==================== uart_fifo_core
Fig. 1: uart_fifo_core, register map, names as in the netlist
Drawn at 2 px/um.
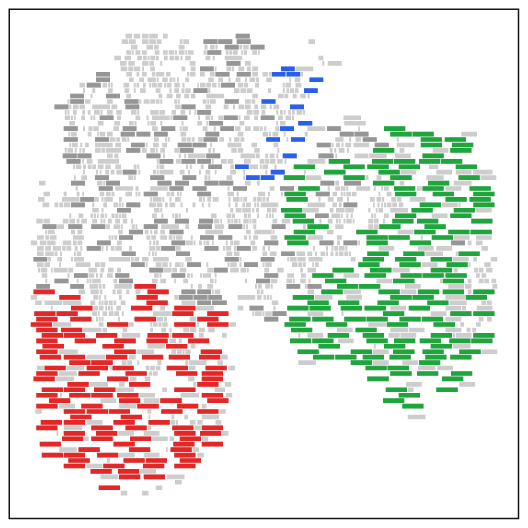

### config.mk
export PLATFORM = sky130hd
export DESIGN_NAME = uart_fifo_core
export DESIGN_NICKNAME = d
export VERILOG_FILES = /design/src/rtl/uart_pkg.sv /design/src/rtl/uart_sync_fifo.sv /design/src/rtl/uart_fifo_core.sv
export SDC_FILE = /design/constraint.sdc
export NUM_CORES = 1
export LEC_CHECK = 0
export ABC_AREA = 0
export CORE_MARGIN = 10
export CORE_UTILIZATION = 35
export DETAILED_ROUTE_END_ITERATION = 12
export PLACE_DENSITY = 0.57
export SKIP_LAST_GASP = 1
export SLEW_MARGIN = 20
export SYNTH_ARGS = -nofsm -noshare
export SYNTH_HDL_FRONTEND = slang
export SYNTH_SLANG_ARGS = --single-unit
### constraint.sdc
create_clock -name clk -period 3.4 [get_ports clk]
set_input_delay 0.68 -clock clk [delete_from_list [all_inputs] [get_ports clk]]
set_output_delay 0.68 -clock clk [all_outputs]
set_load 0.05 [all_outputs]
### src/rtl/uart_pkg.sv
// Shared types and helpers for the UART core.
//   parity_t     : decoded parity mode
//   tx_state_t   : transmit frame FSM states
//   rx_state_t   : receive frame FSM states
//   DIV_MIN      : smallest usable bit period in clk cycles
//   dbits_mask   : data-bit code -> mask of active data bits
//   dbits_last   : data-bit code -> index of the last data bit
//   parity_decode: cfg_parity code -> parity_t (code 3 is treated as none)
package uart_pkg;

   localparam int unsigned DIV_MIN = 4;

   typedef enum logic [1:0] {
      PAR_NONE = 2'd0,
      PAR_EVEN = 2'd1,
      PAR_ODD  = 2'd2
   } parity_t;

   typedef enum logic [2:0] {
      TX_IDLE,
      TX_START,
      TX_DATA,
      TX_PARITY,
      TX_STOP
   } tx_state_t;

   typedef enum logic [2:0] {
      RX_IDLE,
      RX_START,
      RX_DATA,
      RX_PARITY,
      RX_STOP,
      RX_BREAK
   } rx_state_t;

   function automatic logic [7:0] dbits_mask(input logic [1:0] code);
      return 8'hFF >> (2'd3 - code);
   endfunction

   function automatic logic [2:0] dbits_last(input logic [1:0] code);
      return {1'b0, code} + 3'd4;
   endfunction

   function automatic parity_t parity_decode(input logic [1:0] code);
      case (code)
         2'd1:    return PAR_EVEN;
         2'd2:    return PAR_ODD;
         default: return PAR_NONE;
      endcase
   endfunction

endpackage

### src/rtl/uart_sync_fifo.sv
// Synchronous show-ahead FIFO.
//   clk, resetn : clock, synchronous active-low reset (empties the FIFO)
//   push/wr_data: write request and data; accepted when not full, or when
//                 a pop frees an entry in the same cycle
//   pop         : remove head; ignored while empty
//   rd_data     : head entry, zero while empty
//   full/empty  : occupancy flags
//   level       : number of stored entries
module uart_sync_fifo #(
   parameter int WIDTH = 8,
   parameter int DEPTH = 16,
   parameter int LVL_W = $clog2(DEPTH) + 1
) (
   input  logic             clk,
   input  logic             resetn,
   input  logic             push,
   input  logic [WIDTH-1:0] wr_data,
   input  logic             pop,
   output logic [WIDTH-1:0] rd_data,
   output logic             full,
   output logic             empty,
   output logic [LVL_W-1:0] level
);

   localparam int AW = $clog2(DEPTH);

   logic [WIDTH-1:0] mem [DEPTH];
   logic [AW-1:0]    wr_ptr;
   logic [AW-1:0]    rd_ptr;
   logic             do_push;
   logic             do_pop;

   assign empty   = (level == '0);
   assign full    = (level == LVL_W'(DEPTH));
   assign do_pop  = pop && !empty;
   assign do_push = push && (!full || do_pop);
   assign rd_data = empty ? '0 : mem[rd_ptr];

   always_ff @(posedge clk) begin
      if (resetn && do_push) begin
         mem[wr_ptr] <= wr_data;
      end
   end

   always_ff @(posedge clk) begin
      if (!resetn) begin
         wr_ptr <= '0;
         rd_ptr <= '0;
         level  <= '0;
      end else begin
         if (do_push) wr_ptr <= wr_ptr + AW'(1);
         if (do_pop)  rd_ptr <= rd_ptr + AW'(1);
         case ({do_push, do_pop})
            2'b10:   level <= level + LVL_W'(1);
            2'b01:   level <= level - LVL_W'(1);
            default: level <= level;
         endcase
      end
   end

endmodule

### src/rtl/uart_fifo_core.sv
// Full-duplex UART with TX/RX FIFOs and runtime frame format.
//   clk, resetn          : clock, synchronous active-low reset
//   cfg_en               : enables TX launch and RX start detection
//   cfg_div              : bit period in clk cycles (values below 4 act as 4)
//   cfg_dbits/parity/stop2 : frame format, latched at frame start
//   tx_data/valid/ready  : TX FIFO push stream
//   rx_data/perr/ferr/valid/ready : RX FIFO head and pop
//   rx_overrun, ovr_clr  : sticky dropped-frame flag and its clear
//   tx_level, rx_level   : FIFO occupancies
//   tx_busy              : transmitter mid-frame
//   ser_tx, ser_rx       : serial lines (ser_rx asynchronous)
module uart_fifo_core
   import uart_pkg::*;
#(
   parameter int FIFO_DEPTH = 16,
   parameter int DIV_W      = 16,
   parameter int LVL_W      = $clog2(FIFO_DEPTH) + 1
) (
   input  logic             clk,
   input  logic             resetn,
   input  logic             cfg_en,
   input  logic [DIV_W-1:0] cfg_div,
   input  logic [1:0]       cfg_dbits,
   input  logic [1:0]       cfg_parity,
   input  logic             cfg_stop2,
   input  logic [7:0]       tx_data,
   input  logic             tx_valid,
   output logic             tx_ready,
   output logic [7:0]       rx_data,
   output logic             rx_perr,
   output logic             rx_ferr,
   output logic             rx_valid,
   input  logic             rx_ready,
   output logic             rx_overrun,
   input  logic             ovr_clr,
   output logic [LVL_W-1:0] tx_level,
   output logic [LVL_W-1:0] rx_level,
   output logic             tx_busy,
   output logic             ser_tx,
   input  logic             ser_rx
);

   logic [DIV_W-1:0] div_eff;
   logic [7:0]       cfg_mask;
   parity_t          cfg_par;

   assign div_eff  = (cfg_div < DIV_W'(DIV_MIN)) ? DIV_W'(DIV_MIN) : cfg_div;
   assign cfg_mask = dbits_mask(cfg_dbits);
   assign cfg_par  = parity_decode(cfg_parity);

   // ---------------- TX FIFO ----------------
   logic [7:0] tx_head;
   logic       tx_full, tx_empty, tx_pop;

   uart_sync_fifo #(.WIDTH(8), .DEPTH(FIFO_DEPTH), .LVL_W(LVL_W)) u_tx_fifo (
      .clk(clk), .resetn(resetn),
      .push(tx_valid), .wr_data(tx_data),
      .pop(tx_pop), .rd_data(tx_head),
      .full(tx_full), .empty(tx_empty), .level(tx_level)
   );

   assign tx_ready = !tx_full;

   // ---------------- TX FSM ----------------
   tx_state_t        tx_state, tx_state_n;
   logic [DIV_W-1:0] tx_cnt, tx_cnt_n, tx_div_m1, tx_div_m1_n;
   logic [2:0]       tx_bit, tx_bit_n, tx_last, tx_last_n;
   logic [7:0]       tx_shift, tx_shift_n;
   parity_t          tx_par, tx_par_n;
   logic             tx_stop2, tx_stop2_n, tx_stopn, tx_stopn_n;
   logic             tx_pbit, tx_pbit_n, tx_line_n, tx_tick, tx_launch;

   assign tx_busy = (tx_state != TX_IDLE);

   always_comb begin
      tx_state_n  = tx_state;
      tx_cnt_n    = tx_cnt;
      tx_div_m1_n = tx_div_m1;
      tx_bit_n    = tx_bit;
      tx_last_n   = tx_last;
      tx_shift_n  = tx_shift;
      tx_par_n    = tx_par;
      tx_stop2_n  = tx_stop2;
      tx_stopn_n  = tx_stopn;
      tx_pbit_n   = tx_pbit;
      tx_pop      = 1'b0;
      tx_launch   = 1'b0;
      tx_tick     = (tx_cnt == tx_div_m1);
      tx_line_n   = 1'b1;

      case (tx_state)
         TX_IDLE: tx_launch = !tx_empty && cfg_en;
         TX_START: begin
            tx_cnt_n = tx_tick ? '0 : tx_cnt + DIV_W'(1);
            if (tx_tick) tx_state_n = TX_DATA;
         end
         TX_DATA: begin
            tx_cnt_n = tx_tick ? '0 : tx_cnt + DIV_W'(1);
            if (tx_tick) begin
               tx_shift_n = tx_shift >> 1;
               if (tx_bit == tx_last) begin
                  tx_stopn_n = 1'b0;
                  tx_state_n = (tx_par == PAR_NONE) ? TX_STOP : TX_PARITY;
               end else begin
                  tx_bit_n = tx_bit + 3'd1;
               end
            end
         end
         TX_PARITY: begin
            tx_cnt_n = tx_tick ? '0 : tx_cnt + DIV_W'(1);
            if (tx_tick) begin
               tx_stopn_n = 1'b0;
               tx_state_n = TX_STOP;
            end
         end
         TX_STOP: begin
            tx_cnt_n = tx_tick ? '0 : tx_cnt + DIV_W'(1);
            if (tx_tick) begin
               if (tx_stop2 && !tx_stopn) tx_stopn_n = 1'b1;
               else if (!tx_empty && cfg_en) tx_launch = 1'b1;  // no idle gap
               else tx_state_n = TX_IDLE;
            end
         end
         default: tx_state_n = TX_IDLE;
      endcase

      if (tx_launch) begin
         tx_pop      = 1'b1;
         tx_state_n  = TX_START;
         tx_cnt_n    = '0;
         tx_bit_n    = '0;
         tx_stopn_n  = 1'b0;
         tx_div_m1_n = div_eff - DIV_W'(1);
         tx_last_n   = dbits_last(cfg_dbits);
         tx_shift_n  = tx_head & cfg_mask;
         tx_par_n    = cfg_par;
         tx_stop2_n  = cfg_stop2;
         tx_pbit_n   = (^(tx_head & cfg_mask)) ^ (cfg_par == PAR_ODD);
      end

      // Line level is registered from the next state so ser_tx never glitches.
      case (tx_state_n)
         TX_START:  tx_line_n = 1'b0;
         TX_DATA:   tx_line_n = tx_shift_n[0];
         TX_PARITY: tx_line_n = tx_pbit_n;
         default:   tx_line_n = 1'b1;
      endcase
   end

   always_ff @(posedge clk) begin
      if (!resetn) begin
         tx_state  <= TX_IDLE;
         tx_cnt    <= '0;
         tx_div_m1 <= '0;
         tx_bit    <= '0;
         tx_last   <= '0;
         tx_shift  <= '0;
         tx_par    <= PAR_NONE;
         tx_stop2  <= 1'b0;
         tx_stopn  <= 1'b0;
         tx_pbit   <= 1'b0;
         ser_tx    <= 1'b1;
      end else begin
         tx_state  <= tx_state_n;
         tx_cnt    <= tx_cnt_n;
         tx_div_m1 <= tx_div_m1_n;
         tx_bit    <= tx_bit_n;
         tx_last   <= tx_last_n;
         tx_shift  <= tx_shift_n;
         tx_par    <= tx_par_n;
         tx_stop2  <= tx_stop2_n;
         tx_stopn  <= tx_stopn_n;
         tx_pbit   <= tx_pbit_n;
         ser_tx    <= tx_line_n;
      end
   end

   // ---------------- RX synchroniser + FSM ----------------
   logic             rx_s1, rx_s2;
   rx_state_t        rx_state, rx_state_n;
   logic [DIV_W-1:0] rx_cnt, rx_cnt_n, rx_div_m1, rx_div_m1_n, rx_half_m1, rx_half_m1_n;
   logic [2:0]       rx_bit, rx_bit_n, rx_last, rx_last_n;
   logic [7:0]       rx_word, rx_word_n;
   parity_t          rx_par, rx_par_n;
   logic             rx_acc, rx_acc_n, rx_pe, rx_pe_n, rx_tick;
   logic             rx_push, rx_full, rx_empty, rx_drop;
   logic [9:0]       rx_push_data, rx_head;

   always_comb begin
      rx_state_n   = rx_state;
      rx_cnt_n     = rx_cnt;
      rx_div_m1_n  = rx_div_m1;
      rx_half_m1_n = rx_half_m1;
      rx_bit_n     = rx_bit;
      rx_last_n    = rx_last;
      rx_word_n    = rx_word;
      rx_par_n     = rx_par;
      rx_acc_n     = rx_acc;
      rx_pe_n      = rx_pe;
      rx_push      = 1'b0;
      rx_push_data = {rx_pe, !rx_s2, rx_word};
      rx_tick      = (rx_cnt == rx_div_m1);

      case (rx_state)
         RX_IDLE: begin
            if (!rx_s2 && cfg_en) begin
               rx_state_n   = RX_START;
               rx_cnt_n     = '0;
               rx_div_m1_n  = div_eff - DIV_W'(1);
               rx_half_m1_n = (div_eff >> 1) - DIV_W'(1);
               rx_last_n    = dbits_last(cfg_dbits);
               rx_par_n     = cfg_par;
               rx_bit_n     = '0;
               rx_word_n    = '0;
               rx_acc_n     = 1'b0;
               rx_pe_n      = 1'b0;
            end
         end
         RX_START: begin
            if (rx_cnt == rx_half_m1) begin
               rx_cnt_n   = '0;
               rx_state_n = rx_s2 ? RX_IDLE : RX_DATA;  // high here = glitch
            end else begin
               rx_cnt_n = rx_cnt + DIV_W'(1);
            end
         end
         RX_DATA: begin
            rx_cnt_n = rx_tick ? '0 : rx_cnt + DIV_W'(1);
            if (rx_tick) begin
               rx_word_n[rx_bit] = rx_s2;
               rx_acc_n          = rx_acc ^ rx_s2;
               if (rx_bit == rx_last)
                  rx_state_n = (rx_par == PAR_NONE) ? RX_STOP : RX_PARITY;
               else
                  rx_bit_n = rx_bit + 3'd1;
            end
         end
         RX_PARITY: begin
            rx_cnt_n = rx_tick ? '0 : rx_cnt + DIV_W'(1);
            if (rx_tick) begin
               rx_pe_n    = rx_s2 != (rx_acc ^ (rx_par == PAR_ODD));
               rx_state_n = RX_STOP;
            end
         end
         RX_STOP: begin
            rx_cnt_n = rx_tick ? '0 : rx_cnt + DIV_W'(1);
            if (rx_tick) begin
               rx_push    = 1'b1;
               rx_state_n = rx_s2 ? RX_IDLE : RX_BREAK;
            end
         end
         RX_BREAK: if (rx_s2) rx_state_n = RX_IDLE;
         default:  rx_state_n = RX_IDLE;
      endcase
   end

   always_ff @(posedge clk) begin
      if (!resetn) begin
         rx_s1      <= 1'b1;
         rx_s2      <= 1'b1;
         rx_state   <= RX_IDLE;
         rx_cnt     <= '0;
         rx_div_m1  <= '0;
         rx_half_m1 <= '0;
         rx_bit     <= '0;
         rx_last    <= '0;
         rx_word    <= '0;
         rx_par     <= PAR_NONE;
         rx_acc     <= 1'b0;
         rx_pe      <= 1'b0;
         rx_overrun <= 1'b0;
      end else begin
         rx_s1      <= ser_rx;
         rx_s2      <= rx_s1;
         rx_state   <= rx_state_n;
         rx_cnt     <= rx_cnt_n;
         rx_div_m1  <= rx_div_m1_n;
         rx_half_m1 <= rx_half_m1_n;
         rx_bit     <= rx_bit_n;
         rx_last    <= rx_last_n;
         rx_word    <= rx_word_n;
         rx_par     <= rx_par_n;
         rx_acc     <= rx_acc_n;
         rx_pe      <= rx_pe_n;
         if (rx_drop)      rx_overrun <= 1'b1;
         else if (ovr_clr) rx_overrun <= 1'b0;
      end
   end

   // A full FIFO still accepts the frame when the head is popped in the same cycle.
   assign rx_drop = rx_push && rx_full && !rx_ready;

   uart_sync_fifo #(.WIDTH(10), .DEPTH(FIFO_DEPTH), .LVL_W(LVL_W)) u_rx_fifo (
      .clk(clk), .resetn(resetn),
      .push(rx_push), .wr_data(rx_push_data),
      .pop(rx_ready), .rd_data(rx_head),
      .full(rx_full), .empty(rx_empty), .level(rx_level)
   );

   assign rx_valid = !rx_empty;
   assign rx_data  = rx_head[7:0];
   assign rx_ferr  = rx_head[8];
   assign rx_perr  = rx_head[9];

endmodule
==================== present_iter_core
### src/rtl/present_pkg.sv
// present_pkg: shared types and round primitives for the iterative PRESENT core.
//   - state_e    : core FSM states
//   - sbox/inv_sbox, perm/inv_perm : 4-bit S-box and 64-bit bit permutation
//   - key_upd80/128, key_inv_upd80/128 : forward and inverse key-schedule steps
package present_pkg;

  localparam int unsigned BLK_W = 64;
  localparam int unsigned RND_W = 5;

  typedef enum logic [1:0] {
    ST_IDLE   = 2'd0,
    ST_KEYFWD = 2'd1,
    ST_ROUND  = 2'd2,
    ST_DONE   = 2'd3
  } state_e;

  // Nibble x of each table holds f(x).
  localparam logic [63:0] SBOX_LUT     = 64'h21748FE3DA09B65C;
  localparam logic [63:0] INV_SBOX_LUT = 64'hA970364BD21C8FE5;

  function automatic logic [3:0] sbox(input logic [3:0] x);
    return SBOX_LUT[{x, 2'b00} +: 4];
  endfunction

  function automatic logic [3:0] inv_sbox(input logic [3:0] x);
    return INV_SBOX_LUT[{x, 2'b00} +: 4];
  endfunction

  // Bit i moves to 16*i mod 63; bit 63 stays put.
  function automatic logic [BLK_W-1:0] perm(input logic [BLK_W-1:0] s);
    logic [BLK_W-1:0] o;
    o = '0;
    for (int i = 0; i < 63; i++) o[6'((16 * i) % 63)] = s[i];
    o[63] = s[63];
    return o;
  endfunction

  function automatic logic [BLK_W-1:0] inv_perm(input logic [BLK_W-1:0] s);
    logic [BLK_W-1:0] o;
    o = '0;
    for (int i = 0; i < 63; i++) o[i] = s[6'((16 * i) % 63)];
    o[63] = s[63];
    return o;
  endfunction

  function automatic logic [79:0] key_upd80(input logic [79:0] k, input logic [RND_W-1:0] r);
    logic [79:0] t;
    t         = {k[18:0], k[79:19]};
    t[79:76]  = sbox(t[79:76]);
    t[19:15]  = t[19:15] ^ r;
    return t;
  endfunction

  function automatic logic [127:0] key_upd128(input logic [127:0] k, input logic [RND_W-1:0] r);
    logic [127:0] t;
    t           = {k[66:0], k[127:67]};
    t[127:124]  = sbox(t[127:124]);
    t[123:120]  = sbox(t[123:120]);
    t[66:62]    = t[66:62] ^ r;
    return t;
  endfunction

  function automatic logic [79:0] key_inv_upd80(input logic [79:0] k, input logic [RND_W-1:0] r);
    logic [79:0] t;
    t         = k;
    t[19:15]  = t[19:15] ^ r;
    t[79:76]  = inv_sbox(t[79:76]);
    return {t[60:0], t[79:61]};
  endfunction

  function automatic logic [127:0] key_inv_upd128(input logic [127:0] k, input logic [RND_W-1:0] r);
    logic [127:0] t;
    t           = k;
    t[66:62]    = t[66:62] ^ r;
    t[127:124]  = inv_sbox(t[127:124]);
    t[123:120]  = inv_sbox(t[123:120]);
    return {t[60:0], t[127:61]};
  endfunction

endpackage

### src/rtl/present_key_sched.sv
// present_key_sched: key register plus forward (and optionally inverse) update.
// Ports: clk, rst_n, load_i/key_i (load new key), fwd_en_i (apply forward update),
//        inv_en_i (inverse update, only with PRESENT_DECRYPT_EN), rnd_i (round number),
//        top64_o (current round key), fwd_top64_o / inv_top64_o (round key after update).
// Macro: PRESENT_DECRYPT_EN builds the inverse update path.
module present_key_sched
  import present_pkg::*;
#(
  parameter int unsigned KEY_W = 80
) (
  input  logic             clk,
  input  logic             rst_n,
  input  logic             load_i,
  input  logic [KEY_W-1:0] key_i,
  input  logic             fwd_en_i,
`ifdef PRESENT_DECRYPT_EN
  input  logic             inv_en_i,
  output logic [BLK_W-1:0] inv_top64_o,
`endif
  input  logic [RND_W-1:0] rnd_i,
  output logic [BLK_W-1:0] top64_o,
  output logic [BLK_W-1:0] fwd_top64_o
);

  logic [KEY_W-1:0] key_q, key_d;
  logic [KEY_W-1:0] fwd_key;
`ifdef PRESENT_DECRYPT_EN
  logic [KEY_W-1:0] inv_key;
`endif

  // Update flavour fixed by key width at elaboration.
  if (KEY_W == 80) begin : g_k80
    assign fwd_key = key_upd80(key_q, rnd_i);
`ifdef PRESENT_DECRYPT_EN
    assign inv_key = key_inv_upd80(key_q, rnd_i);
`endif
  end else if (KEY_W == 128) begin : g_k128
    assign fwd_key = key_upd128(key_q, rnd_i);
`ifdef PRESENT_DECRYPT_EN
    assign inv_key = key_inv_upd128(key_q, rnd_i);
`endif
  end else begin : g_bad_key_w
    $error("present_key_sched: KEY_W must be 80 or 128");
  end

  always_comb begin
    key_d = key_q;
    if (load_i)        key_d = key_i;
    else if (fwd_en_i) key_d = fwd_key;
`ifdef PRESENT_DECRYPT_EN
    else if (inv_en_i) key_d = inv_key;
`endif
  end

  always_ff @(posedge clk or negedge rst_n) begin
    if (!rst_n) key_q <= '0;
    else        key_q <= key_d;
  end

  assign top64_o     = key_q[KEY_W-1 -: BLK_W];
  assign fwd_top64_o = fwd_key[KEY_W-1 -: BLK_W];
`ifdef PRESENT_DECRYPT_EN
  assign inv_top64_o = inv_key[KEY_W-1 -: BLK_W];
`endif

endmodule

### src/rtl/present_iter_core.sv
// present_iter_core: iterative PRESENT engine, SBOX_PAR S-boxes per cycle,
// 16/SBOX_PAR cycles per round, valid/ready handshake on request and result.
// Ports: clk, rst_n; in_valid/in_ready/in_decrypt/key/pt (request);
//        out_valid/out_ready/ct (result, ct registered); busy (not idle).
// Macro: PRESENT_DECRYPT_EN adds decryption (KEYFWD pre-pass + inverse rounds).
module present_iter_core
  import present_pkg::*;
#(
  parameter int unsigned KEY_W    = 80,
  parameter int unsigned ROUNDS   = 31,
  parameter int unsigned SBOX_PAR = 16
) (
  input  logic             clk,
  input  logic             rst_n,
  input  logic             in_valid,
  output logic             in_ready,
  input  logic             in_decrypt,
  input  logic [KEY_W-1:0] key,
  input  logic [63:0]      pt,
  output logic             out_valid,
  input  logic             out_ready,
  output logic [63:0]      ct,
  output logic             busy
);

  localparam int unsigned     C      = 16 / SBOX_PAR;
  localparam logic [1:0]       J_LAST = 2'(C - 1);
  localparam logic [RND_W-1:0] R_LAST = RND_W'(ROUNDS);

  if (ROUNDS == 0 || ROUNDS > 31) begin : g_bad_rounds
    $error("present_iter_core: ROUNDS must be 1..31");
  end
  if (SBOX_PAR != 4 && SBOX_PAR != 8 && SBOX_PAR != 16) begin : g_bad_par
    $error("present_iter_core: SBOX_PAR must be 4, 8 or 16");
  end

  state_e           state_q, state_d;
  logic [RND_W-1:0] r_q, r_d;
  logic [1:0]       j_q, j_d;
  logic [BLK_W-1:0] blk_q, blk_d;
  logic [BLK_W-1:0] ct_q, ct_d;
  logic             out_valid_q, out_valid_d;
  logic             key_load, key_fwd;
  logic [BLK_W-1:0] rkey, fwd_top;
  logic [BLK_W-1:0] enc_sub, enc_perm;
`ifdef PRESENT_DECRYPT_EN
  logic             dec_q, dec_d;
  logic             key_inv;
  logic [BLK_W-1:0] inv_top;
  logic [BLK_W-1:0] dec_src, dec_sub;
`else
  logic             unused_decrypt;
  assign unused_decrypt = in_decrypt;
`endif

  present_key_sched #(.KEY_W(KEY_W)) u_key_sched (
    .clk         (clk),
    .rst_n       (rst_n),
    .load_i      (key_load),
    .key_i       (key),
    .fwd_en_i    (key_fwd),
`ifdef PRESENT_DECRYPT_EN
    .inv_en_i    (key_inv),
    .inv_top64_o (inv_top),
`endif
    .rnd_i       (r_q),
    .top64_o     (rkey),
    .fwd_top64_o (fwd_top)
  );

  // Encrypt sub-step: key-add and substitute nibble group j, permute the full result.
  always_comb begin
    enc_sub = blk_q;
    for (int i = 0; i < 16; i++) begin
      if (2'(i / SBOX_PAR) == j_q) enc_sub[4*i +: 4] = sbox(blk_q[4*i +: 4] ^ rkey[4*i +: 4]);
    end
    enc_perm = perm(enc_sub);
  end

`ifdef PRESENT_DECRYPT_EN
  // Decrypt sub-step: inverse-permute on entry to the round, then inverse S-box group j.
  always_comb begin
    dec_src = (j_q == 2'd0) ? inv_perm(blk_q) : blk_q;
    dec_sub = dec_src;
    for (int i = 0; i < 16; i++) begin
      if (2'(i / SBOX_PAR) == j_q) dec_sub[4*i +: 4] = inv_sbox(dec_src[4*i +: 4]);
    end
  end
`endif

  // Next-state and control.
  always_comb begin
    state_d     = state_q;
    r_d         = r_q;
    j_d         = j_q;
    blk_d       = blk_q;
    ct_d        = ct_q;
    out_valid_d = out_valid_q;
    key_load    = 1'b0;
    key_fwd     = 1'b0;
`ifdef PRESENT_DECRYPT_EN
    dec_d       = dec_q;
    key_inv     = 1'b0;
`endif
    case (state_q)
      ST_IDLE: begin
        if (in_valid) begin
          blk_d    = pt;
          key_load = 1'b1;
          r_d      = RND_W'(1);
          j_d      = 2'd0;
`ifdef PRESENT_DECRYPT_EN
          dec_d    = in_decrypt;
          state_d  = in_decrypt ? ST_KEYFWD : ST_ROUND;
`else
          state_d  = ST_ROUND;
`endif
        end
      end
`ifdef PRESENT_DECRYPT_EN
      // Walk the schedule forward to K_{ROUNDS+1}, then strip the final whitening key.
      ST_KEYFWD: begin
        key_fwd = 1'b1;
        r_d     = r_q + RND_W'(1);
        if (r_q == R_LAST) begin
          blk_d   = blk_q ^ fwd_top;
          r_d     = R_LAST;
          state_d = ST_ROUND;
        end
      end
`endif
      ST_ROUND: begin
`ifdef PRESENT_DECRYPT_EN
        if (dec_q) begin
          if (j_q == J_LAST) begin
            j_d     = 2'd0;
            key_inv = 1'b1;
            r_d     = r_q - RND_W'(1);
            blk_d   = dec_sub ^ inv_top;
            if (r_q == RND_W'(1)) begin
              ct_d        = dec_sub ^ inv_top;
              out_valid_d = 1'b1;
              state_d     = ST_DONE;
            end
          end else begin
            blk_d = dec_sub;
            j_d   = j_q + 2'd1;
          end
        end else
`endif
        begin
          if (j_q == J_LAST) begin
            j_d     = 2'd0;
            key_fwd = 1'b1;
            r_d     = r_q + RND_W'(1);
            blk_d   = enc_perm;
            if (r_q == R_LAST) begin
              ct_d        = enc_perm ^ fwd_top;
              out_valid_d = 1'b1;
              state_d     = ST_DONE;
            end
          end else begin
            blk_d = enc_sub;
            j_d   = j_q + 2'd1;
          end
        end
      end
      ST_DONE: begin
        if (out_ready) begin
          out_valid_d = 1'b0;
          state_d     = ST_IDLE;
        end
      end
      default: state_d = ST_IDLE;
    endcase
  end

  always_ff @(posedge clk or negedge rst_n) begin
    if (!rst_n) begin
      state_q     <= ST_IDLE;
      r_q         <= '0;
      j_q         <= '0;
      blk_q       <= '0;
      ct_q        <= '0;
      out_valid_q <= 1'b0;
`ifdef PRESENT_DECRYPT_EN
      dec_q       <= 1'b0;
`endif
    end else begin
      state_q     <= state_d;
      r_q         <= r_d;
      j_q         <= j_d;
      blk_q       <= blk_d;
      ct_q        <= ct_d;
      out_valid_q <= out_valid_d;
`ifdef PRESENT_DECRYPT_EN
      dec_q       <= dec_d;
`endif
    end
  end

  assign in_ready  = (state_q == ST_IDLE);
  assign busy      = (state_q != ST_IDLE);
  assign out_valid = out_valid_q;
  assign ct        = ct_q;

endmodule

### config.mk
export PLATFORM = sky130hd
export DESIGN_NAME = present_iter_core
export DESIGN_NICKNAME = d
export VERILOG_FILES = /design/src/rtl/present_pkg.sv /design/src/rtl/present_key_sched.sv /design/src/rtl/present_iter_core.sv
export SDC_FILE = /design/constraint.sdc
export NUM_CORES = 1
export LEC_CHECK = 0
export CORE_MARGIN = 2
export CORE_UTILIZATION = 53
export DETAILED_ROUTE_END_ITERATION = 6
export PLACE_DENSITY = 0.91
export SLEW_MARGIN = 15
export SYNTH_ARGS = -nofsm -noshare
export SYNTH_HDL_FRONTEND = slang
export SYNTH_SLANG_ARGS = --single-unit
### constraint.sdc
create_clock -name clk -period 3 [get_ports clk]
set_clock_uncertainty 0.2 [all_clocks]
set_input_delay 0.45 -clock clk [delete_from_list [all_inputs] [get_ports clk]]
set_output_delay 0.45 -clock clk [all_outputs]
set_load 0.03 [all_outputs]
==================== display_scan_flat
`src/rtl/display_scan_pkg.sv`:
```
// display_pkg: FSM states, segment codes and digit helpers shared by the display_scan files.
//   Contents: state_t, N_DIGITS, BCD_W, SEG_DIGIT/SEG_DASH/SEG_BLANK (active-high),
//             seg_decode() for one BCD digit, add3() for one double-dabble adjust step.
package display_pkg;
    typedef enum logic [1:0] {IDLE, CONVERT, COMMIT} state_t;
    localparam int N_DIGITS = 4;
    localparam int BCD_W = 4 * N_DIGITS;
    localparam logic [6:0] SEG_DIGIT [0:9] = '{7'h3F, 7'h06, 7'h5B, 7'h4F, 7'h66,
                                               7'h6D, 7'h7D, 7'h07, 7'h7F, 7'h6F};
    localparam logic [6:0] SEG_DASH = 7'h40;
    localparam logic [6:0] SEG_BLANK = 7'h00;

    function automatic logic [6:0] seg_decode(input logic [3:0] d);
        return d > 4'd9 ? SEG_DASH : SEG_DIGIT[d];
    endfunction

    // Each nibble is adjusted on its own; no carry ripples between digits.
    function automatic logic [BCD_W-1:0] add3(input logic [BCD_W-1:0] b);
        logic [BCD_W-1:0] r;
        r = b;
        for (int i = 0; i < N_DIGITS; i++)
            r[4*i +: 4] = b[4*i +: 4] >= 4'd5 ? b[4*i +: 4] + 4'd3 : b[4*i +: 4];
        return r;
    endfunction
endpackage

```
`src/rtl/display_scan_if.sv`:
```
// display_scan_if: load handshake carrying the binary value into display_scan.
//   value : binary value to display (master -> slave)
//   load  : one-cycle latch request (master -> slave)
//   busy  : conversion in progress, load ignored (slave -> master)
interface display_scan_if #(parameter int WIDTH = 14);
    logic [WIDTH-1:0] value;
    logic             load;
    logic             busy;
    modport master(output value, output load, input busy);
    modport slave(input value, input load, output busy);
endinterface

```
`src/rtl/display_scan_bin2bcd_seq.sv`:
```
// bin2bcd_seq: sequential double-dabble converter, one input bit per cycle.
//   clk, reset : system clock, synchronous active-high reset
//   i_value    : binary value, latched when i_load is seen in IDLE
//   i_load     : start request
//   o_busy     : high from the cycle after the accepted load through COMMIT
//   o_done     : one-cycle pulse while in COMMIT, o_bcd is final then
//   o_bcd      : four BCD nibbles, digit 0 in bits 3:0
module bin2bcd_seq
    import display_pkg::*;
#(
    parameter int WIDTH = 14
) (
    input  logic             clk,
    input  logic             reset,
    input  logic [WIDTH-1:0] i_value,
    input  logic             i_load,
    output logic             o_busy,
    output logic             o_done,
    output logic [BCD_W-1:0] o_bcd
);
    localparam int CW = $clog2(WIDTH + 1);

    state_t           r_state;
    logic [WIDTH-1:0] r_shift;
    logic [BCD_W-1:0] r_bcd;
    logic [CW-1:0]    r_cnt;
    logic             r_busy;
    logic             r_done;

    always_ff @(posedge clk) begin
        if (reset) begin
            r_state <= IDLE;
            r_shift <= '0;
            r_bcd   <= '0;
            r_cnt   <= '0;
            r_busy  <= 1'b0;
            r_done  <= 1'b0;
        end else begin
            r_done <= 1'b0;
            case (r_state)
                IDLE: if (i_load) begin
                    r_shift <= i_value;
                    r_bcd   <= '0;
                    r_cnt   <= '0;
                    r_busy  <= 1'b1;
                    r_state <= CONVERT;
                end
                CONVERT: begin
                    // Top bits of the BCD word drop out only for values that show dashes anyway.
                    {r_bcd, r_shift} <= {add3(r_bcd), r_shift} << 1;
                    r_cnt <= r_cnt + 1'b1;
                    if (r_cnt == CW'(WIDTH - 1)) begin
                        r_state <= COMMIT;
                        r_done  <= 1'b1;
                    end
                end
                default: begin
                    r_busy  <= 1'b0;
                    r_state <= IDLE;
                end
            endcase
        end
    end

    assign o_busy = r_busy;
    assign o_done = r_done;
    assign o_bcd  = r_bcd;
endmodule

```
`src/rtl/display_scan.sv`:
```
// display_scan: latches a product, converts it to BCD and scans it onto four 7-segment digits.
//   clk, reset    : system clock, synchronous active-high reset
//   i_clk_display : refresh level in the clk domain, each rising edge is one scan step
//   bus           : value/load/busy handshake (slave side)
//   o_anodes      : one-hot digit select, bit 0 rightmost
//   o_segments    : {g,f,e,d,c,b,a}
//   Both outputs are inverted when ACTIVE_LOW=1.
module display_scan
    import display_pkg::*;
#(
    parameter int WIDTH      = 14,
    parameter int MAX_VALUE  = 9999,
    parameter bit ACTIVE_LOW = 1'b1
) (
    input  logic                clk,
    input  logic                reset,
    input  logic                i_clk_display,
    display_scan_if.slave       bus,
    output logic [N_DIGITS-1:0] o_anodes,
    output logic [6:0]          o_segments
);
    localparam logic [WIDTH-1:0]    MAX_W   = WIDTH'(MAX_VALUE);
    localparam logic [N_DIGITS-1:0] AN_POL  = {N_DIGITS{ACTIVE_LOW}};
    localparam logic [6:0]          SEG_POL = {7{ACTIVE_LOW}};
    localparam int                  IW      = $clog2(N_DIGITS);

    logic                w_busy;
    logic                w_done;
    logic [BCD_W-1:0]    w_bcd;
    logic [N_DIGITS-1:0] w_nz;
    logic [N_DIGITS-1:0] w_blank;
    logic [6:0]          w_seg;
    logic                w_step;

    logic                r_ovf;
    logic [BCD_W-1:0]    r_digits;
    logic [N_DIGITS-1:0] r_blank;
    logic                r_dash;
    logic                r_clk_display_q;
    logic [IW-1:0]       r_idx;
    logic [N_DIGITS-1:0] r_anodes;
    logic [6:0]          r_segments;

    bin2bcd_seq #(.WIDTH(WIDTH)) u_bcd (
        .clk    (clk),
        .reset  (reset),
        .i_value(bus.value),
        .i_load (bus.load),
        .o_busy (w_busy),
        .o_done (w_done),
        .o_bcd  (w_bcd)
    );

    for (genvar d = 0; d < N_DIGITS; d++) assign w_nz[d] = |w_bcd[4*d +: 4];

    // A digit is blank when it and every digit above it are zero; digit 0 always shows.
    always_comb begin
        w_blank = '0;
        for (int i = 1; i < N_DIGITS; i++) w_blank[i] = (w_nz >> i) == '0;
    end

    assign w_step = i_clk_display & ~r_clk_display_q;
    assign w_seg  = r_blank[r_idx] ? SEG_BLANK : r_dash ? SEG_DASH : seg_decode(r_digits[4*r_idx +: 4]);

    always_ff @(posedge clk) begin
        if (reset) begin
            r_ovf           <= 1'b0;
            r_digits        <= '0;
            r_blank         <= '1;
            r_dash          <= 1'b0;
            r_clk_display_q <= 1'b0;
            r_idx           <= '0;
            r_anodes        <= AN_POL;
            r_segments      <= SEG_POL;
        end else begin
            r_clk_display_q <= i_clk_display;
            if (bus.load && !w_busy) r_ovf <= bus.value > MAX_W;
            if (w_done) begin
                r_digits <= w_bcd;
                r_blank  <= r_ovf ? '0 : w_blank;
                r_dash   <= r_ovf;
            end
            // A step reads the display register before any same-cycle commit lands.
            if (w_step) begin
                r_anodes   <= ({{(N_DIGITS-1){1'b0}}, 1'b1} << r_idx) ^ AN_POL;
                r_segments <= w_seg ^ SEG_POL;
                r_idx      <= r_idx + 1'b1;
            end
        end
    end

    assign bus.busy   = w_busy;
    assign o_anodes   = r_anodes;
    assign o_segments = r_segments;
endmodule

```
`src/flat_wrapper.sv`:
```
// flat-port wrapper written by rule: the top's interface ports become plain ports
module display_scan_flat import display_pkg::*;
#(
    parameter int WIDTH      = 14,
    parameter int MAX_VALUE  = 9999,
    parameter bit ACTIVE_LOW = 1'b1
)
  (clk, reset, i_clk_display, o_anodes, o_segments, bus_value, bus_load, bus_busy);
  display_scan_if #(.WIDTH(WIDTH)) bus_i ();
  input  logic clk;
  input  logic reset;
  input  logic i_clk_display;
  output logic [N_DIGITS-1:0] o_anodes;
  output logic [6:0] o_segments;
  input wire logic [$bits(bus_i.value)-1:0] bus_value;
  input wire logic [$bits(bus_i.load)-1:0] bus_load;
  output wire logic [$bits(bus_i.busy)-1:0] bus_busy;
  assign bus_i.value = bus_value;
  assign bus_i.load = bus_load;
  assign bus_busy = bus_i.busy;
  display_scan #(.WIDTH(WIDTH), .MAX_VALUE(MAX_VALUE), .ACTIVE_LOW(ACTIVE_LOW)) u_core (.clk(clk), .reset(reset), .i_clk_display(i_clk_display), .bus(bus_i), .o_anodes(o_anodes), .o_segments(o_segments));
endmodule
```
`config.mk`:
```
export PLATFORM = sky130hd
export DESIGN_NAME = display_scan_flat
export DESIGN_NICKNAME = d
export VERILOG_FILES = /design/src/rtl/display_scan_pkg.sv /design/src/rtl/display_scan_if.sv /design/src/rtl/display_scan_bin2bcd_seq.sv /design/src/rtl/display_scan.sv /design/src/flat_wrapper.sv
export SDC_FILE = /design/constraint.sdc
export NUM_CORES = 1
export LEC_CHECK = 0
export ABC_AREA = 1
export CAP_MARGIN = 20
export CORE_MARGIN = 3
export CORE_UTILIZATION = 54
export CTS_CLUSTER_SIZE = 16
export DETAILED_ROUTE_END_ITERATION = 8
export PLACE_DENSITY_LB_ADDON = 0.08
export RECOVER_POWER = 100
export SLEW_MARGIN = 20
export SYNTH_ARGS = -nofsm -noshare
export SYNTH_HDL_FRONTEND = slang
export SYNTH_HIERARCHICAL = 1
export SYNTH_SLANG_ARGS = --single-unit
```
`constraint.sdc`:
```
create_clock -name clk -period 2.3 [get_ports clk]
set_input_delay 0.46 -clock clk [delete_from_list [all_inputs] [get_ports clk]]
set_output_delay 0.46 -clock clk [all_outputs]
set_load 0.005 [all_outputs]
```

==> gallery <==
Placed standard cells.
picture 1
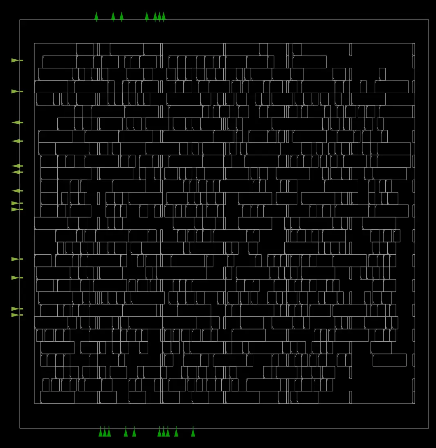
picture 2
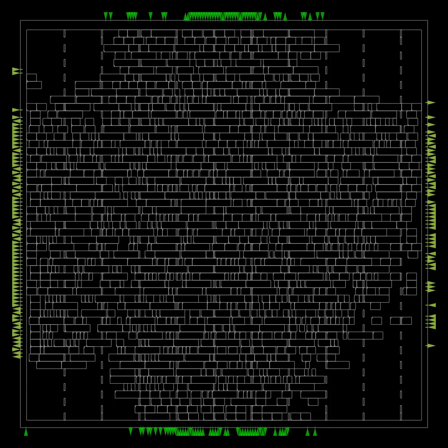
picture 3
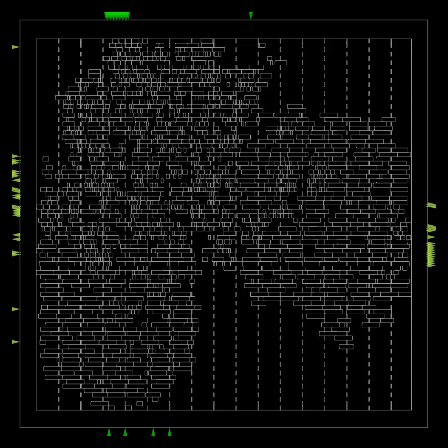
Of these, lowest utilization: picture 3
display_scan_flat is picture 1.
present_iter_core is picture 2.
uart_fifo_core is picture 3.

Fig. 2: present_iter_core, signal wires by layer
Drawn at 2 px/um. Only two layers are drawn.
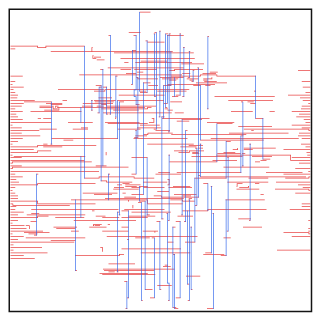
blue -> met4  # wire length 2310 um
red -> met3  # wire length 4160 um

==> flow_summary.toml, present_iter_core <==
# flow metrics
[finish]
nNonClkInverters = 42
insertedDiodeCount = 1
comb-cell-share = 0.3741
fin_util = 0.6927
num-nets-final = 1549

[global_route]
grt_pass1_vias = 9955
antenna_found_initial = 1

[synthesis]
synth.top_cell.area_share = 0.4805
top_area_cell = "dfrtp_1"

[critical_path]
rrSetupSlack_ns = 0.55
ff2ff_path_depth = 7
crit_family = "buffers and inverters"
cp.required_ns = 2.35
startpoint_type = "register"
cp-startpoint = "state_q[0]$_DFFE_PN0P_"
cpMaxStageDelayCell = "clkdlybuf4s50_1"

[run_status]
status = "completed"

[detailed_routing]
ant_nets = 0
avgViaCountPerCell = 6.049

[clock_network]
cts_tree = "yes"

[sta]
worstMarginPinSlew_ns = 0.5791
fin_setup_tns_ns = 0
fin_crit_sh = 0.9278
holdWs_ns = 0.2341
max_freq_mhz = 359.3

[floorplan]
ios = 216
present_iter_core: per-layer routing:
layer  share of wire  track usage  vias to the layer above
met2            0.46       0.5032                      689
met5               0            0                        -
met3            0.12      0.07606                      156
li1                -            -                     4329
met1            0.36       0.4157                     4795
met4           0.064       0.1807                        0
present_iter_core: where the power goes:
part | internal (mW) | total [mW] | switching [mW] | leakage [nW]
Clock | 1.65 | 2.85 | 1.20 | 0.365
Combinational | 3.57 | 8.39 | 4.82 | 3.53
Sequential | 3.97 | 5.23 | 1.26 | 2.85
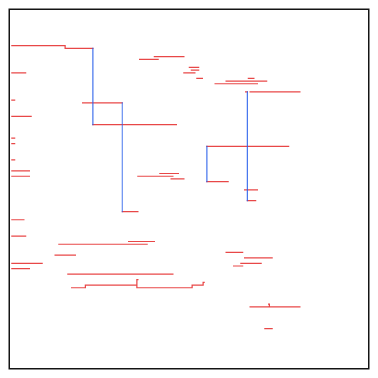
Fig. 3. Signal wires by layer (display_scan_flat).
Drawn at 4 px/um. Only two layers are drawn.
red -> met3  # wire length 327 um
blue -> met4  # wire length 82.3 um

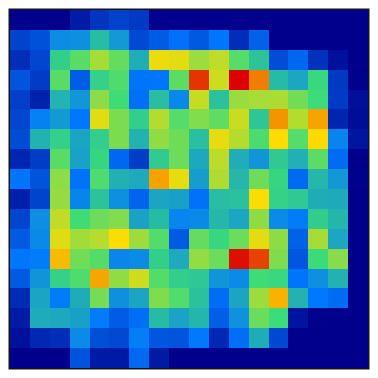
Fig. 4. Wire density map (display_scan_flat).
Drawn at 4 px/um. The die is cut into 18 by 18 equal tiles; dark blue is low, red is high, scaled to the fullest tile. Values are wire area over tile area, all layers added.
mean over tiles = 0.16
fullest tile = 0.49
nearly empty tiles = 15%
densest ninth of the die = center

==> flow_summary.toml, display_scan_flat <==
# flow metrics
[run_status]
status = "completed"

[power_and_ir_drop]
seq_power_share = 0.467
switching_share = 0.2413
p_leak_nw = 1.925
comb_cell_power_mw = 0.345

[critical_path]
r2r_start = "u_core/r_idx[1]$_SDFFE_PP0P_"

[sta]
min_period_ns = 1.989
fin_setup_tns_ns = 0

[clock_network]
cts-resized-gates = 0
cts_buffers = 9

[finish]
lay_top_cells = "100 x nand2_1, 74 x dfxtp_1, 71 x nor2_1"
drive_gt1_frac = 0.08378

[synthesis]
top_cells_by_area = "dfxtp_1 39%, nand2_1 9.9%, nor2_1 7.1%"

[detailed_routing]
avgViaCountPerCell = 5.277
ant_nets = 0

[placed_design]
hpwl_mm = 5.848
pre_cts_slack_ns = 0.4089

[floorplan]
ios = 30

[global_route]
use_met1 = 0.3031
[display_scan_flat: final cells by class]
| cell class | instances | share of cell area |
|---|---|---|
| Multi-Input combinational cell | 375 | 0.4422 |
| Sequential cell | 74 | 0.3438 |
| Clock buffer | 10 | 0.03194 |
| Timing Repair Buffer | 36 | 0.07753 |
| Tap cell | 93 | 0.02700 |
| Inverter | 61 | 0.05372 |
| Clock inverter | 5 | 0.02381 |
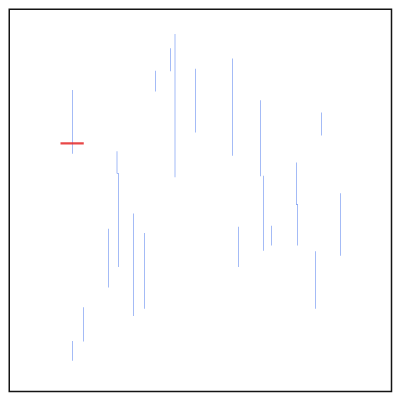
Fig. 5. Signal wires by layer (uart_fifo_core).
Drawn at 1.5 px/um. Only two layers are drawn.
blue -> met4  # wire length 833 um
red -> met5  # wire length 13.8 um

## Picture notes: Fig. 1
red -> `u_tx_fifo.mem`  # placed flops 128, where lower left
green -> `u_rx_fifo.mem`  # placed flops 160, where middle right
blue -> `rx_cnt`  # placed flops 16, where top center
not colored = 145

==> flow_summary.toml, uart_fifo_core <==
# flow metrics
[critical_path]
rrSetupSlack_ns = 0.27
critPathMaxFanout = 10
r2r_end = "u_tx_fifo.level[4]$_SDFFE_PN0P_"
crit_family = "multiplexers"

[synthesis]
yosys_area_um2 = 19130
syn-cell-area_um2 = 19130
yosys_warnings = 0
yosys_cells = 1419
synthMuxAreaShare = 0.1141
ys_sh_xor = 0.06663
avgSynthCellArea_um2 = 13.48
syn_nets = 1480

[detailed_routing]
top_layer = "met5"

[clock_network]
clkSinkCount = 449
insertion_delay_ns = 0.60
cts-resized-gates = 3

[power_and_ir_drop]
comb_cell_power_mw = 4.33
p_comb_frac = 0.274
p_switching_mw = 4.993
p_clk_frac = 0.318

[run_status]
status = "completed"

[global_route]
grt_use_total = 0.1321
grtUsageMet2 = 0.2120

[floorplan]
die_h_um = 253.8
die_w_um = 253.8
fp-utilization = 0.3542

[placed_design]
place_congestion = 0.8507
place.port_buffers = 60
hpwl_mm = 28.59

[finish]
lay_top_cells = "288 x edfxtp_1, 198 x nor2_1, 158 x dfxtp_1"
[uart_fifo_core: sequential cells by signal (all words and copies together), names as in the netlist, 8 cells and up, named ones only]
signal and count:
rx_div_m1 16, u_tx_fifo.mem 128, rx_word 8, tx_cnt 16
rx_cnt 16, u_rx_fifo.mem 160, tx_div_m1 16, tx_shift 8
rx_half_m1 16

==================== mult16u_shared_sched
Fig. 6: mult16u_shared_sched, register map, names as in the netlist
Drawn at 4 px/um.
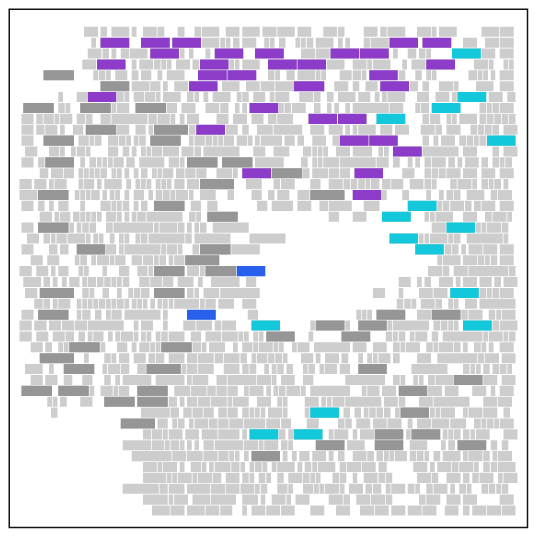

File: config.mk
export PLATFORM = sky130hd
export DESIGN_NAME = mult16u_shared_sched
export DESIGN_NICKNAME = d
export VERILOG_FILES = /design/src/rtl/mult16u_shared_sched.sv
export SDC_FILE = /design/constraint.sdc
export NUM_CORES = 1
export LEC_CHECK = 0
export ABC_AREA = 1
export CORE_MARGIN = 2
export CORE_UTILIZATION = 37
export DETAILED_ROUTE_END_ITERATION = 8
export PLACE_DENSITY = 0.77
export SETUP_SLACK_MARGIN = 0.1
export SLEW_MARGIN = 5
export SYNTH_ARGS = -nofsm -noshare
export SYNTH_HDL_FRONTEND = slang
export SYNTH_SLANG_ARGS = --single-unit
File: constraint.sdc
create_clock -name clk -period 1.6 [get_ports clk]
set_input_delay 0.32 -clock clk [delete_from_list [all_inputs] [get_ports clk]]
set_output_delay 0.32 -clock clk [all_outputs]
set_load 0.005 [all_outputs]
File: src/rtl/mult16u_shared_sched.sv
// Round-robin front end sharing one external combinational multiplier between NUM_REQ requesters.
// Two-stage stallable pipeline: S1 holds operands driving the multiplier, S2 holds the product for return.
module mult16u_shared_sched #(
  parameter int NUM_REQ = 4,
  parameter int WIDTH   = 16
) (
  input  logic                       clk,
  input  logic                       rst,
  input  logic [NUM_REQ-1:0]         req_valid,
  output logic [NUM_REQ-1:0]         req_ready,
  input  logic [NUM_REQ*WIDTH-1:0]   req_multiplicand,
  input  logic [NUM_REQ*WIDTH-1:0]   req_multiplier,
  input  logic [NUM_REQ-1:0]         req_mask,
  output logic [NUM_REQ-1:0]         rsp_valid,
  input  logic [NUM_REQ-1:0]         rsp_ready,
  output logic [2*WIDTH-1:0]         rsp_product,
  output logic [WIDTH-1:0]           mul_multiplicand,
  output logic [WIDTH-1:0]           mul_multiplier,
  input  logic [2*WIDTH-1:0]         mul_product,
  output logic                       busy,
  output logic [31:0]                issue_count
);

  localparam int TW = (NUM_REQ > 1) ? $clog2(NUM_REQ) : 1;

  logic               r_v1;
  logic [TW-1:0]      r_tag1;
  logic [WIDTH-1:0]   r_a;
  logic [WIDTH-1:0]   r_b;
  logic               r_v2;
  logic [TW-1:0]      r_tag2;
  logic [2*WIDTH-1:0] r_p;
  logic [TW-1:0]      r_ptr;
  logic [31:0]        r_issue_count;

  logic [NUM_REQ-1:0] w_elig;
  logic               w_gnt_found;
  logic [TW-1:0]      w_gnt_idx;
  logic [TW-1:0]      w_cand;
  logic [TW-1:0]      w_ptr_next;
  logic               w_s2_adv;
  logic               w_s2_load_ok;
  logic               w_s1_load_ok;
  logic               w_s1_to_s2;
  logic               w_hs;
  logic [WIDTH-1:0]   w_a_sel;
  logic [WIDTH-1:0]   w_b_sel;

  assign w_elig = req_valid & req_mask;

  // Descending scan so the candidate closest to the pointer is written last and wins.
  always_comb begin
    w_gnt_found = 1'b0;
    w_gnt_idx   = '0;
    w_cand      = '0;
    for (int k = NUM_REQ - 1; k >= 0; k--) begin
      w_cand = TW'((int'(r_ptr) + k) % NUM_REQ);
      if (w_elig[w_cand]) begin
        w_gnt_found = 1'b1;
        w_gnt_idx   = w_cand;
      end
    end
  end

  assign w_s2_adv     = r_v2 & rsp_ready[r_tag2];
  assign w_s2_load_ok = ~r_v2 | w_s2_adv;
  assign w_s1_load_ok = ~r_v1 | w_s2_load_ok;
  assign w_s1_to_s2   = r_v1 & w_s2_load_ok;
  assign w_hs         = w_gnt_found & w_s1_load_ok & ~rst;

  assign w_ptr_next = (w_gnt_idx == TW'(NUM_REQ - 1)) ? '0 : w_gnt_idx + TW'(1);
  assign w_a_sel    = req_multiplicand[w_gnt_idx*WIDTH +: WIDTH];
  assign w_b_sel    = req_multiplier[w_gnt_idx*WIDTH +: WIDTH];

  // Outputs are masked during reset so no handshake can complete against state being discarded.
  for (genvar gi = 0; gi < NUM_REQ; gi++) begin : g_port
    assign req_ready[gi] = w_hs & (w_gnt_idx == TW'(gi));
    assign rsp_valid[gi] = r_v2 & ~rst & (r_tag2 == TW'(gi));
  end

  always_ff @(posedge clk) begin
    if (rst) begin
      r_v1          <= 1'b0;
      r_tag1        <= '0;
      r_a           <= '0;
      r_b           <= '0;
      r_v2          <= 1'b0;
      r_tag2        <= '0;
      r_p           <= '0;
      r_ptr         <= '0;
      r_issue_count <= '0;
    end else begin
      if (w_hs) begin
        r_v1          <= 1'b1;
        r_tag1        <= w_gnt_idx;
        r_a           <= w_a_sel;
        r_b           <= w_b_sel;
        r_ptr         <= w_ptr_next;
        r_issue_count <= r_issue_count + 32'd1;
      end else if (w_s1_to_s2) begin
        r_v1 <= 1'b0;
      end
      if (w_s1_to_s2) begin
        r_v2   <= 1'b1;
        r_tag2 <= r_tag1;
        r_p    <= mul_product;
      end else if (w_s2_adv) begin
        r_v2 <= 1'b0;
      end
    end
  end

  assign mul_multiplicand = r_a;
  assign mul_multiplier   = r_b;
  assign rsp_product      = r_p;
  assign busy             = r_v1 | r_v2;
  assign issue_count      = r_issue_count;

endmodule
==================== adaptive_rtg_controller
==> src/rtl/adaptive_rtg_controller.sv <==
// Adaptive random test generation sequencer: LFSR vectors are walked through the
// fault list via an inject handshake and accepted against an adaptive threshold.
module adaptive_rtg_controller #(
    parameter int unsigned NUM_FAULTS = 16,
    parameter int unsigned VEC_W      = 6,
    parameter int unsigned INIT_EXP   = 5,
    parameter int unsigned UT_LIMIT   = 13,
    parameter int unsigned COV_TARGET = 95,
    parameter logic [15:0] LFSR_SEED  = 16'hACE1,
    parameter int unsigned FIDX_W     = 5
) (
    input  logic              clk,
    input  logic              rst,
    input  logic              start,
    output logic              busy,
    output logic              done,
    output logic [VEC_W-1:0]  test_vec,
    output logic [FIDX_W-1:0] flt_idx,
    output logic              inj_req,
    input  logic              inj_ack,
    input  logic              mismatch,
    output logic              acc_valid,
    output logic [VEC_W-1:0]  acc_vec,
    output logic [7:0]        acc_num,
    output logic [FIDX_W-1:0] det_count,
    output logic [6:0]        coverage,
    output logic [7:0]        trials
);

    localparam int unsigned EXP_W = FIDX_W + 1;

    typedef enum logic [2:0] {
        S_IDLE, S_GEN, S_REQ, S_GAP, S_UPDATE, S_CHECK, S_DONE
    } state_t;

    state_t                  r_state;
    logic [15:0]             r_lfsr;
    logic [NUM_FAULTS-1:0]   r_ct_list;
    logic [NUM_FAULTS-1:0]   r_at_list;
    logic [FIDX_W-1:0]       r_ct_cnt;
    logic [FIDX_W-1:0]       r_new_cnt;
    logic [EXP_W-1:0]        r_exp;
    logic [7:0]              r_ut;
    logic                    r_busy;
    logic                    r_done;
    logic [VEC_W-1:0]        r_test_vec;
    logic [FIDX_W-1:0]       r_flt_idx;
    logic                    r_inj_req;
    logic                    r_acc_valid;
    logic [VEC_W-1:0]        r_acc_vec;
    logic [7:0]              r_acc_num;
    logic [FIDX_W-1:0]       r_det_count;
    logic [6:0]              r_coverage;

    logic [15:0]             w_lfsr_next;
    logic [NUM_FAULTS-1:0]   w_fmask;
    logic [NUM_FAULTS-1:0]   w_merged;
    logic [EXP_W:0]          w_exp_sum;
    logic [EXP_W-1:0]        w_exp_next;
    logic                    w_accept;
    logic [FIDX_W-1:0]       w_det_next;
    logic [6:0]              w_cov;

    // Fibonacci x^16+x^14+x^13+x^11+1, shifting toward bit 0
    assign w_lfsr_next = {r_lfsr[0] ^ r_lfsr[2] ^ r_lfsr[3] ^ r_lfsr[5], r_lfsr[15:1]};

    // One-hot for fault index 1..NUM_FAULTS mapped onto bit 0..NUM_FAULTS-1
    assign w_fmask  = NUM_FAULTS'(1) << (r_flt_idx - FIDX_W'(1));
    assign w_merged = r_at_list | r_ct_list;

    assign w_exp_sum  = (EXP_W+1)'(r_ct_cnt) + (EXP_W+1)'(r_exp);
    assign w_exp_next = (EXP_W'(r_ct_cnt) < r_exp) ? (r_exp >> 1) : EXP_W'(w_exp_sum >> 1);
    assign w_accept   = (EXP_W'(r_ct_cnt) >= w_exp_next) && (r_new_cnt != '0);

    assign w_cov = 7'((32'(r_det_count) * 32'd100) / NUM_FAULTS);

    always_comb begin
        w_det_next = '0;
        for (int i = 0; i < NUM_FAULTS; i++) begin
            w_det_next = w_det_next + FIDX_W'(w_merged[i]);
        end
    end

    always_ff @(posedge clk or posedge rst) begin
        if (rst) begin
            r_state     <= S_IDLE;
            r_lfsr      <= LFSR_SEED;
            r_ct_list   <= '0;
            r_at_list   <= '0;
            r_ct_cnt    <= '0;
            r_new_cnt   <= '0;
            r_exp       <= EXP_W'(INIT_EXP);
            r_ut        <= '0;
            r_busy      <= 1'b0;
            r_done      <= 1'b0;
            r_test_vec  <= '0;
            r_flt_idx   <= '0;
            r_inj_req   <= 1'b0;
            r_acc_valid <= 1'b0;
            r_acc_vec   <= '0;
            r_acc_num   <= '0;
            r_det_count <= '0;
            r_coverage  <= '0;
        end else begin
            r_acc_valid <= 1'b0;
            case (r_state)
                S_IDLE, S_DONE: begin
                    if (start) begin
                        r_at_list   <= '0;
                        r_det_count <= '0;
                        r_coverage  <= '0;
                        r_ut        <= '0;
                        r_exp       <= EXP_W'(INIT_EXP);
                        r_lfsr      <= LFSR_SEED;
                        r_busy      <= 1'b1;
                        r_done      <= 1'b0;
                        r_state     <= S_GEN;
                    end
                end
                S_GEN: begin
                    r_lfsr     <= w_lfsr_next;
                    r_test_vec <= w_lfsr_next[VEC_W-1:0];
                    r_ut       <= r_ut + 8'd1;
                    r_ct_list  <= '0;
                    r_ct_cnt   <= '0;
                    r_new_cnt  <= '0;
                    r_flt_idx  <= FIDX_W'(1);
                    r_inj_req  <= 1'b1;
                    r_state    <= S_REQ;
                end
                S_REQ: begin
                    if (inj_ack) begin
                        r_inj_req <= 1'b0;
                        if (mismatch) begin
                            r_ct_list <= r_ct_list | w_fmask;
                            r_ct_cnt  <= r_ct_cnt + FIDX_W'(1);
                            if ((r_at_list & w_fmask) == '0) begin
                                r_new_cnt <= r_new_cnt + FIDX_W'(1);
                            end
                        end
                        r_state <= (r_flt_idx == FIDX_W'(NUM_FAULTS)) ? S_UPDATE : S_GAP;
                    end
                end
                S_GAP: begin
                    r_flt_idx <= r_flt_idx + FIDX_W'(1);
                    r_inj_req <= 1'b1;
                    r_state   <= S_REQ;
                end
                S_UPDATE: begin
                    // Acceptance is judged against the freshly updated threshold
                    r_exp <= w_exp_next;
                    if (w_accept) begin
                        r_at_list   <= w_merged;
                        r_det_count <= w_det_next;
                        r_acc_valid <= 1'b1;
                        r_acc_vec   <= r_test_vec;
                        r_acc_num   <= r_ut;
                    end
                    r_state <= S_CHECK;
                end
                S_CHECK: begin
                    r_coverage <= w_cov;
                    if ((w_cov >= 7'(COV_TARGET)) || (r_ut >= 8'(UT_LIMIT))) begin
                        r_busy  <= 1'b0;
                        r_done  <= 1'b1;
                        r_state <= S_DONE;
                    end else begin
                        r_state <= S_GEN;
                    end
                end
                default: r_state <= S_IDLE;
            endcase
        end
    end

    assign busy      = r_busy;
    assign done      = r_done;
    assign test_vec  = r_test_vec;
    assign flt_idx   = r_flt_idx;
    assign inj_req   = r_inj_req;
    assign acc_valid = r_acc_valid;
    assign acc_vec   = r_acc_vec;
    assign acc_num   = r_acc_num;
    assign det_count = r_det_count;
    assign coverage  = r_coverage;
    assign trials    = r_ut;

endmodule

==> config.mk <==
export PLATFORM = sky130hd
export DESIGN_NAME = adaptive_rtg_controller
export DESIGN_NICKNAME = d
export VERILOG_FILES = /design/src/rtl/adaptive_rtg_controller.sv
export SDC_FILE = /design/constraint.sdc
export NUM_CORES = 1
export LEC_CHECK = 0
export ABC_AREA = 1
export CELL_PAD_IN_SITES_DETAIL_PLACEMENT = 1
export CELL_PAD_IN_SITES_GLOBAL_PLACEMENT = 1
export CORE_MARGIN = 1.5
export CORE_UTILIZATION = 49
export CTS_CLUSTER_SIZE = 8
export DETAILED_ROUTE_END_ITERATION = 8
export DONT_BUFFER_PORTS = 1
export PLACE_DENSITY = 0.9
export SYNTH_ARGS = -nofsm -noshare
export SYNTH_HDL_FRONTEND = slang
export SYNTH_SLANG_ARGS = --single-unit
==> constraint.sdc <==
create_clock -name clk -period 4.9 [get_ports clk]
set_input_delay 1.225 -clock clk [delete_from_list [all_inputs] [get_ports clk]]
set_output_delay 1.225 -clock clk [all_outputs]
set_load 0.02 [all_outputs]
==================== hazard_ctrl_flat
`config.mk`:
```
export PLATFORM = sky130hd
export DESIGN_NAME = hazard_ctrl_flat
export DESIGN_NICKNAME = d
export VERILOG_FILES = /design/src/rtl/hazard_ctrl_if.sv /design/src/rtl/hazard_ctrl.sv /design/src/flat_wrapper.sv
export SDC_FILE = /design/constraint.sdc
export NUM_CORES = 1
export LEC_CHECK = 0
export CAP_MARGIN = 5
export CELL_PAD_IN_SITES_DETAIL_PLACEMENT = 1
export CELL_PAD_IN_SITES_GLOBAL_PLACEMENT = 1
export CORE_MARGIN = 2
export CORE_UTILIZATION = 34
export CTS_CLUSTER_SIZE = 28
export DETAILED_ROUTE_END_ITERATION = 8
export MAX_ROUTING_LAYER = met4
export PLACE_DENSITY = 0.91
export SLEW_MARGIN = 5
export SYNTH_ARGS = -nofsm -noshare
export SYNTH_HDL_FRONTEND = slang
export SYNTH_SLANG_ARGS = --single-unit
```
`constraint.sdc`:
```
create_clock -name clk -period 3.1 [get_ports clk]
set_clock_uncertainty 0.1 [all_clocks]
set_input_delay 0.62 -clock clk [delete_from_list [all_inputs] [get_ports clk]]
set_output_delay 0.62 -clock clk [all_outputs]
set_load 0.02 [all_outputs]
```
`src/rtl/hazard_ctrl_if.sv`:
```
// Bundle of pipeline-side signals exchanged between the datapath and the
// hazard controller. The datapath drives register indices and control bits
// and receives forwarding selects, stage enables and the perf counters.
interface hazard_ctrl_if #(
  parameter int REG_ADDR_W = 5,
  parameter int CNT_W      = 16
);
  logic [REG_ADDR_W-1:0] rs1_d;
  logic [REG_ADDR_W-1:0] rs2_d;
  logic [REG_ADDR_W-1:0] rs1_e;
  logic [REG_ADDR_W-1:0] rs2_e;
  logic [REG_ADDR_W-1:0] rd_e;
  logic [REG_ADDR_W-1:0] rd_m;
  logic [REG_ADDR_W-1:0] rd_w;
  logic                  reg_write_m;
  logic                  reg_write_w;
  logic                  mem_read_e;
  logic                  muldiv_e;
  logic                  branch_taken_e;
  logic                  jump_e;
  logic                  mem_stall;
  logic                  perf_clr;
  logic [1:0]            forward_a_e;
  logic [1:0]            forward_b_e;
  logic                  stall_f;
  logic                  stall_d;
  logic                  stall_e;
  logic                  stall_m;
  logic                  flush_d;
  logic                  flush_e;
  logic                  md_busy;
  logic [CNT_W-1:0]      stall_cycles;
  logic [CNT_W-1:0]      flush_cycles;

  // Datapath side
  modport master (
    output rs1_d, rs2_d, rs1_e, rs2_e, rd_e, rd_m, rd_w,
    output reg_write_m, reg_write_w, mem_read_e, muldiv_e,
    output branch_taken_e, jump_e, mem_stall, perf_clr,
    input  forward_a_e, forward_b_e, stall_f, stall_d, stall_e, stall_m,
    input  flush_d, flush_e, md_busy, stall_cycles, flush_cycles
  );

  // Hazard controller side
  modport slave (
    input  rs1_d, rs2_d, rs1_e, rs2_e, rd_e, rd_m, rd_w,
    input  reg_write_m, reg_write_w, mem_read_e, muldiv_e,
    input  branch_taken_e, jump_e, mem_stall, perf_clr,
    output forward_a_e, forward_b_e, stall_f, stall_d, stall_e, stall_m,
    output flush_d, flush_e, md_busy, stall_cycles, flush_cycles
  );
endinterface

```
`src/rtl/hazard_ctrl.sv`:
```
// Hazard controller for the 5-stage pipeline: operand forwarding, load-use
// bubbles, control-flush, multi-cycle mul/div occupancy of E, cache-miss
// freeze and saturating stall/flush cycle counters.
module hazard_ctrl #(
  parameter int REG_ADDR_W = 5,
  parameter int MD_LATENCY = 4,
  parameter int CNT_W      = 16
) (
  input logic          clk,
  input logic          rst,
  hazard_ctrl_if.slave bus
);

  typedef enum logic {IDLE, BUSY} md_state_t;

  // Counter must hold MD_LATENCY-2; keep at least one bit for short latencies.
  localparam int MD_CNT_W = (MD_LATENCY > 2) ? $clog2(MD_LATENCY) : 1;
  localparam logic [MD_CNT_W-1:0] MD_LOAD =
    (MD_LATENCY > 1) ? MD_CNT_W'(MD_LATENCY - 2) : '0;
  localparam bit MD_MULTI = (MD_LATENCY > 1);
  localparam logic [CNT_W-1:0] CNT_MAX = '1;

  md_state_t             state_reg, state_next;
  logic [MD_CNT_W-1:0]   md_cnt_reg, md_cnt_next;
  logic                  md_stall;

  logic                  redirect;
  logic                  lu;
  logic [REG_ADDR_W-1:0] rs_e [2];
  logic [1:0]            fwd_sel [2];
  logic                  stall_fd_raw;
  logic                  stall_e_raw;
  logic                  flush_d_raw;
  logic                  flush_e_raw;
  logic [1:0]            cnt_inc;
  logic [CNT_W-1:0]      cnt_val [2];

  assign rs_e[0] = bus.rs1_e;
  assign rs_e[1] = bus.rs2_e;

  // Per-operand forwarding select, the younger M result wins over W
  generate
    for (genvar gi = 0; gi < 2; gi++) begin : g_fwd
      assign fwd_sel[gi] =
        (bus.reg_write_m && (bus.rd_m != '0) && (bus.rd_m == rs_e[gi])) ? 2'b10 :
        (bus.reg_write_w && (bus.rd_w != '0) && (bus.rd_w == rs_e[gi])) ? 2'b01 :
                                                                          2'b00;
    end
  endgenerate

  assign redirect = bus.branch_taken_e | bus.jump_e;
  assign lu = bus.mem_read_e && (bus.rd_e != '0) &&
              ((bus.rd_e == bus.rs1_d) || (bus.rd_e == bus.rs2_d));

  // Mul/div occupancy state and down-counter
  always_ff @(posedge clk) begin
    if (rst) begin
      state_reg  <= IDLE;
      md_cnt_reg <= '0;
    end else begin
      state_reg  <= state_next;
      md_cnt_reg <= md_cnt_next;
    end
  end

  // Mul/div next state; a cache miss freezes progress but not the stall
  always_comb begin
    state_next  = state_reg;
    md_cnt_next = md_cnt_reg;
    md_stall    = 1'b0;
    case (state_reg)
      IDLE: begin
        if (bus.muldiv_e && MD_MULTI) begin
          md_stall = 1'b1;
          if (!bus.mem_stall) begin
            md_cnt_next = MD_LOAD;
            state_next  = BUSY;
          end
        end
      end
      BUSY: begin
        if (md_cnt_reg != '0) begin
          md_stall = 1'b1;
          if (!bus.mem_stall) md_cnt_next = md_cnt_reg - 1'b1;
        end else if (!bus.mem_stall) begin
          state_next = IDLE;
        end
      end
      default: state_next = IDLE;
    endcase
  end

  assign stall_e_raw  = bus.mem_stall | md_stall;
  assign stall_fd_raw = bus.mem_stall | md_stall | (lu & ~redirect);
  assign flush_d_raw  = redirect & ~bus.mem_stall;
  assign flush_e_raw  = (redirect | (lu & ~stall_e_raw)) & ~bus.mem_stall;

  // Output drive; everything is held low while reset is asserted
  always_comb begin
    bus.forward_a_e = 2'b00;
    bus.forward_b_e = 2'b00;
    bus.stall_f     = 1'b0;
    bus.stall_d     = 1'b0;
    bus.stall_e     = 1'b0;
    bus.stall_m     = 1'b0;
    bus.flush_d     = 1'b0;
    bus.flush_e     = 1'b0;
    bus.md_busy     = 1'b0;
    if (!rst) begin
      bus.forward_a_e = fwd_sel[0];
      bus.forward_b_e = fwd_sel[1];
      bus.stall_f     = stall_fd_raw;
      bus.stall_d     = stall_fd_raw;
      bus.stall_e     = stall_e_raw;
      bus.stall_m     = bus.mem_stall;
      bus.flush_d     = flush_d_raw;
      bus.flush_e     = flush_e_raw;
      bus.md_busy     = (state_reg == BUSY);
    end
  end

  // Counter 0 tracks stall_f cycles, counter 1 tracks flush_e cycles
  assign cnt_inc[0] = ~rst & stall_fd_raw;
  assign cnt_inc[1] = ~rst & flush_e_raw;

  generate
    for (genvar gi = 0; gi < 2; gi++) begin : g_cnt
      logic [CNT_W-1:0] cnt_reg;

      // Saturating counter, clear takes priority over increment
      always_ff @(posedge clk) begin
        if (rst || bus.perf_clr) begin
          cnt_reg <= '0;
        end else if (cnt_inc[gi] && (cnt_reg != CNT_MAX)) begin
          cnt_reg <= cnt_reg + 1'b1;
        end
      end

      assign cnt_val[gi] = cnt_reg;
    end
  endgenerate

  assign bus.stall_cycles = cnt_val[0];
  assign bus.flush_cycles = cnt_val[1];

endmodule

```
`src/flat_wrapper.sv`:
```
// flat-port wrapper written by rule: the top's interface ports become plain ports
module hazard_ctrl_flat 
#(
  parameter int REG_ADDR_W = 5,
  parameter int MD_LATENCY = 4,
  parameter int CNT_W      = 16
)
  (clk, rst, bus_rs1_d, bus_rs2_d, bus_rs1_e, bus_rs2_e, bus_rd_e, bus_rd_m, bus_rd_w, bus_reg_write_m, bus_reg_write_w, bus_mem_read_e, bus_muldiv_e, bus_branch_taken_e, bus_jump_e, bus_mem_stall, bus_perf_clr, bus_forward_a_e, bus_forward_b_e, bus_stall_f, bus_stall_d, bus_stall_e, bus_stall_m, bus_flush_d, bus_flush_e, bus_md_busy, bus_stall_cycles, bus_flush_cycles);
  hazard_ctrl_if #(.REG_ADDR_W(REG_ADDR_W), .CNT_W(CNT_W)) bus_i ();
  input logic clk;
  input logic rst;
  input wire logic [$bits(bus_i.rs1_d)-1:0] bus_rs1_d;
  input wire logic [$bits(bus_i.rs2_d)-1:0] bus_rs2_d;
  input wire logic [$bits(bus_i.rs1_e)-1:0] bus_rs1_e;
  input wire logic [$bits(bus_i.rs2_e)-1:0] bus_rs2_e;
  input wire logic [$bits(bus_i.rd_e)-1:0] bus_rd_e;
  input wire logic [$bits(bus_i.rd_m)-1:0] bus_rd_m;
  input wire logic [$bits(bus_i.rd_w)-1:0] bus_rd_w;
  input wire logic [$bits(bus_i.reg_write_m)-1:0] bus_reg_write_m;
  input wire logic [$bits(bus_i.reg_write_w)-1:0] bus_reg_write_w;
  input wire logic [$bits(bus_i.mem_read_e)-1:0] bus_mem_read_e;
  input wire logic [$bits(bus_i.muldiv_e)-1:0] bus_muldiv_e;
  input wire logic [$bits(bus_i.branch_taken_e)-1:0] bus_branch_taken_e;
  input wire logic [$bits(bus_i.jump_e)-1:0] bus_jump_e;
  input wire logic [$bits(bus_i.mem_stall)-1:0] bus_mem_stall;
  input wire logic [$bits(bus_i.perf_clr)-1:0] bus_perf_clr;
  output wire logic [$bits(bus_i.forward_a_e)-1:0] bus_forward_a_e;
  output wire logic [$bits(bus_i.forward_b_e)-1:0] bus_forward_b_e;
  output wire logic [$bits(bus_i.stall_f)-1:0] bus_stall_f;
  output wire logic [$bits(bus_i.stall_d)-1:0] bus_stall_d;
  output wire logic [$bits(bus_i.stall_e)-1:0] bus_stall_e;
  output wire logic [$bits(bus_i.stall_m)-1:0] bus_stall_m;
  output wire logic [$bits(bus_i.flush_d)-1:0] bus_flush_d;
  output wire logic [$bits(bus_i.flush_e)-1:0] bus_flush_e;
  output wire logic [$bits(bus_i.md_busy)-1:0] bus_md_busy;
  output wire logic [$bits(bus_i.stall_cycles)-1:0] bus_stall_cycles;
  output wire logic [$bits(bus_i.flush_cycles)-1:0] bus_flush_cycles;
  assign bus_i.rs1_d = bus_rs1_d;
  assign bus_i.rs2_d = bus_rs2_d;
  assign bus_i.rs1_e = bus_rs1_e;
  assign bus_i.rs2_e = bus_rs2_e;
  assign bus_i.rd_e = bus_rd_e;
  assign bus_i.rd_m = bus_rd_m;
  assign bus_i.rd_w = bus_rd_w;
  assign bus_i.reg_write_m = bus_reg_write_m;
  assign bus_i.reg_write_w = bus_reg_write_w;
  assign bus_i.mem_read_e = bus_mem_read_e;
  assign bus_i.muldiv_e = bus_muldiv_e;
  assign bus_i.branch_taken_e = bus_branch_taken_e;
  assign bus_i.jump_e = bus_jump_e;
  assign bus_i.mem_stall = bus_mem_stall;
  assign bus_i.perf_clr = bus_perf_clr;
  assign bus_forward_a_e = bus_i.forward_a_e;
  assign bus_forward_b_e = bus_i.forward_b_e;
  assign bus_stall_f = bus_i.stall_f;
  assign bus_stall_d = bus_i.stall_d;
  assign bus_stall_e = bus_i.stall_e;
  assign bus_stall_m = bus_i.stall_m;
  assign bus_flush_d = bus_i.flush_d;
  assign bus_flush_e = bus_i.flush_e;
  assign bus_md_busy = bus_i.md_busy;
  assign bus_stall_cycles = bus_i.stall_cycles;
  assign bus_flush_cycles = bus_i.flush_cycles;
  hazard_ctrl #(.REG_ADDR_W(REG_ADDR_W), .MD_LATENCY(MD_LATENCY), .CNT_W(CNT_W)) u_core (.clk(clk), .rst(rst), .bus(bus_i));
endmodule
```
==================== btb_update_scheduler
===== src/rtl/btb_update_scheduler.sv =====
// btb_update_scheduler
// Purpose: sequences every write into the single-write-port BTB array. Branch
// resolution updates are queued in a small FIFO and drained whenever the array
// is free; a flush request replaces the queue with a full-array invalidation
// walk, one block per accepted write.
// Ports:
//   CLK, RST                      clock, synchronous active-high reset
//   update_valid/ready            resolution update handshake
//   update_PC/ASID/target         resolved branch PC, its ASID and target
//   flush_req                     one-cycle request to invalidate the whole BTB
//   flush_busy                    invalidation walk in progress
//   flush_done                    one-cycle pulse after the final flush write
//   btb_wr_valid/ready            write handshake towards the array
//   btb_wr_index/entry/all        write address; all=1 writes every way
//   btb_wr_vld_bit/tag/target     write payload

// Tag hash: XOR-fold of the PC bits above the index field, seeded with the ASID.
module btb_tag_hash #(
    parameter int unsigned BTB_INDEX_WIDTH                = 4,
    parameter int unsigned BTB_TAG_WIDTH                  = 8,
    parameter int unsigned LOG_BTB_NWAY_ENTRIES_PER_BLOCK = 2,
    parameter int unsigned ASID_WIDTH                     = 4
) (
    input  logic [31:0]              pc,
    input  logic [ASID_WIDTH-1:0]    asid,
    output logic [BTB_TAG_WIDTH-1:0] tag
);
    localparam int unsigned SHIFT  = BTB_INDEX_WIDTH + LOG_BTB_NWAY_ENTRIES_PER_BLOCK + 1;
    localparam int unsigned NCHUNK = (32 - SHIFT + BTB_TAG_WIDTH - 1) / BTB_TAG_WIDTH;
    localparam int unsigned HI_W   = NCHUNK * BTB_TAG_WIDTH;

    logic [HI_W-1:0] hi;

    always_comb begin
        hi  = HI_W'(pc >> SHIFT);
        tag = BTB_TAG_WIDTH'(asid);
        for (int i = 0; i < int'(NCHUNK); i++) begin
            tag = tag ^ hi[i*BTB_TAG_WIDTH +: BTB_TAG_WIDTH];
        end
    end
endmodule

module btb_update_scheduler #(
    parameter int unsigned UPDATE_QUEUE_DEPTH             = 4,
    parameter int unsigned TARGET_WIDTH                   = 32,
    parameter int unsigned BTB_INDEX_WIDTH                = 4,
    parameter int unsigned BTB_TAG_WIDTH                  = 8,
    parameter int unsigned LOG_BTB_NWAY_ENTRIES_PER_BLOCK = 2,
    parameter int unsigned ASID_WIDTH                     = 4
) (
    input  logic                                      CLK,
    input  logic                                      RST,
    input  logic                                      update_valid,
    output logic                                      update_ready,
    input  logic [31:0]                               update_PC,
    input  logic [ASID_WIDTH-1:0]                     update_ASID,
    input  logic [TARGET_WIDTH-1:0]                   update_target,
    input  logic                                      flush_req,
    output logic                                      flush_busy,
    output logic                                      flush_done,
    output logic                                      btb_wr_valid,
    input  logic                                      btb_wr_ready,
    output logic [BTB_INDEX_WIDTH-1:0]                btb_wr_index,
    output logic [LOG_BTB_NWAY_ENTRIES_PER_BLOCK-1:0] btb_wr_entry,
    output logic                                      btb_wr_all,
    output logic                                      btb_wr_vld_bit,
    output logic [BTB_TAG_WIDTH-1:0]                  btb_wr_tag,
    output logic [TARGET_WIDTH-1:0]                   btb_wr_target
);
    localparam int unsigned IDX_W = BTB_INDEX_WIDTH;
    localparam int unsigned ENT_W = LOG_BTB_NWAY_ENTRIES_PER_BLOCK;
    localparam int unsigned PTR_W = (UPDATE_QUEUE_DEPTH > 1) ? $clog2(UPDATE_QUEUE_DEPTH) : 1;
    localparam int unsigned CNT_W = PTR_W + 1;
    localparam logic [IDX_W-1:0] LAST_INDEX = '1;

    typedef enum logic {
        ST_READY = 1'b0,
        ST_FLUSH = 1'b1
    } state_t;

    typedef struct packed {
        logic [IDX_W-1:0]         index;
        logic [ENT_W-1:0]         entry;
        logic [BTB_TAG_WIDTH-1:0] tag;
        logic [TARGET_WIDTH-1:0]  target;
    } upd_t;

    state_t           state, state_nx;
    upd_t             mem [UPDATE_QUEUE_DEPTH];
    upd_t             new_upd;
    upd_t             head;
    logic [PTR_W-1:0] rd_ptr, rd_ptr_nx, wr_ptr, wr_ptr_nx;
    logic [CNT_W-1:0] count, count_nx;
    logic [IDX_W-1:0] flush_cnt, flush_cnt_nx;
    logic             flush_done_nx;
    logic [BTB_TAG_WIDTH-1:0] new_tag;
    logic             full, empty, enq, deq;

    btb_tag_hash #(
        .BTB_INDEX_WIDTH                (BTB_INDEX_WIDTH),
        .BTB_TAG_WIDTH                  (BTB_TAG_WIDTH),
        .LOG_BTB_NWAY_ENTRIES_PER_BLOCK (LOG_BTB_NWAY_ENTRIES_PER_BLOCK),
        .ASID_WIDTH                     (ASID_WIDTH)
    ) u_tag_hash (
        .pc   (update_PC),
        .asid (update_ASID),
        .tag  (new_tag)
    );

    // Array fields are derived once, at enqueue time.
    always_comb begin
        new_upd.index  = update_PC[IDX_W+ENT_W:ENT_W+1];
        new_upd.entry  = update_PC[ENT_W:1];
        new_upd.tag    = new_tag;
        new_upd.target = update_target;
    end

    assign full  = (count == CNT_W'(UPDATE_QUEUE_DEPTH));
    assign empty = (count == '0);
    assign head  = mem[rd_ptr];

    // Depends only on registered state and the flush request, never on btb_wr_ready.
    assign update_ready = !RST && (state == ST_READY) && !full && !flush_req;
    assign flush_busy   = (state == ST_FLUSH);
    assign enq          = update_valid && update_ready;
    assign deq          = (state == ST_READY) && btb_wr_valid && btb_wr_ready;

    // Write port: FIFO head in READY, invalidation of one block per write in FLUSH.
    always_comb begin
        btb_wr_valid   = 1'b0;
        btb_wr_index   = '0;
        btb_wr_entry   = '0;
        btb_wr_all     = 1'b0;
        btb_wr_vld_bit = 1'b0;
        btb_wr_tag     = '0;
        btb_wr_target  = '0;
        case (state)
            ST_READY: begin
                if (!empty) begin
                    btb_wr_valid   = 1'b1;
                    btb_wr_index   = head.index;
                    btb_wr_entry   = head.entry;
                    btb_wr_vld_bit = 1'b1;
                    btb_wr_tag     = head.tag;
                    btb_wr_target  = head.target;
                end
            end
            ST_FLUSH: begin
                btb_wr_valid = 1'b1;
                btb_wr_index = flush_cnt;
                btb_wr_all   = 1'b1;
            end
            default: ;
        endcase
    end

    // Next state, queue bookkeeping and walk counter.
    always_comb begin
        state_nx      = state;
        rd_ptr_nx     = rd_ptr;
        wr_ptr_nx     = wr_ptr;
        count_nx      = count;
        flush_cnt_nx  = flush_cnt;
        flush_done_nx = 1'b0;
        case (state)
            ST_READY: begin
                if (flush_req) begin
                    // Queued updates predate the flush and are dropped.
                    state_nx     = ST_FLUSH;
                    rd_ptr_nx    = '0;
                    wr_ptr_nx    = '0;
                    count_nx     = '0;
                    flush_cnt_nx = '0;
                end else begin
                    if (enq) wr_ptr_nx = wr_ptr + PTR_W'(1);
                    if (deq) rd_ptr_nx = rd_ptr + PTR_W'(1);
                    count_nx = count + CNT_W'(enq) - CNT_W'(deq);
                end
            end
            ST_FLUSH: begin
                if (flush_req) begin
                    flush_cnt_nx = '0;
                end else if (btb_wr_ready) begin
                    if (flush_cnt == LAST_INDEX) begin
                        state_nx      = ST_READY;
                        flush_cnt_nx  = '0;
                        flush_done_nx = 1'b1;
                    end else begin
                        flush_cnt_nx = flush_cnt + IDX_W'(1);
                    end
                end
            end
            default: state_nx = ST_READY;
        endcase
    end

    // State register.
    always_ff @(posedge CLK) begin
        if (RST) begin
            state      <= ST_READY;
            rd_ptr     <= '0;
            wr_ptr     <= '0;
            count      <= '0;
            flush_cnt  <= '0;
            flush_done <= 1'b0;
        end else begin
            state      <= state_nx;
            rd_ptr     <= rd_ptr_nx;
            wr_ptr     <= wr_ptr_nx;
            count      <= count_nx;
            flush_cnt  <= flush_cnt_nx;
            flush_done <= flush_done_nx;
        end
    end

    // Queue storage; contents are only observed through a non-empty head.
    always_ff @(posedge CLK) begin
        if (enq) mem[wr_ptr] <= new_upd;
    end
endmodule


===== config.mk =====
export PLATFORM = sky130hd
export DESIGN_NAME = btb_update_scheduler
export DESIGN_NICKNAME = d
export VERILOG_FILES = /design/src/rtl/btb_update_scheduler.sv
export SDC_FILE = /design/constraint.sdc
export NUM_CORES = 1
export LEC_CHECK = 0
export CORE_MARGIN = 5
export CORE_UTILIZATION = 54
export CTS_CLUSTER_SIZE = 16
export DETAILED_ROUTE_END_ITERATION = 8
export GPL_TIMING_DRIVEN = 0
export MAX_ROUTING_LAYER = met4
export PLACE_DENSITY = 0.82
export REMOVE_ABC_BUFFERS = 1
export SKIP_CTS_REPAIR_TIMING = 1
export SYNTH_ARGS = -nofsm -noshare
export SYNTH_HDL_FRONTEND = slang
export SYNTH_SLANG_ARGS = --single-unit
export TNS_END_PERCENT = 5

===== constraint.sdc =====
create_clock -name CLK -period 3.7 [get_ports CLK]
set_clock_uncertainty 0.2 [all_clocks]
set_input_delay 0.37 -clock CLK [delete_from_list [all_inputs] [get_ports CLK]]
set_output_delay 0.37 -clock CLK [all_outputs]
set_load 0.02 [all_outputs]


## Gallery

Wires at chosen ports, followed through buffers.
image #1
Drawn at 6 px/um.
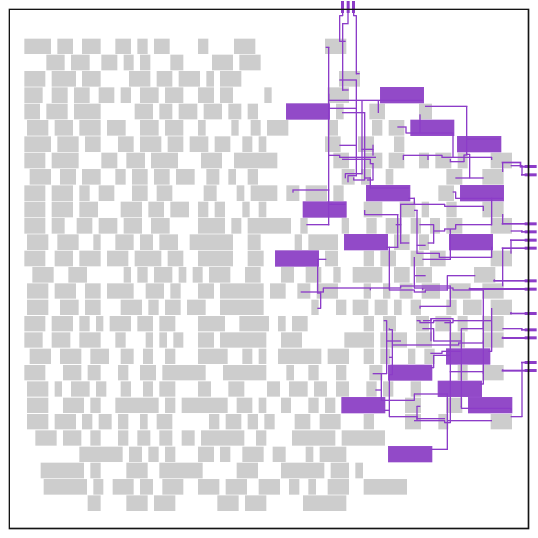
image #2
Drawn at 4 px/um.
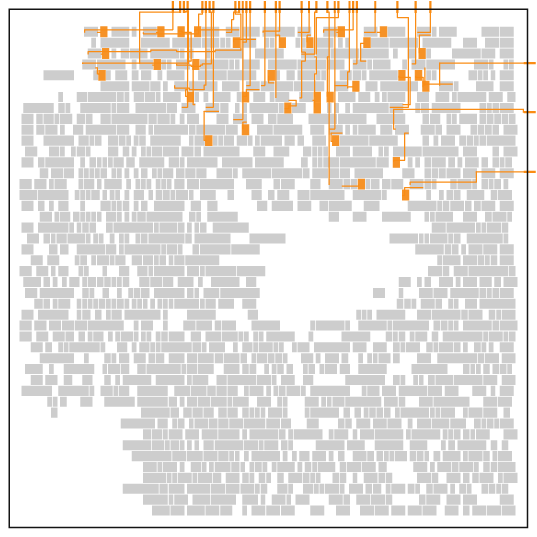
image #3
Drawn at 4 px/um.
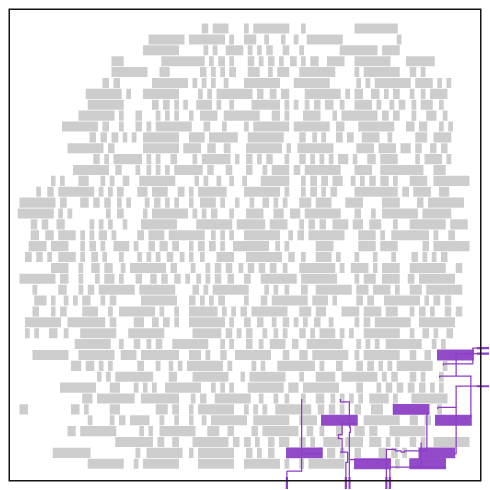
image #4
Drawn at 4 px/um.
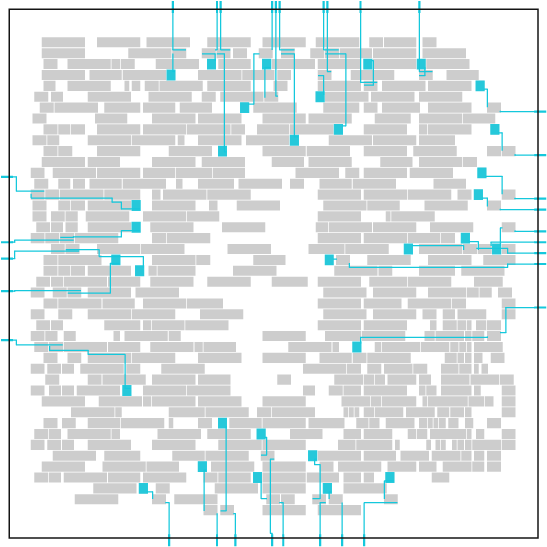
Of these, most cells: image #2
Of these, smallest die: image #1
| picture | from |
|---|---|
| image #2 | mult16u_shared_sched |
| image #4 | btb_update_scheduler |
| image #1 | hazard_ctrl_flat |
| image #3 | adaptive_rtg_controller |

Key to image #2:
orange -> `mul_product`  # bits 32, direction input, end cells 32, buffers 32, wire 906 um

Fig. 7: adaptive_rtg_controller, register map, names as in the netlist
Drawn at 4 px/um.
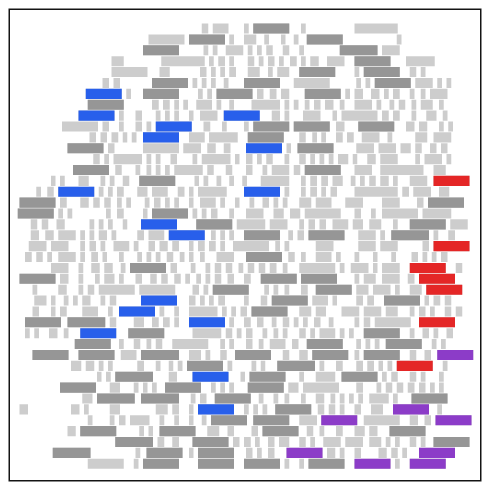
purple -> `acc_num`  # placed flops 8, where lower right
red -> `coverage`  # placed flops 7, where middle right
blue -> `r_ct_list`  # placed flops 16

==> flow_summary.toml, adaptive_rtg_controller <==
# flow metrics
[clock_network]
cts_buffer_depth = 2
root_buffer = "clkbuf_16"
h-tree-depth = 4
cts_hold_buf = 0

[detailed_routing]
vias = 5381

[sta]
fin_setup_tns_ns = 0

[critical_path]
cp-startpoint = "r_ct_list[3]$_DFFE_PP0P_"
cpMaxStageDelayCell = "fa_1"
startpoint_type = "register"
crit_family = "adder cells"
r2r_end = "det_count[2]$_DFFE_PP0P_"
cp.required_ns = 5.25
path_common_cell = "fa_1"

[global_route]
grt_pass1_vias = 5929

[placed_design]
place_congestion = 0.8901
place_area_um2 = 6583

[floorplan]
tap-cell-count = 172
die_h_um = 117.5
chipArea_um2 = 13810

[run_status]
status = "completed"

[finish]
multi_input_comb_cells = 488
final_cell_area_um2 = 7213

[power_and_ir_drop]
seq_power_share = 0.326

[hold_path]
min_to = "r_lfsr[13]$_DFFE_PP1P_"

[synthesis]
avgSynthCellArea_um2 = 8.649
async_reset_ff_frac = 1.000
synth_seq_share = 0.4537
top_cells_by_area = "dfrtp_1 41%, ha_1 8.4%, nand2_1 7.3%"
top_area_cell = "dfrtp_1"
-- adaptive_rtg_controller: logic make-up (layout without fill, tap and decap cells) --
kind of cell,count (synthesis),in the layout,synth area share
simple gates,289,289,0.2062
buf+inv,139,157,0.08431
xor+xnor,17,17,0.02317
flops,116,116,0.4537
compound gates,124,124,0.1063
mux,3,3,0.005257
fa+ha+maj,55,55,0.1211
-- adaptive_rtg_controller: layer usage --
layer,GRT usage,vias to the layer above,wire length (um)
met5,0,-,0
met4,0.1395,0,749
met3,0.07413,63,929
met2,0.5092,175,9930
met1,0.3426,2725,7733
li1,-,2418,-
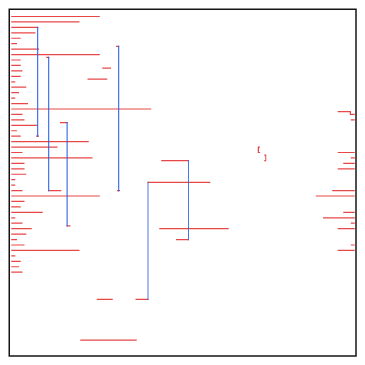
Fig. 8. Signal wires by layer (hazard_ctrl_flat).
Drawn at 4 px/um. Only two layers are drawn.
red -> met3  # wire length 421 um
blue -> met4  # wire length 171 um

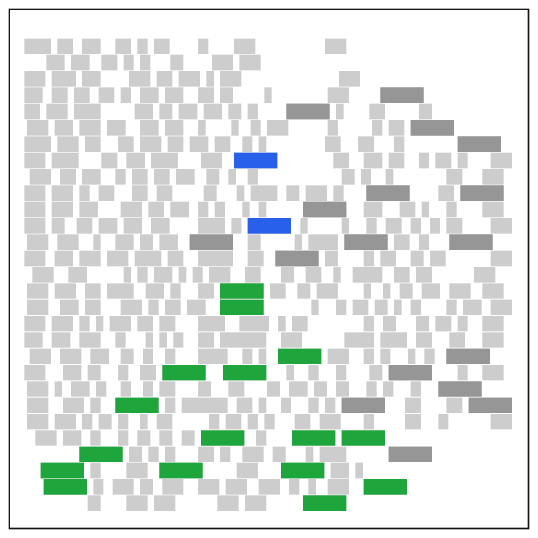
Fig. 9. Register map, names as in the netlist (hazard_ctrl_flat).
Drawn at 6 px/um.
green -> `u_core.bus.stall_cycles`  # placed flops 16
blue -> `u_core.md_cnt_reg`  # placed flops 2
not colored = 17

==> flow_summary.toml, hazard_ctrl_flat <==
# flow metrics
[detailed_routing]
dr.pass1.iters = 4
wl_met1_mm = 3.268
dr_wl_met3_um = 420

[hold_path]
holdCritStartpoint = "u_core.bus.flush_cycles[11]$_SDFFE_PP0P_"

[finish]
insertedDiodeCount = 0

[critical_path]
rrSetupSlack_ns = 0.62

[synthesis]
yosys.area_share.aoi = 0.1886
top_area_cell = "dfxtp_1"
logic_family = "simple AND/OR/NAND/NOR gates"
yosys_cells = 284
yosys_area_um2 = 2302

[floorplan]
chipArea_um2 = 7445

[placed_design]
place_area_um2 = 3401

[global_route]
grt_use_total = 0.2212
grt_max_degree = 30

[power_and_ir_drop]
internal_power_mw = 0.7341
seq_power_share = 0.449

[sta]
relSlewSlack = 0.6363

[clock_network]
h-tree-depth = 2

[run_status]
status = "completed"
[hazard_ctrl_flat: layout make-up]
class	count	area share
Tap cell	77	0.02746
Inverter	7	0.007489
Multi-Input combinational cell	227	0.4315
Timing Repair Buffer	117	0.3096
Clock buffer	6	0.02068
Clock inverter	2	0.003566
Sequential cell	35	0.1997
[hazard_ctrl_flat: worst max-delay path, stage by stage]
cell	delay, ns
clkdlybuf4s50_1	0.45
or4_4	0.44
o21ai_2	0.14
buf_4	0.12
nor3_1	0.06
nor4_2	0.29
buf_4	0.20
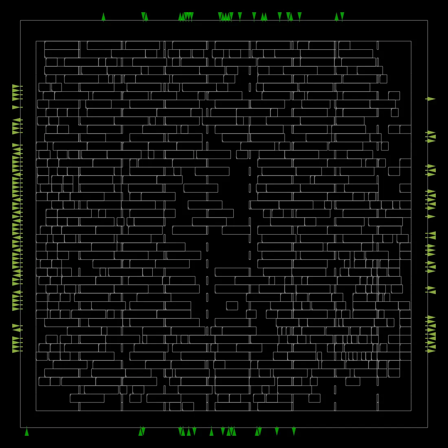
Fig. 10. Placed standard cells (btb_update_scheduler).
registers: 199
Fill cells: 926
fin cells: 727

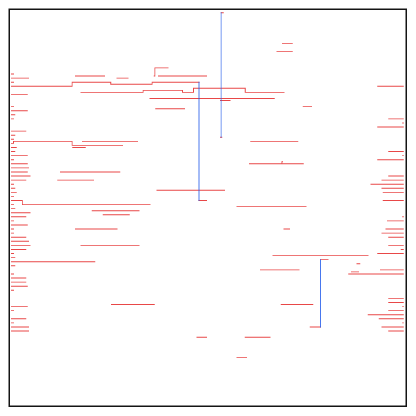
Fig. 11. Signal wires by layer (btb_update_scheduler).
Drawn at 3 px/um. Only two layers are drawn.
blue -> met4  # wire length 103 um
red -> met3  # wire length 984 um

==> flow_summary.toml, btb_update_scheduler <==
# flow metrics
[run_status]
status = "completed"

[critical_path]
r2r_end = "count[2]$_SDFFE_PP0N_"
startpoint_type = "primary input"
rrSetupSlack_ns = 0.34

[sta]
finalMaxSlewViolations = 0
worstMarginPinSlew_ns = 0.7685

[power_and_ir_drop]
p_comb_frac = 0.054
seq_power_share = 0.555

[synthesis]
adder_share = 0.01342
top_area_cell = "edfxtp_1"

[global_route]
grt.overflow.total = 0

[finish]
num-nets-final = 611
largest_reg_flops = 184
insertedDiodeCount = 0

[clock_network]
cts_buffers = 17
[btb_update_scheduler: final cells by class]
type,count,share of cell area
Multi-Input combinational cell,175,0.2015
Sequential cell,199,0.5800
Clock buffer,18,0.04269
Inverter,7,0.002614
Clock inverter,14,0.01319
Timing Repair Buffer,130,0.1371
Tap cell,184,0.02290
[btb_update_scheduler: metal layers]
layer	wire, um	up-vias	GRT usage
met5	0	-	-
met4	103	0	0.06514
met3	983	6	0.04695
met2	7370	166	0.2788
met1	6492	2121	0.2489
li1	-	1862	-
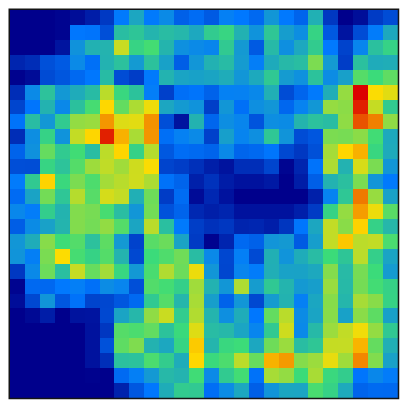
Fig. 12. Wire density map (mult16u_shared_sched).
Drawn at 3 px/um. The die is cut into 26 by 26 equal tiles; dark blue is low, red is high, scaled to the fullest tile. Values are wire area over tile area, all layers added.
tiles over half the peak = 26%
emptiest ninth of the die = lower left
fullest tile = 0.74
nearly empty tiles = 8.0%
mean over tiles = 0.26

## Picture notes: Fig. 6
purple -> `rsp_product`  # placed flops 32
blue -> `r_tag1`  # placed flops 2
cyan -> `mul_multiplicand`  # placed flops 16
not colored = 54

==> flow_summary.toml, mult16u_shared_sched <==
# flow metrics
[power_and_ir_drop]
powerSeq_mw = 3.72
p_comb_frac = 0.662
p_switching_mw = 7.341

[clock_network]
postCtsSetupBuffers = 15
root_buffer = "clkbuf_16"
clkSinkCount = 104

[run_status]
status = "finished, violations left"
violations = "negative setup slack"

[critical_path]
cp.depth = 12
cpMaxStageDelayCell = "clkdlybuf4s50_1"

[global_route]
grtUsageMet2 = 0.4879
grt_util_met3 = 0.06358
top_usage_layer = "met2"

[detailed_routing]
vias = 7712
top_layer = "met4"
dr.pass1.iters = 5

[synthesis]
yosys_area_um2 = 5801
synth_seq_share = 0.3589
syn_nets = 1094

[floorplan]
tap-cell-count = 211
fp-utilization = 0.3802

[sta]
min_period_ns = 2.265
setup_viol_count_final = 72
final.setup.worst_slack_ns = -0.6646

[hold_path]
min_to = "mul_multiplicand[7]$_SDFFE_PP0P_"

[finish]
clock_cell_area_share = 0.02535
largest_cell_class = "non-clock buffers"

[flow_run]
warning_count = 29

[placed_design]
placed_cells = 1424
-- mult16u_shared_sched: cells by family (layout without fill, tap and decap cells) --
| family | Yosys count | after routing | synth area share |
|---|---|---|---|
| and+or+nand+nor | 598 | 598 | 0.4474 |
| buffers and inverters | 118 | 475 | 0.09340 |
| DFF | 104 | 104 | 0.3589 |
| AOI/OAI and AO/OA | 79 | 79 | 0.06946 |
| xor gates and xnor gates | 19 | 19 | 0.02869 |
| adders and majority gates | 1 | 1 | 0.002157 |
| other | 0 | 1 | 0 |

==================== alu_op_buffer_flat
### src/rtl/alu_op_buffer_if.sv
// Request/result handshake bundle between issue logic, alu_op_buffer and the result consumer.
interface alu_op_buffer_if;
  logic        in_valid;
  logic        in_ready;
  logic [31:0] in_a;
  logic [31:0] in_b;
  logic [2:0]  in_op;
  logic        out_valid;
  logic        out_ready;
  logic [31:0] out_c;
  logic [2:0]  out_op;

  modport slave (
    input  in_valid, in_a, in_b, in_op, out_ready,
    output in_ready, out_valid, out_c, out_op
  );

  modport master (
    output in_valid, in_a, in_b, in_op, out_ready,
    input  in_ready, out_valid, out_c, out_op
  );
endinterface

### src/rtl/alu_op_buffer.sv
// Execute-stage request FIFO in front of a combinational alu, with a registered result stage.
// Optional ALU_BUF_OPCHECK_EN: drops requests with undefined ops and raises sticky op_err.
module alu_op_buffer #(
  parameter int DEPTH = 4,
  parameter int AW    = 2
) (
  input  logic          clk,
  input  logic          reset,
  alu_op_buffer_if.slave bus,
  output logic [31:0]   alu_a,
  output logic [31:0]   alu_b,
  output logic [2:0]    alu_op,
  input  logic [31:0]   alu_c,
  output logic [AW:0]   count
`ifdef ALU_BUF_OPCHECK_EN
  ,
  output logic          op_err
`endif
);

  localparam logic [AW:0] FULL_CNT = DEPTH[AW:0];

  logic [31:0]   mem_a_p0  [DEPTH];
  logic [31:0]   mem_b_p0  [DEPTH];
  logic [2:0]    mem_op_p0 [DEPTH];
  logic [AW-1:0] wr_ptr_p0;
  logic [AW-1:0] rd_ptr_p0;
  logic [AW:0]   cnt_p0;

  logic          vld_p1;
  logic [31:0]   c_p1;
  logic [2:0]    op_p1;

  logic          accept;
  logic          push;
  logic          pop;
  logic          empty;

`ifdef ALU_BUF_OPCHECK_EN
  function automatic logic op_legal(input logic [2:0] op);
    return op <= 3'd5;
  endfunction
`endif

  assign empty        = (cnt_p0 == '0);
  assign bus.in_ready = (cnt_p0 < FULL_CNT) && reset;
  assign accept       = bus.in_valid && bus.in_ready;

`ifdef ALU_BUF_OPCHECK_EN
  // Illegal ops still complete the handshake so issue logic never stalls on them.
  assign push = accept && op_legal(bus.in_op);
`else
  assign push = accept;
`endif

  assign pop = !empty && (!vld_p1 || bus.out_ready);

  // Stage p0: request FIFO; head feeds the alu directly
  always_ff @(posedge clk) begin
    if (push) begin
      mem_a_p0[wr_ptr_p0]  <= bus.in_a;
      mem_b_p0[wr_ptr_p0]  <= bus.in_b;
      mem_op_p0[wr_ptr_p0] <= bus.in_op;
    end
  end

  assign alu_a  = empty ? '0 : mem_a_p0[rd_ptr_p0];
  assign alu_b  = empty ? '0 : mem_b_p0[rd_ptr_p0];
  assign alu_op = empty ? '0 : mem_op_p0[rd_ptr_p0];
  assign count  = cnt_p0;

  always_ff @(posedge clk) begin
    if (!reset) begin
      wr_ptr_p0 <= '0;
      rd_ptr_p0 <= '0;
      cnt_p0    <= '0;
    end else begin
      if (push) wr_ptr_p0 <= wr_ptr_p0 + AW'(1);
      if (pop)  rd_ptr_p0 <= rd_ptr_p0 + AW'(1);
      cnt_p0 <= cnt_p0 + {{AW{1'b0}}, push} - {{AW{1'b0}}, pop};
    end
  end

  // Stage p1: registered alu result, held until the consumer takes it
  always_ff @(posedge clk) begin
    if (!reset) begin
      vld_p1 <= 1'b0;
      c_p1   <= '0;
      op_p1  <= '0;
    end else if (pop) begin
      vld_p1 <= 1'b1;
      c_p1   <= alu_c;
      op_p1  <= alu_op;
    end else if (bus.out_ready) begin
      vld_p1 <= 1'b0;
    end
  end

  assign bus.out_valid = vld_p1;
  assign bus.out_c     = c_p1;
  assign bus.out_op    = op_p1;

`ifdef ALU_BUF_OPCHECK_EN
  always_ff @(posedge clk) begin
    if (!reset)                               op_err <= 1'b0;
    else if (accept && !op_legal(bus.in_op))  op_err <= 1'b1;
  end
`endif

endmodule

### src/flat_wrapper.sv
// flat-port wrapper written by rule: the top's interface ports become plain ports
module alu_op_buffer_flat 
#(
  parameter int DEPTH = 4,
  parameter int AW    = 2
)
  (clk, reset, alu_a, alu_b, alu_op, alu_c, count, bus_in_valid, bus_in_a, bus_in_b, bus_in_op, bus_out_ready, bus_in_ready, bus_out_valid, bus_out_c, bus_out_op);
  alu_op_buffer_if bus_i ();
  input  logic clk;
  input  logic reset;
  output logic [31:0] alu_a;
  output logic [31:0] alu_b;
  output logic [2:0] alu_op;
  input  logic [31:0] alu_c;
  output logic [AW:0] count;
  input wire logic [$bits(bus_i.in_valid)-1:0] bus_in_valid;
  input wire logic [$bits(bus_i.in_a)-1:0] bus_in_a;
  input wire logic [$bits(bus_i.in_b)-1:0] bus_in_b;
  input wire logic [$bits(bus_i.in_op)-1:0] bus_in_op;
  input wire logic [$bits(bus_i.out_ready)-1:0] bus_out_ready;
  output wire logic [$bits(bus_i.in_ready)-1:0] bus_in_ready;
  output wire logic [$bits(bus_i.out_valid)-1:0] bus_out_valid;
  output wire logic [$bits(bus_i.out_c)-1:0] bus_out_c;
  output wire logic [$bits(bus_i.out_op)-1:0] bus_out_op;
  assign bus_i.in_valid = bus_in_valid;
  assign bus_i.in_a = bus_in_a;
  assign bus_i.in_b = bus_in_b;
  assign bus_i.in_op = bus_in_op;
  assign bus_i.out_ready = bus_out_ready;
  assign bus_in_ready = bus_i.in_ready;
  assign bus_out_valid = bus_i.out_valid;
  assign bus_out_c = bus_i.out_c;
  assign bus_out_op = bus_i.out_op;
  alu_op_buffer #(.DEPTH(DEPTH), .AW(AW)) u_core (.clk(clk), .reset(reset), .bus(bus_i), .alu_a(alu_a), .alu_b(alu_b), .alu_op(alu_op), .alu_c(alu_c), .count(count));
endmodule
### config.mk
export PLATFORM = sky130hd
export DESIGN_NAME = alu_op_buffer_flat
export DESIGN_NICKNAME = d
export VERILOG_FILES = /design/src/rtl/alu_op_buffer_if.sv /design/src/rtl/alu_op_buffer.sv /design/src/flat_wrapper.sv
export SDC_FILE = /design/constraint.sdc
export NUM_CORES = 1
export LEC_CHECK = 0
export ABC_CLOCK_PERIOD_IN_PS = 5200
export CORE_ASPECT_RATIO = 1.25
export CORE_MARGIN = 5
export CORE_UTILIZATION = 55
export CTS_CLUSTER_DIAMETER = 120
export DETAILED_ROUTE_END_ITERATION = 10
export PLACE_DENSITY_LB_ADDON = 0.2
export SLEW_MARGIN = 15
export SYNTH_ARGS = -nofsm -noshare
export SYNTH_HDL_FRONTEND = slang
export SYNTH_SLANG_ARGS = --single-unit
### constraint.sdc
create_clock -name clk -period 5.2 [get_ports clk]
set_input_delay 1.04 -clock clk [delete_from_list [all_inputs] [get_ports clk]]
set_output_delay 1.04 -clock clk [all_outputs]
set_load 0.01 [all_outputs]
==================== instr_byte_loader
### config.mk
export PLATFORM = sky130hd
export DESIGN_NAME = instr_byte_loader
export DESIGN_NICKNAME = d
export VERILOG_FILES = /design/src/rtl/instr_byte_loader.sv
export SDC_FILE = /design/constraint.sdc
export NUM_CORES = 1
export LEC_CHECK = 0
export ABC_AREA = 0
export CAP_MARGIN = 0
export CORE_ASPECT_RATIO = 0.5
export CORE_UTILIZATION = 47
export CTS_CLUSTER_SIZE = 8
export DETAILED_ROUTE_END_ITERATION = 7
export PLACE_DENSITY = 0.76
export SYNTH_ARGS = -nofsm -noshare
export SYNTH_HDL_FRONTEND = slang
export SYNTH_SLANG_ARGS = --single-unit
### constraint.sdc
create_clock -name clk_i -period 1.65 [get_ports clk_i]
set_clock_uncertainty 0.15 [all_clocks]
set_input_delay 0.2475 -clock clk_i [delete_from_list [all_inputs] [get_ports clk_i]]
set_output_delay 0.2475 -clock clk_i [all_outputs]
set_load 0.05 [all_outputs]
### src/rtl/instr_byte_loader.sv
// Instruction byte loader: frames an 8-bit byte stream between FE/FF markers,
// packs big-endian 32-bit words and writes them to consecutive imem addresses.
// The core is held until a complete, correctly terminated program is loaded.
module instr_byte_loader #(
  parameter int unsigned N_WORDS = 64,
  parameter int unsigned AW      = 6
) (
  input  logic          clk_i,
  input  logic          reset_n,
  input  logic [7:0]    instr_i,
  input  logic          byte_valid_i,
  output logic          imem_we_o,
  output logic [AW-1:0] imem_waddr_o,
  output logic [31:0]   imem_wdata_o,
  output logic          loading_o,
  output logic          cpu_run_o,
  output logic          err_o,
  output logic [AW:0]   words_o
);

  localparam int unsigned WW = AW + 1;
  localparam logic [7:0]    START_BYTE = 8'hFE;
  localparam logic [7:0]    END_BYTE   = 8'hFF;
  localparam logic [WW-1:0] LAST_WORD  = WW'(N_WORDS - 1);
  localparam logic [WW-1:0] MAX_WORDS  = WW'(N_WORDS);

  typedef enum logic [2:0] {IDLE, LOAD, WAIT_END, DONE, ERR} state_t;

  state_t        state_q, state_d;
  logic [1:0]    k_q, k_d;
  logic [23:0]   part_q, part_d;
  logic          we_d;
  logic [AW-1:0] waddr_d;
  logic [31:0]   wdata_d;
  logic          loading_d, run_d, err_d;
  logic [AW:0]   words_d;

  // State and datapath registers; reset discards any partial word.
  always_ff @(posedge clk_i or negedge reset_n) begin
    if (!reset_n) begin
      state_q      <= IDLE;
      k_q          <= 2'd0;
      part_q       <= 24'd0;
      imem_we_o    <= 1'b0;
      imem_waddr_o <= '0;
      imem_wdata_o <= 32'd0;
      loading_o    <= 1'b0;
      cpu_run_o    <= 1'b0;
      err_o        <= 1'b0;
      words_o      <= '0;
    end else begin
      state_q      <= state_d;
      k_q          <= k_d;
      part_q       <= part_d;
      imem_we_o    <= we_d;
      imem_waddr_o <= waddr_d;
      imem_wdata_o <= wdata_d;
      loading_o    <= loading_d;
      cpu_run_o    <= run_d;
      err_o        <= err_d;
      words_o      <= words_d;
    end
  end

  // Next-state and next-output logic; invalid cycles only drop the strobe.
  always_comb begin
    state_d   = state_q;
    k_d       = k_q;
    part_d    = part_q;
    we_d      = 1'b0;
    waddr_d   = imem_waddr_o;
    wdata_d   = imem_wdata_o;
    loading_d = loading_o;
    run_d     = cpu_run_o;
    err_d     = err_o;
    words_d   = words_o;
    if (byte_valid_i) begin
      case (state_q)
        IDLE: begin
          if (instr_i == START_BYTE) begin
            state_d   = LOAD;
            k_d       = 2'd0;
            words_d   = '0;
            loading_d = 1'b1;
          end
        end
        LOAD: begin
          if (k_q == 2'd3) begin
            we_d    = 1'b1;
            wdata_d = {part_q, instr_i};
            waddr_d = words_o[AW-1:0];
            words_d = (words_o == MAX_WORDS) ? words_o : words_o + WW'(1);
            k_d     = 2'd0;
            if (words_o == LAST_WORD) state_d = WAIT_END;
          end else begin
            part_d = {part_q[15:0], instr_i};
            k_d    = k_q + 2'd1;
          end
        end
        WAIT_END: begin
          loading_d = 1'b0;
          if (instr_i == END_BYTE) begin
            state_d = DONE;
            run_d   = 1'b1;
          end else begin
            state_d = ERR;
            err_d   = 1'b1;
          end
        end
        default: ;
      endcase
    end
  end

endmodule


==> notes/layouts.md <==
Pictures saved along the way, in no particular order.

Placed standard cells.
shot_01.png
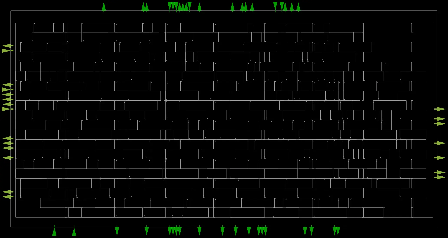
shot_02.png
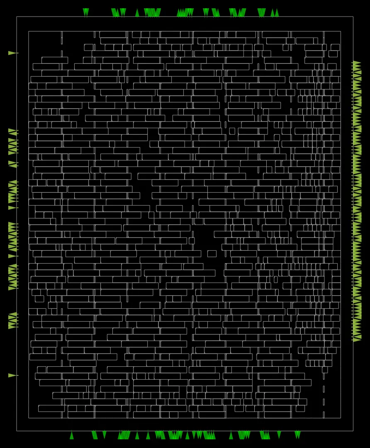
- most cells: shot_02.png
- instr_byte_loader = shot_01.png
- alu_op_buffer_flat = shot_02.png

Fig. 13: instr_byte_loader, signal wires by layer
Drawn at 4 px/um. Only two layers are drawn.
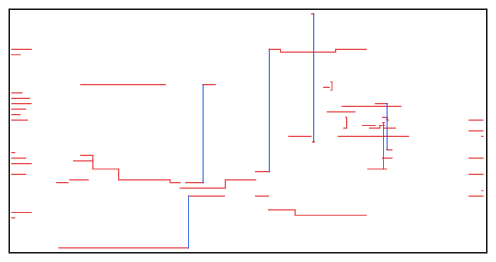
red -> met3  # wire length 333 um
blue -> met4  # wire length 123 um

==> flow_summary.toml, instr_byte_loader <==
# flow metrics
[sta]
setup_viol_count_final = 70
holdWs_ns = 0.1505
final.setup.worst_slack_ns = -0.1706

[flow_run]
warning_count = 30

[critical_path]
cp.required_ns = 1.71
cp-endpoint = "part_q[21]$_DFFE_PN0P_"
arrival_ns = 1.89
crit_path_end_kind = "register"

[global_route]
top_usage_layer = "met2"

[run_status]
violations = "negative setup slack"
status = "finished, violations left"

[floorplan]
die_h_um = 60.49

[hold_path]
hp-class = "in -> async"

[synthesis]
adder_share = 0.01167

[finish]
combGateArea_um2 = 1383
flop_area_um2 = 1956
num-nets-final = 336
areaGrowthSynthToFinish_pct = 58.60

[detailed_routing]
dr_wl_met3_um = 332
instr_byte_loader: timing repair:
item | 4_1_cts | 5_1_grt
hold buffers | 1 | 0
gates resized | 10 | 9
pin swaps | 4 | 2
hold endpoints to repair | 78 | 0
endpoints found under the setup margin | 70 | 72
buffers inserted | 4 | 1
instr_byte_loader: where the power goes:
group / internal, mW / switching, mW / leakage, nW / total, mW
registers: 1.94 / 0.0176 / 1.07 / 1.95
clock network: 1.09 / 0.728 / 0.131 / 1.82
logic: 0.117 / 0.125 / 1.24 / 0.242
total: 3.14 / 0.870 / 2.44 / 4.01
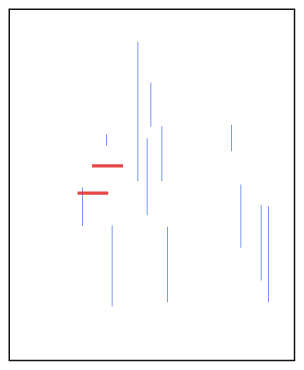
Fig. 14. Signal wires by layer (alu_op_buffer_flat).
Drawn at 2 px/um. Only two layers are drawn.
blue -> met4  # wire length 388 um
red -> met5  # wire length 27.6 um

==> flow_summary.toml, alu_op_buffer_flat <==
# flow metrics
[synthesis]
syn_inst = 639
ys_sh_xor = 0.001465
syn_nets = 749

[finish]
areaGrowthSynthToFinish_pct = 26.48
final_cell_area_um2 = 15120
fin_cells = 1141

[power_and_ir_drop]
max-vdd-ir-drop_uv = 396.3
p_clk_frac = 0.257
clock_net_power_mw = 1.97
p_comb_frac = 0.331

[floorplan]
core_area_um2 = 21470

[critical_path]
cp-startpoint = "u_core.count[2]$_SDFF_PN0_"

[placed_design]
place.port_buffers = 209

[clock_network]
cts-resized-gates = 0

[detailed_routing]
drt_iter0_drc = 407
dr.pass1.iters = 5
wl_met2_mm = 13.48

[global_route]
grt.overflow.total = 0
grt_pass1_vias = 7045

[run_status]
status = "completed"
## alu_op_buffer_flat: cell type report
| class | count | area (um^2) | area share |
|---|---|---|---|
| Sequential cell | 313 | 8956 | 0.5923 |
| Multi-Input combinational cell | 276 | 2741 | 0.1813 |
| Timing Repair Buffer | 218 | 2160 | 0.1428 |
| Clock buffer | 41 | 832.0 | 0.05503 |
| Tap cell | 279 | 349.1 | 0.02309 |
| Clock inverter | 8 | 60.06 | 0.003972 |
| Inverter | 6 | 22.52 | 0.001489 |

==================== regfile_scoreboard
Fig. 15: regfile_scoreboard, signal wires by layer
Drawn at 1 px/um. Only two layers are drawn.
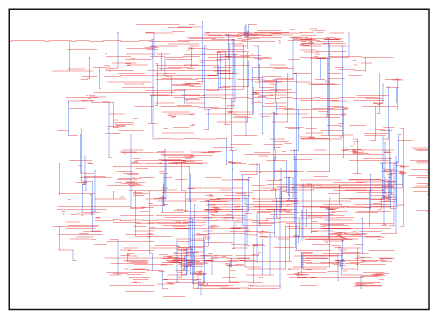
Fig. 16: regfile_scoreboard, register map, names as in the netlist
Drawn at 1.5 px/um.
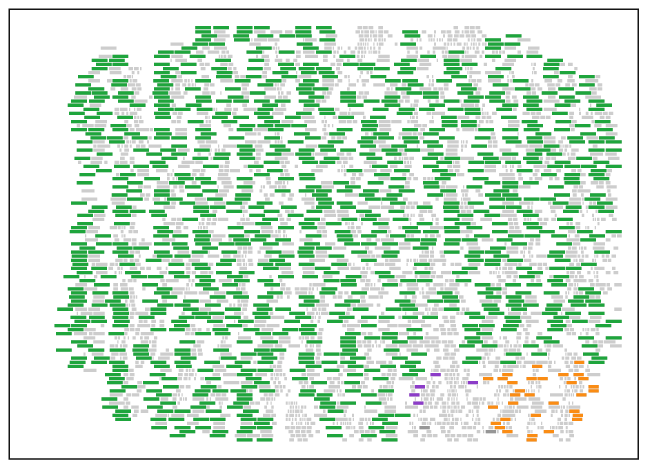
Fig. 17: regfile_scoreboard, wire density map
Drawn at 1 px/um. The die is cut into 21 by 15 equal tiles; dark blue is low, red is high, scaled to the fullest tile. Values are wire area over tile area, all layers added.
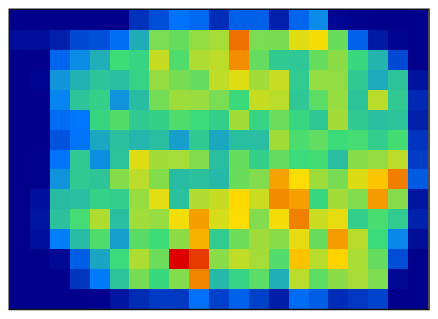
`src/rtl/regfile_scoreboard.sv`:
```
// Register file with per-register busy scoreboard and a one-register-per-cycle clear sweep.
// Reads and busy lookups are combinational; same-cycle writeback can be forwarded.
module regfile_scoreboard #(
   parameter  int XLEN     = 32,
   parameter  int NREGS    = 32,
   parameter  int ZERO_REG = 1,
   parameter  int BYPASS   = 1,
   localparam int AW       = $clog2(NREGS)
) (
   input  logic            i_rfs_clk,
   input  logic            i_rfs_rst,
   input  logic [AW-1:0]   i_rfs_A1,
   input  logic [AW-1:0]   i_rfs_A2,
   input  logic [AW-1:0]   i_rfs_A3,
   input  logic [XLEN-1:0] i_rfs_WD3,
   input  logic            i_rfs_WE3,
   input  logic            i_rfs_issue_en,
   input  logic [AW-1:0]   i_rfs_issue_rd,
   output logic [XLEN-1:0] o_rfs_RD1,
   output logic [XLEN-1:0] o_rfs_RD2,
   output logic            o_rfs_busy1,
   output logic            o_rfs_busy2,
   output logic            o_rfs_ready
);

   localparam logic [AW:0]   NREGS_W = (AW+1)'(NREGS);
   localparam logic [AW-1:0] LAST    = AW'(NREGS - 1);

   typedef enum logic {INIT, RUN} state_t;

   state_t            state_reg;
   logic              ready_reg;
   logic [AW-1:0]     cnt_reg;
   logic [XLEN-1:0]   mem_reg [NREGS];
   logic [NREGS-1:0]  busy_vec;

   logic clr_en, upd_en, wr_en, iss_en, byp1, byp2;

   // Out-of-range addresses and (optionally) x0 are never stored, busy, or visible.
   function automatic logic addr_ok(input logic [AW-1:0] a);
      return ({1'b0, a} < NREGS_W) && !((ZERO_REG != 0) && (a == '0));
   endfunction

   always_ff @(posedge i_rfs_clk) begin
      if (i_rfs_rst) begin
         state_reg <= INIT;
         cnt_reg   <= '0;
         ready_reg <= 1'b0;
      end else begin
         case (state_reg)
            INIT: begin
               cnt_reg <= cnt_reg + 1'b1;
               if (cnt_reg == LAST) begin
                  state_reg <= RUN;
                  ready_reg <= 1'b1;
               end
            end
            default: begin
               state_reg <= RUN;
               ready_reg <= 1'b1;
            end
         endcase
      end
   end

   assign clr_en = (state_reg == INIT) && !i_rfs_rst;
   assign upd_en = (state_reg == RUN) && !i_rfs_rst;
   assign wr_en  = upd_en && i_rfs_WE3 && addr_ok(i_rfs_A3);
   assign iss_en = upd_en && i_rfs_issue_en && addr_ok(i_rfs_issue_rd);

   // Single write port; the array is only ever cleared by the sweep, never by reset.
   always_ff @(posedge i_rfs_clk) begin
      if (clr_en)
         mem_reg[cnt_reg] <= '0;
      else if (wr_en)
         mem_reg[i_rfs_A3] <= i_rfs_WD3;
   end

   genvar gi;
   generate
      for (gi = 0; gi < NREGS; gi++) begin : g_busy
         logic bit_reg;
         // Issue beats writeback: a new producer keeps the register busy.
         always_ff @(posedge i_rfs_clk) begin
            if (clr_en && (cnt_reg == AW'(gi)))
               bit_reg <= 1'b0;
            else if (iss_en && (i_rfs_issue_rd == AW'(gi)))
               bit_reg <= 1'b1;
            else if (wr_en && (i_rfs_A3 == AW'(gi)))
               bit_reg <= 1'b0;
         end
         assign busy_vec[gi] = bit_reg;
      end
   endgenerate

   assign byp1 = (BYPASS != 0) && wr_en && (i_rfs_A3 == i_rfs_A1);
   assign byp2 = (BYPASS != 0) && wr_en && (i_rfs_A3 == i_rfs_A2);

   always_comb begin
      o_rfs_RD1   = '0;
      o_rfs_RD2   = '0;
      o_rfs_busy1 = 1'b0;
      o_rfs_busy2 = 1'b0;
      if (ready_reg && addr_ok(i_rfs_A1)) begin
         o_rfs_RD1   = byp1 ? i_rfs_WD3 : mem_reg[i_rfs_A1];
         o_rfs_busy1 = busy_vec[i_rfs_A1] && !byp1;
      end
      if (ready_reg && addr_ok(i_rfs_A2)) begin
         o_rfs_RD2   = byp2 ? i_rfs_WD3 : mem_reg[i_rfs_A2];
         o_rfs_busy2 = busy_vec[i_rfs_A2] && !byp2;
      end
   end

   assign o_rfs_ready = ready_reg;

endmodule

```
`config.mk`:
```
export PLATFORM = sky130hd
export DESIGN_NAME = regfile_scoreboard
export DESIGN_NICKNAME = d
export VERILOG_FILES = /design/src/rtl/regfile_scoreboard.sv
export SDC_FILE = /design/constraint.sdc
export NUM_CORES = 1
export LEC_CHECK = 0
export CAP_MARGIN = 20
export CORE_ASPECT_RATIO = 0.7
export CORE_MARGIN = 10
export CORE_UTILIZATION = 47
export DETAILED_ROUTE_END_ITERATION = 6
export SLEW_MARGIN = 10
export SYNTH_ARGS = -nofsm -noshare
export SYNTH_HDL_FRONTEND = slang
export SYNTH_SLANG_ARGS = --single-unit
```
`constraint.sdc`:
```
create_clock -name i_rfs_clk -period 6.32 [get_ports i_rfs_clk]
set_clock_uncertainty 0.05 [all_clocks]
set_input_delay 1.264 -clock i_rfs_clk [delete_from_list [all_inputs] [get_ports i_rfs_clk]]
set_output_delay 1.264 -clock i_rfs_clk [all_outputs]
set_load 0.02 [all_outputs]
```
==> flow_summary.toml <==
# flow metrics
[run_status]
status = "completed"

[critical_path]
cp_num_buf_inv = 3
cp.required_ns = 5.01
rrSetupSlack_ns = 2.15

[finish]
signal_buffer_area_fraction = 0.05493
flop_area_um2 = 31530
clock_cell_area_share = 0.05864
fin_cells = 4955

[synthesis]
ys_ff = 1063
syn-cell-area_um2 = 52180
synth.top_cell.area_share = 0.5893
yosys_warnings = 0

[hold_path]
holdCritStartpoint = "g_busy[0].bit_reg$_SDFFE_PP0P_"

[sta]
final.setup.worst_slack_ns = 0.4323
holdWs_ns = 0.4348
fin_crit_sh = 0.9316

[global_route]
grt.overflow.total = 0
grt_pass1_wl_mm = 248.2

[clock_network]
cts_buffers = 107
h-tree-depth = 3

[placed_design]
pre_cts_slack_ns = 0.5240

[detailed_routing]
drt_iter0_drc = 4665
wl_met2_mm = 78.82
dr_wl_met3_mm = 17.64
ant_nets = 0
avgViaCountPerCell = 6.954

[power_and_ir_drop]
p_total_mw = 15.46
About Fig. 15:
red -> met3  # wire length 17600 um
blue -> met4  # wire length 6560 um

About Fig. 16:
purple -> `cnt_reg`  # placed flops 5
green -> `mem_reg`  # placed flops 1024, where all over the die
orange -> `g_busy.bit_reg`  # placed flops 32, where lower right

About Fig. 17:
nearly empty tiles = 15%
emptiest ninth of the die = upper left
mean over tiles = 0.23
tiles over half the peak = 41%
fullest tile = 0.58

## cell families after synthesis
family | synth area share
flip-flops | 0.6043
multiplexers | 0.2165
buffers and inverters | 0.03180
AND-OR/OR-AND | 0.1045
adder cells (fa/ha/maj) | 0.001439
XOR/XNOR | 0.002182
AND/OR/NAND/NOR | 0.03930
## power by group through the flow
stage | clock [mW] | sequential, mW | combinational, mW
global route | 6.82 | 7.69 | 1.36
floorplan | 0 | 7.83 | 0.812
CTS | 6.53 | 7.68 | 1.29
global placement | 0 | 7.83 | 1.28
finish | 6.47 | 7.69 | 1.31
detailed placement | 0 | 7.83 | 1.28


==> notes/layouts.md <==
Pictures saved along the way, in no particular order.

Wire density map.
panel A
Drawn at 4 px/um. The die is cut into 24 by 12 equal tiles; dark blue is low, red is high, scaled to the fullest tile. Values are wire area over tile area, all layers added.
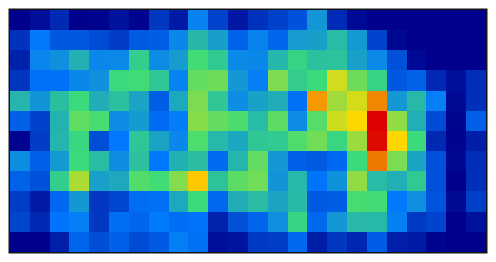
panel B
Drawn at 3 px/um. The die is cut into 24 by 24 equal tiles; dark blue is low, red is high, scaled to the fullest tile. Values are wire area over tile area, all layers added.
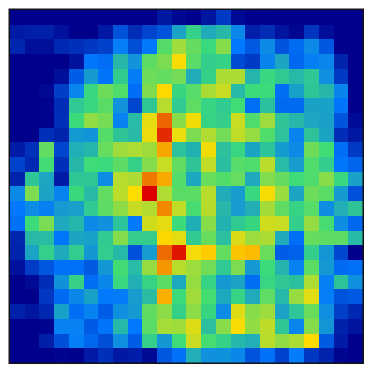
panel C
Drawn at 3 px/um. The die is cut into 26 by 26 equal tiles; dark blue is low, red is high, scaled to the fullest tile. Values are wire area over tile area, all layers added.
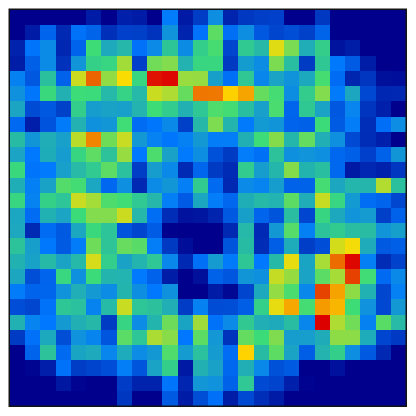
panel D
Drawn at 1.5 px/um. The die is cut into 25 by 25 equal tiles; dark blue is low, red is high, scaled to the fullest tile. Values are wire area over tile area, all layers added.
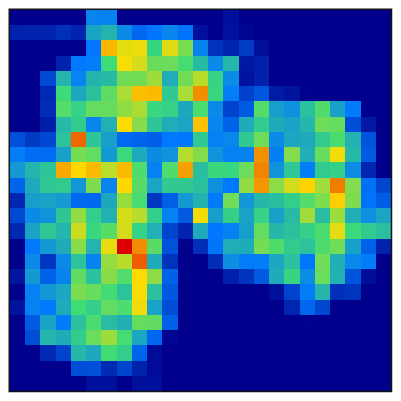
panel E
Drawn at 4 px/um. The die is cut into 17 by 17 equal tiles; dark blue is low, red is high, scaled to the fullest tile. Values are wire area over tile area, all layers added.
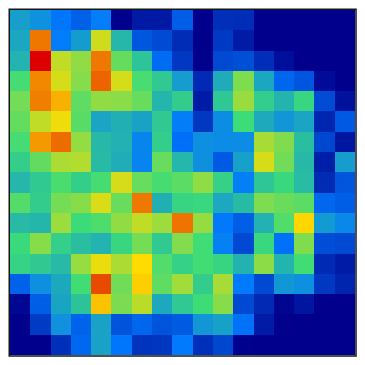
panel F
Drawn at 2 px/um. The die is cut into 30 by 30 equal tiles; dark blue is low, red is high, scaled to the fullest tile. Values are wire area over tile area, all layers added.
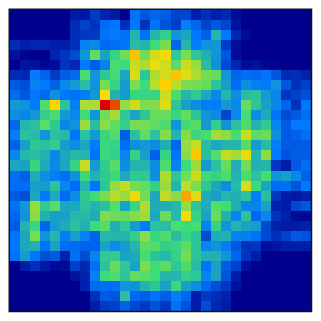
present_iter_core is panel F.
instr_byte_loader is panel A.
hazard_ctrl_flat is panel E.
adaptive_rtg_controller is panel B.
btb_update_scheduler is panel C.
uart_fifo_core is panel D.

Key to panel E:
mean over tiles = 0.17
nearly empty tiles = 12%
tiles over half the peak = 31%
fullest tile = 0.48


==> gallery <==
Register map, names as in the netlist.
Plate I
Drawn at 6 px/um.
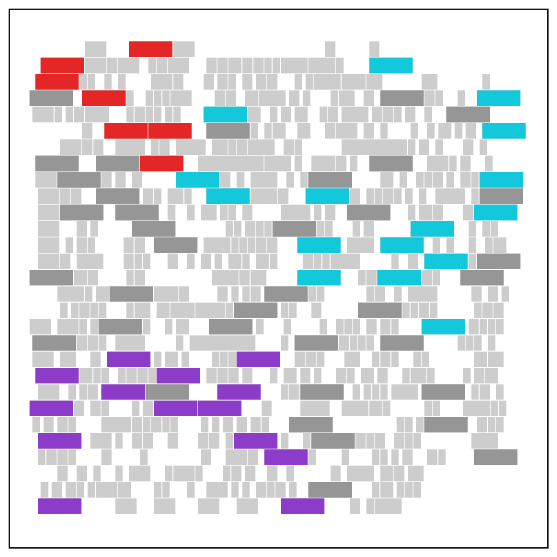
Plate II
Drawn at 3 px/um.
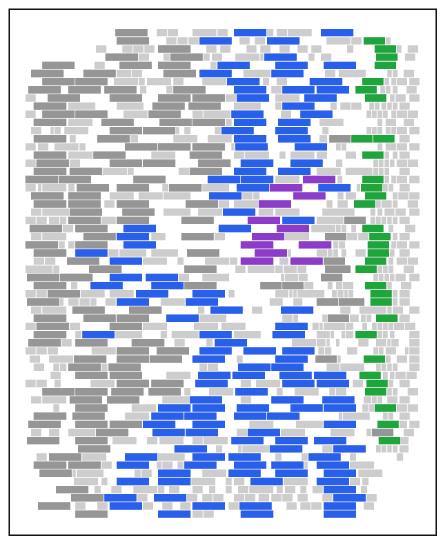
Plate III
Drawn at 4 px/um.
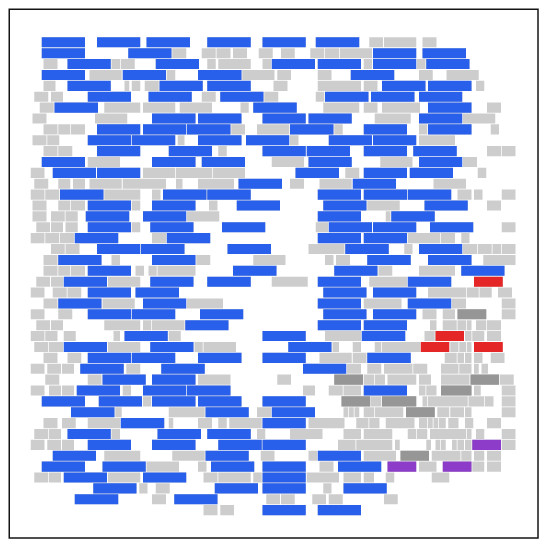
Plate IV
Drawn at 6 px/um.
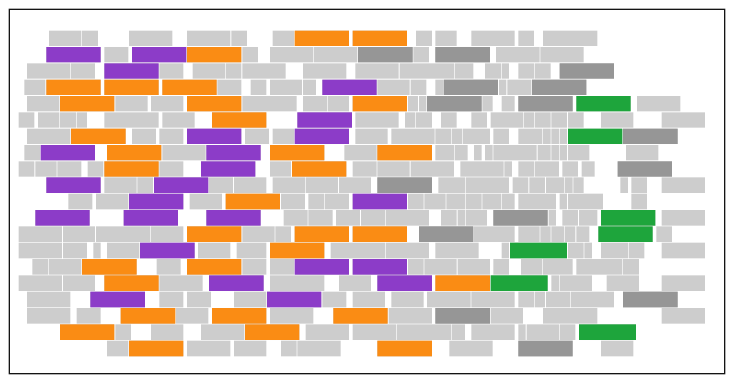
Plate V
Drawn at 4 px/um.
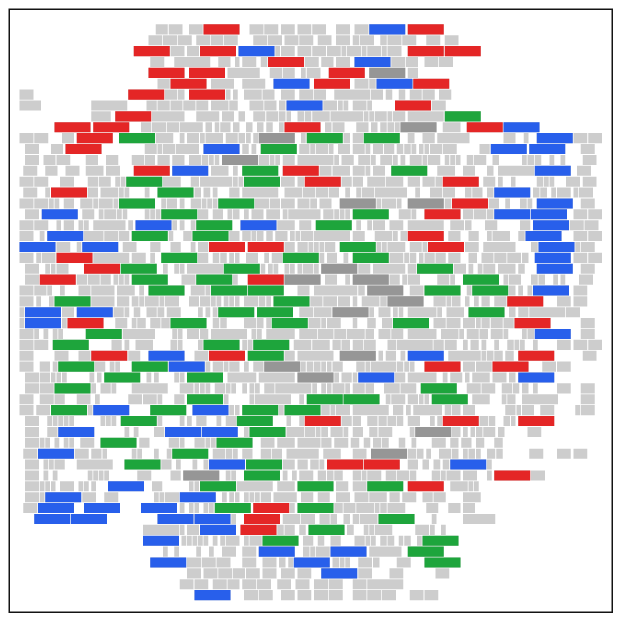
For alu_op_buffer_flat, see Plate II.
For present_iter_core, see Plate V.
For display_scan_flat, see Plate I.
For instr_byte_loader, see Plate IV.
For btb_update_scheduler, see Plate III.
Of these, most sequential cells: Plate II

Key to Plate III:
red -> `flush_cnt`  # placed flops 4
blue -> `mem`  # placed flops 184
purple -> `count`  # placed flops 3

No activity file was given, so power comes from the tool's default toggle rates.
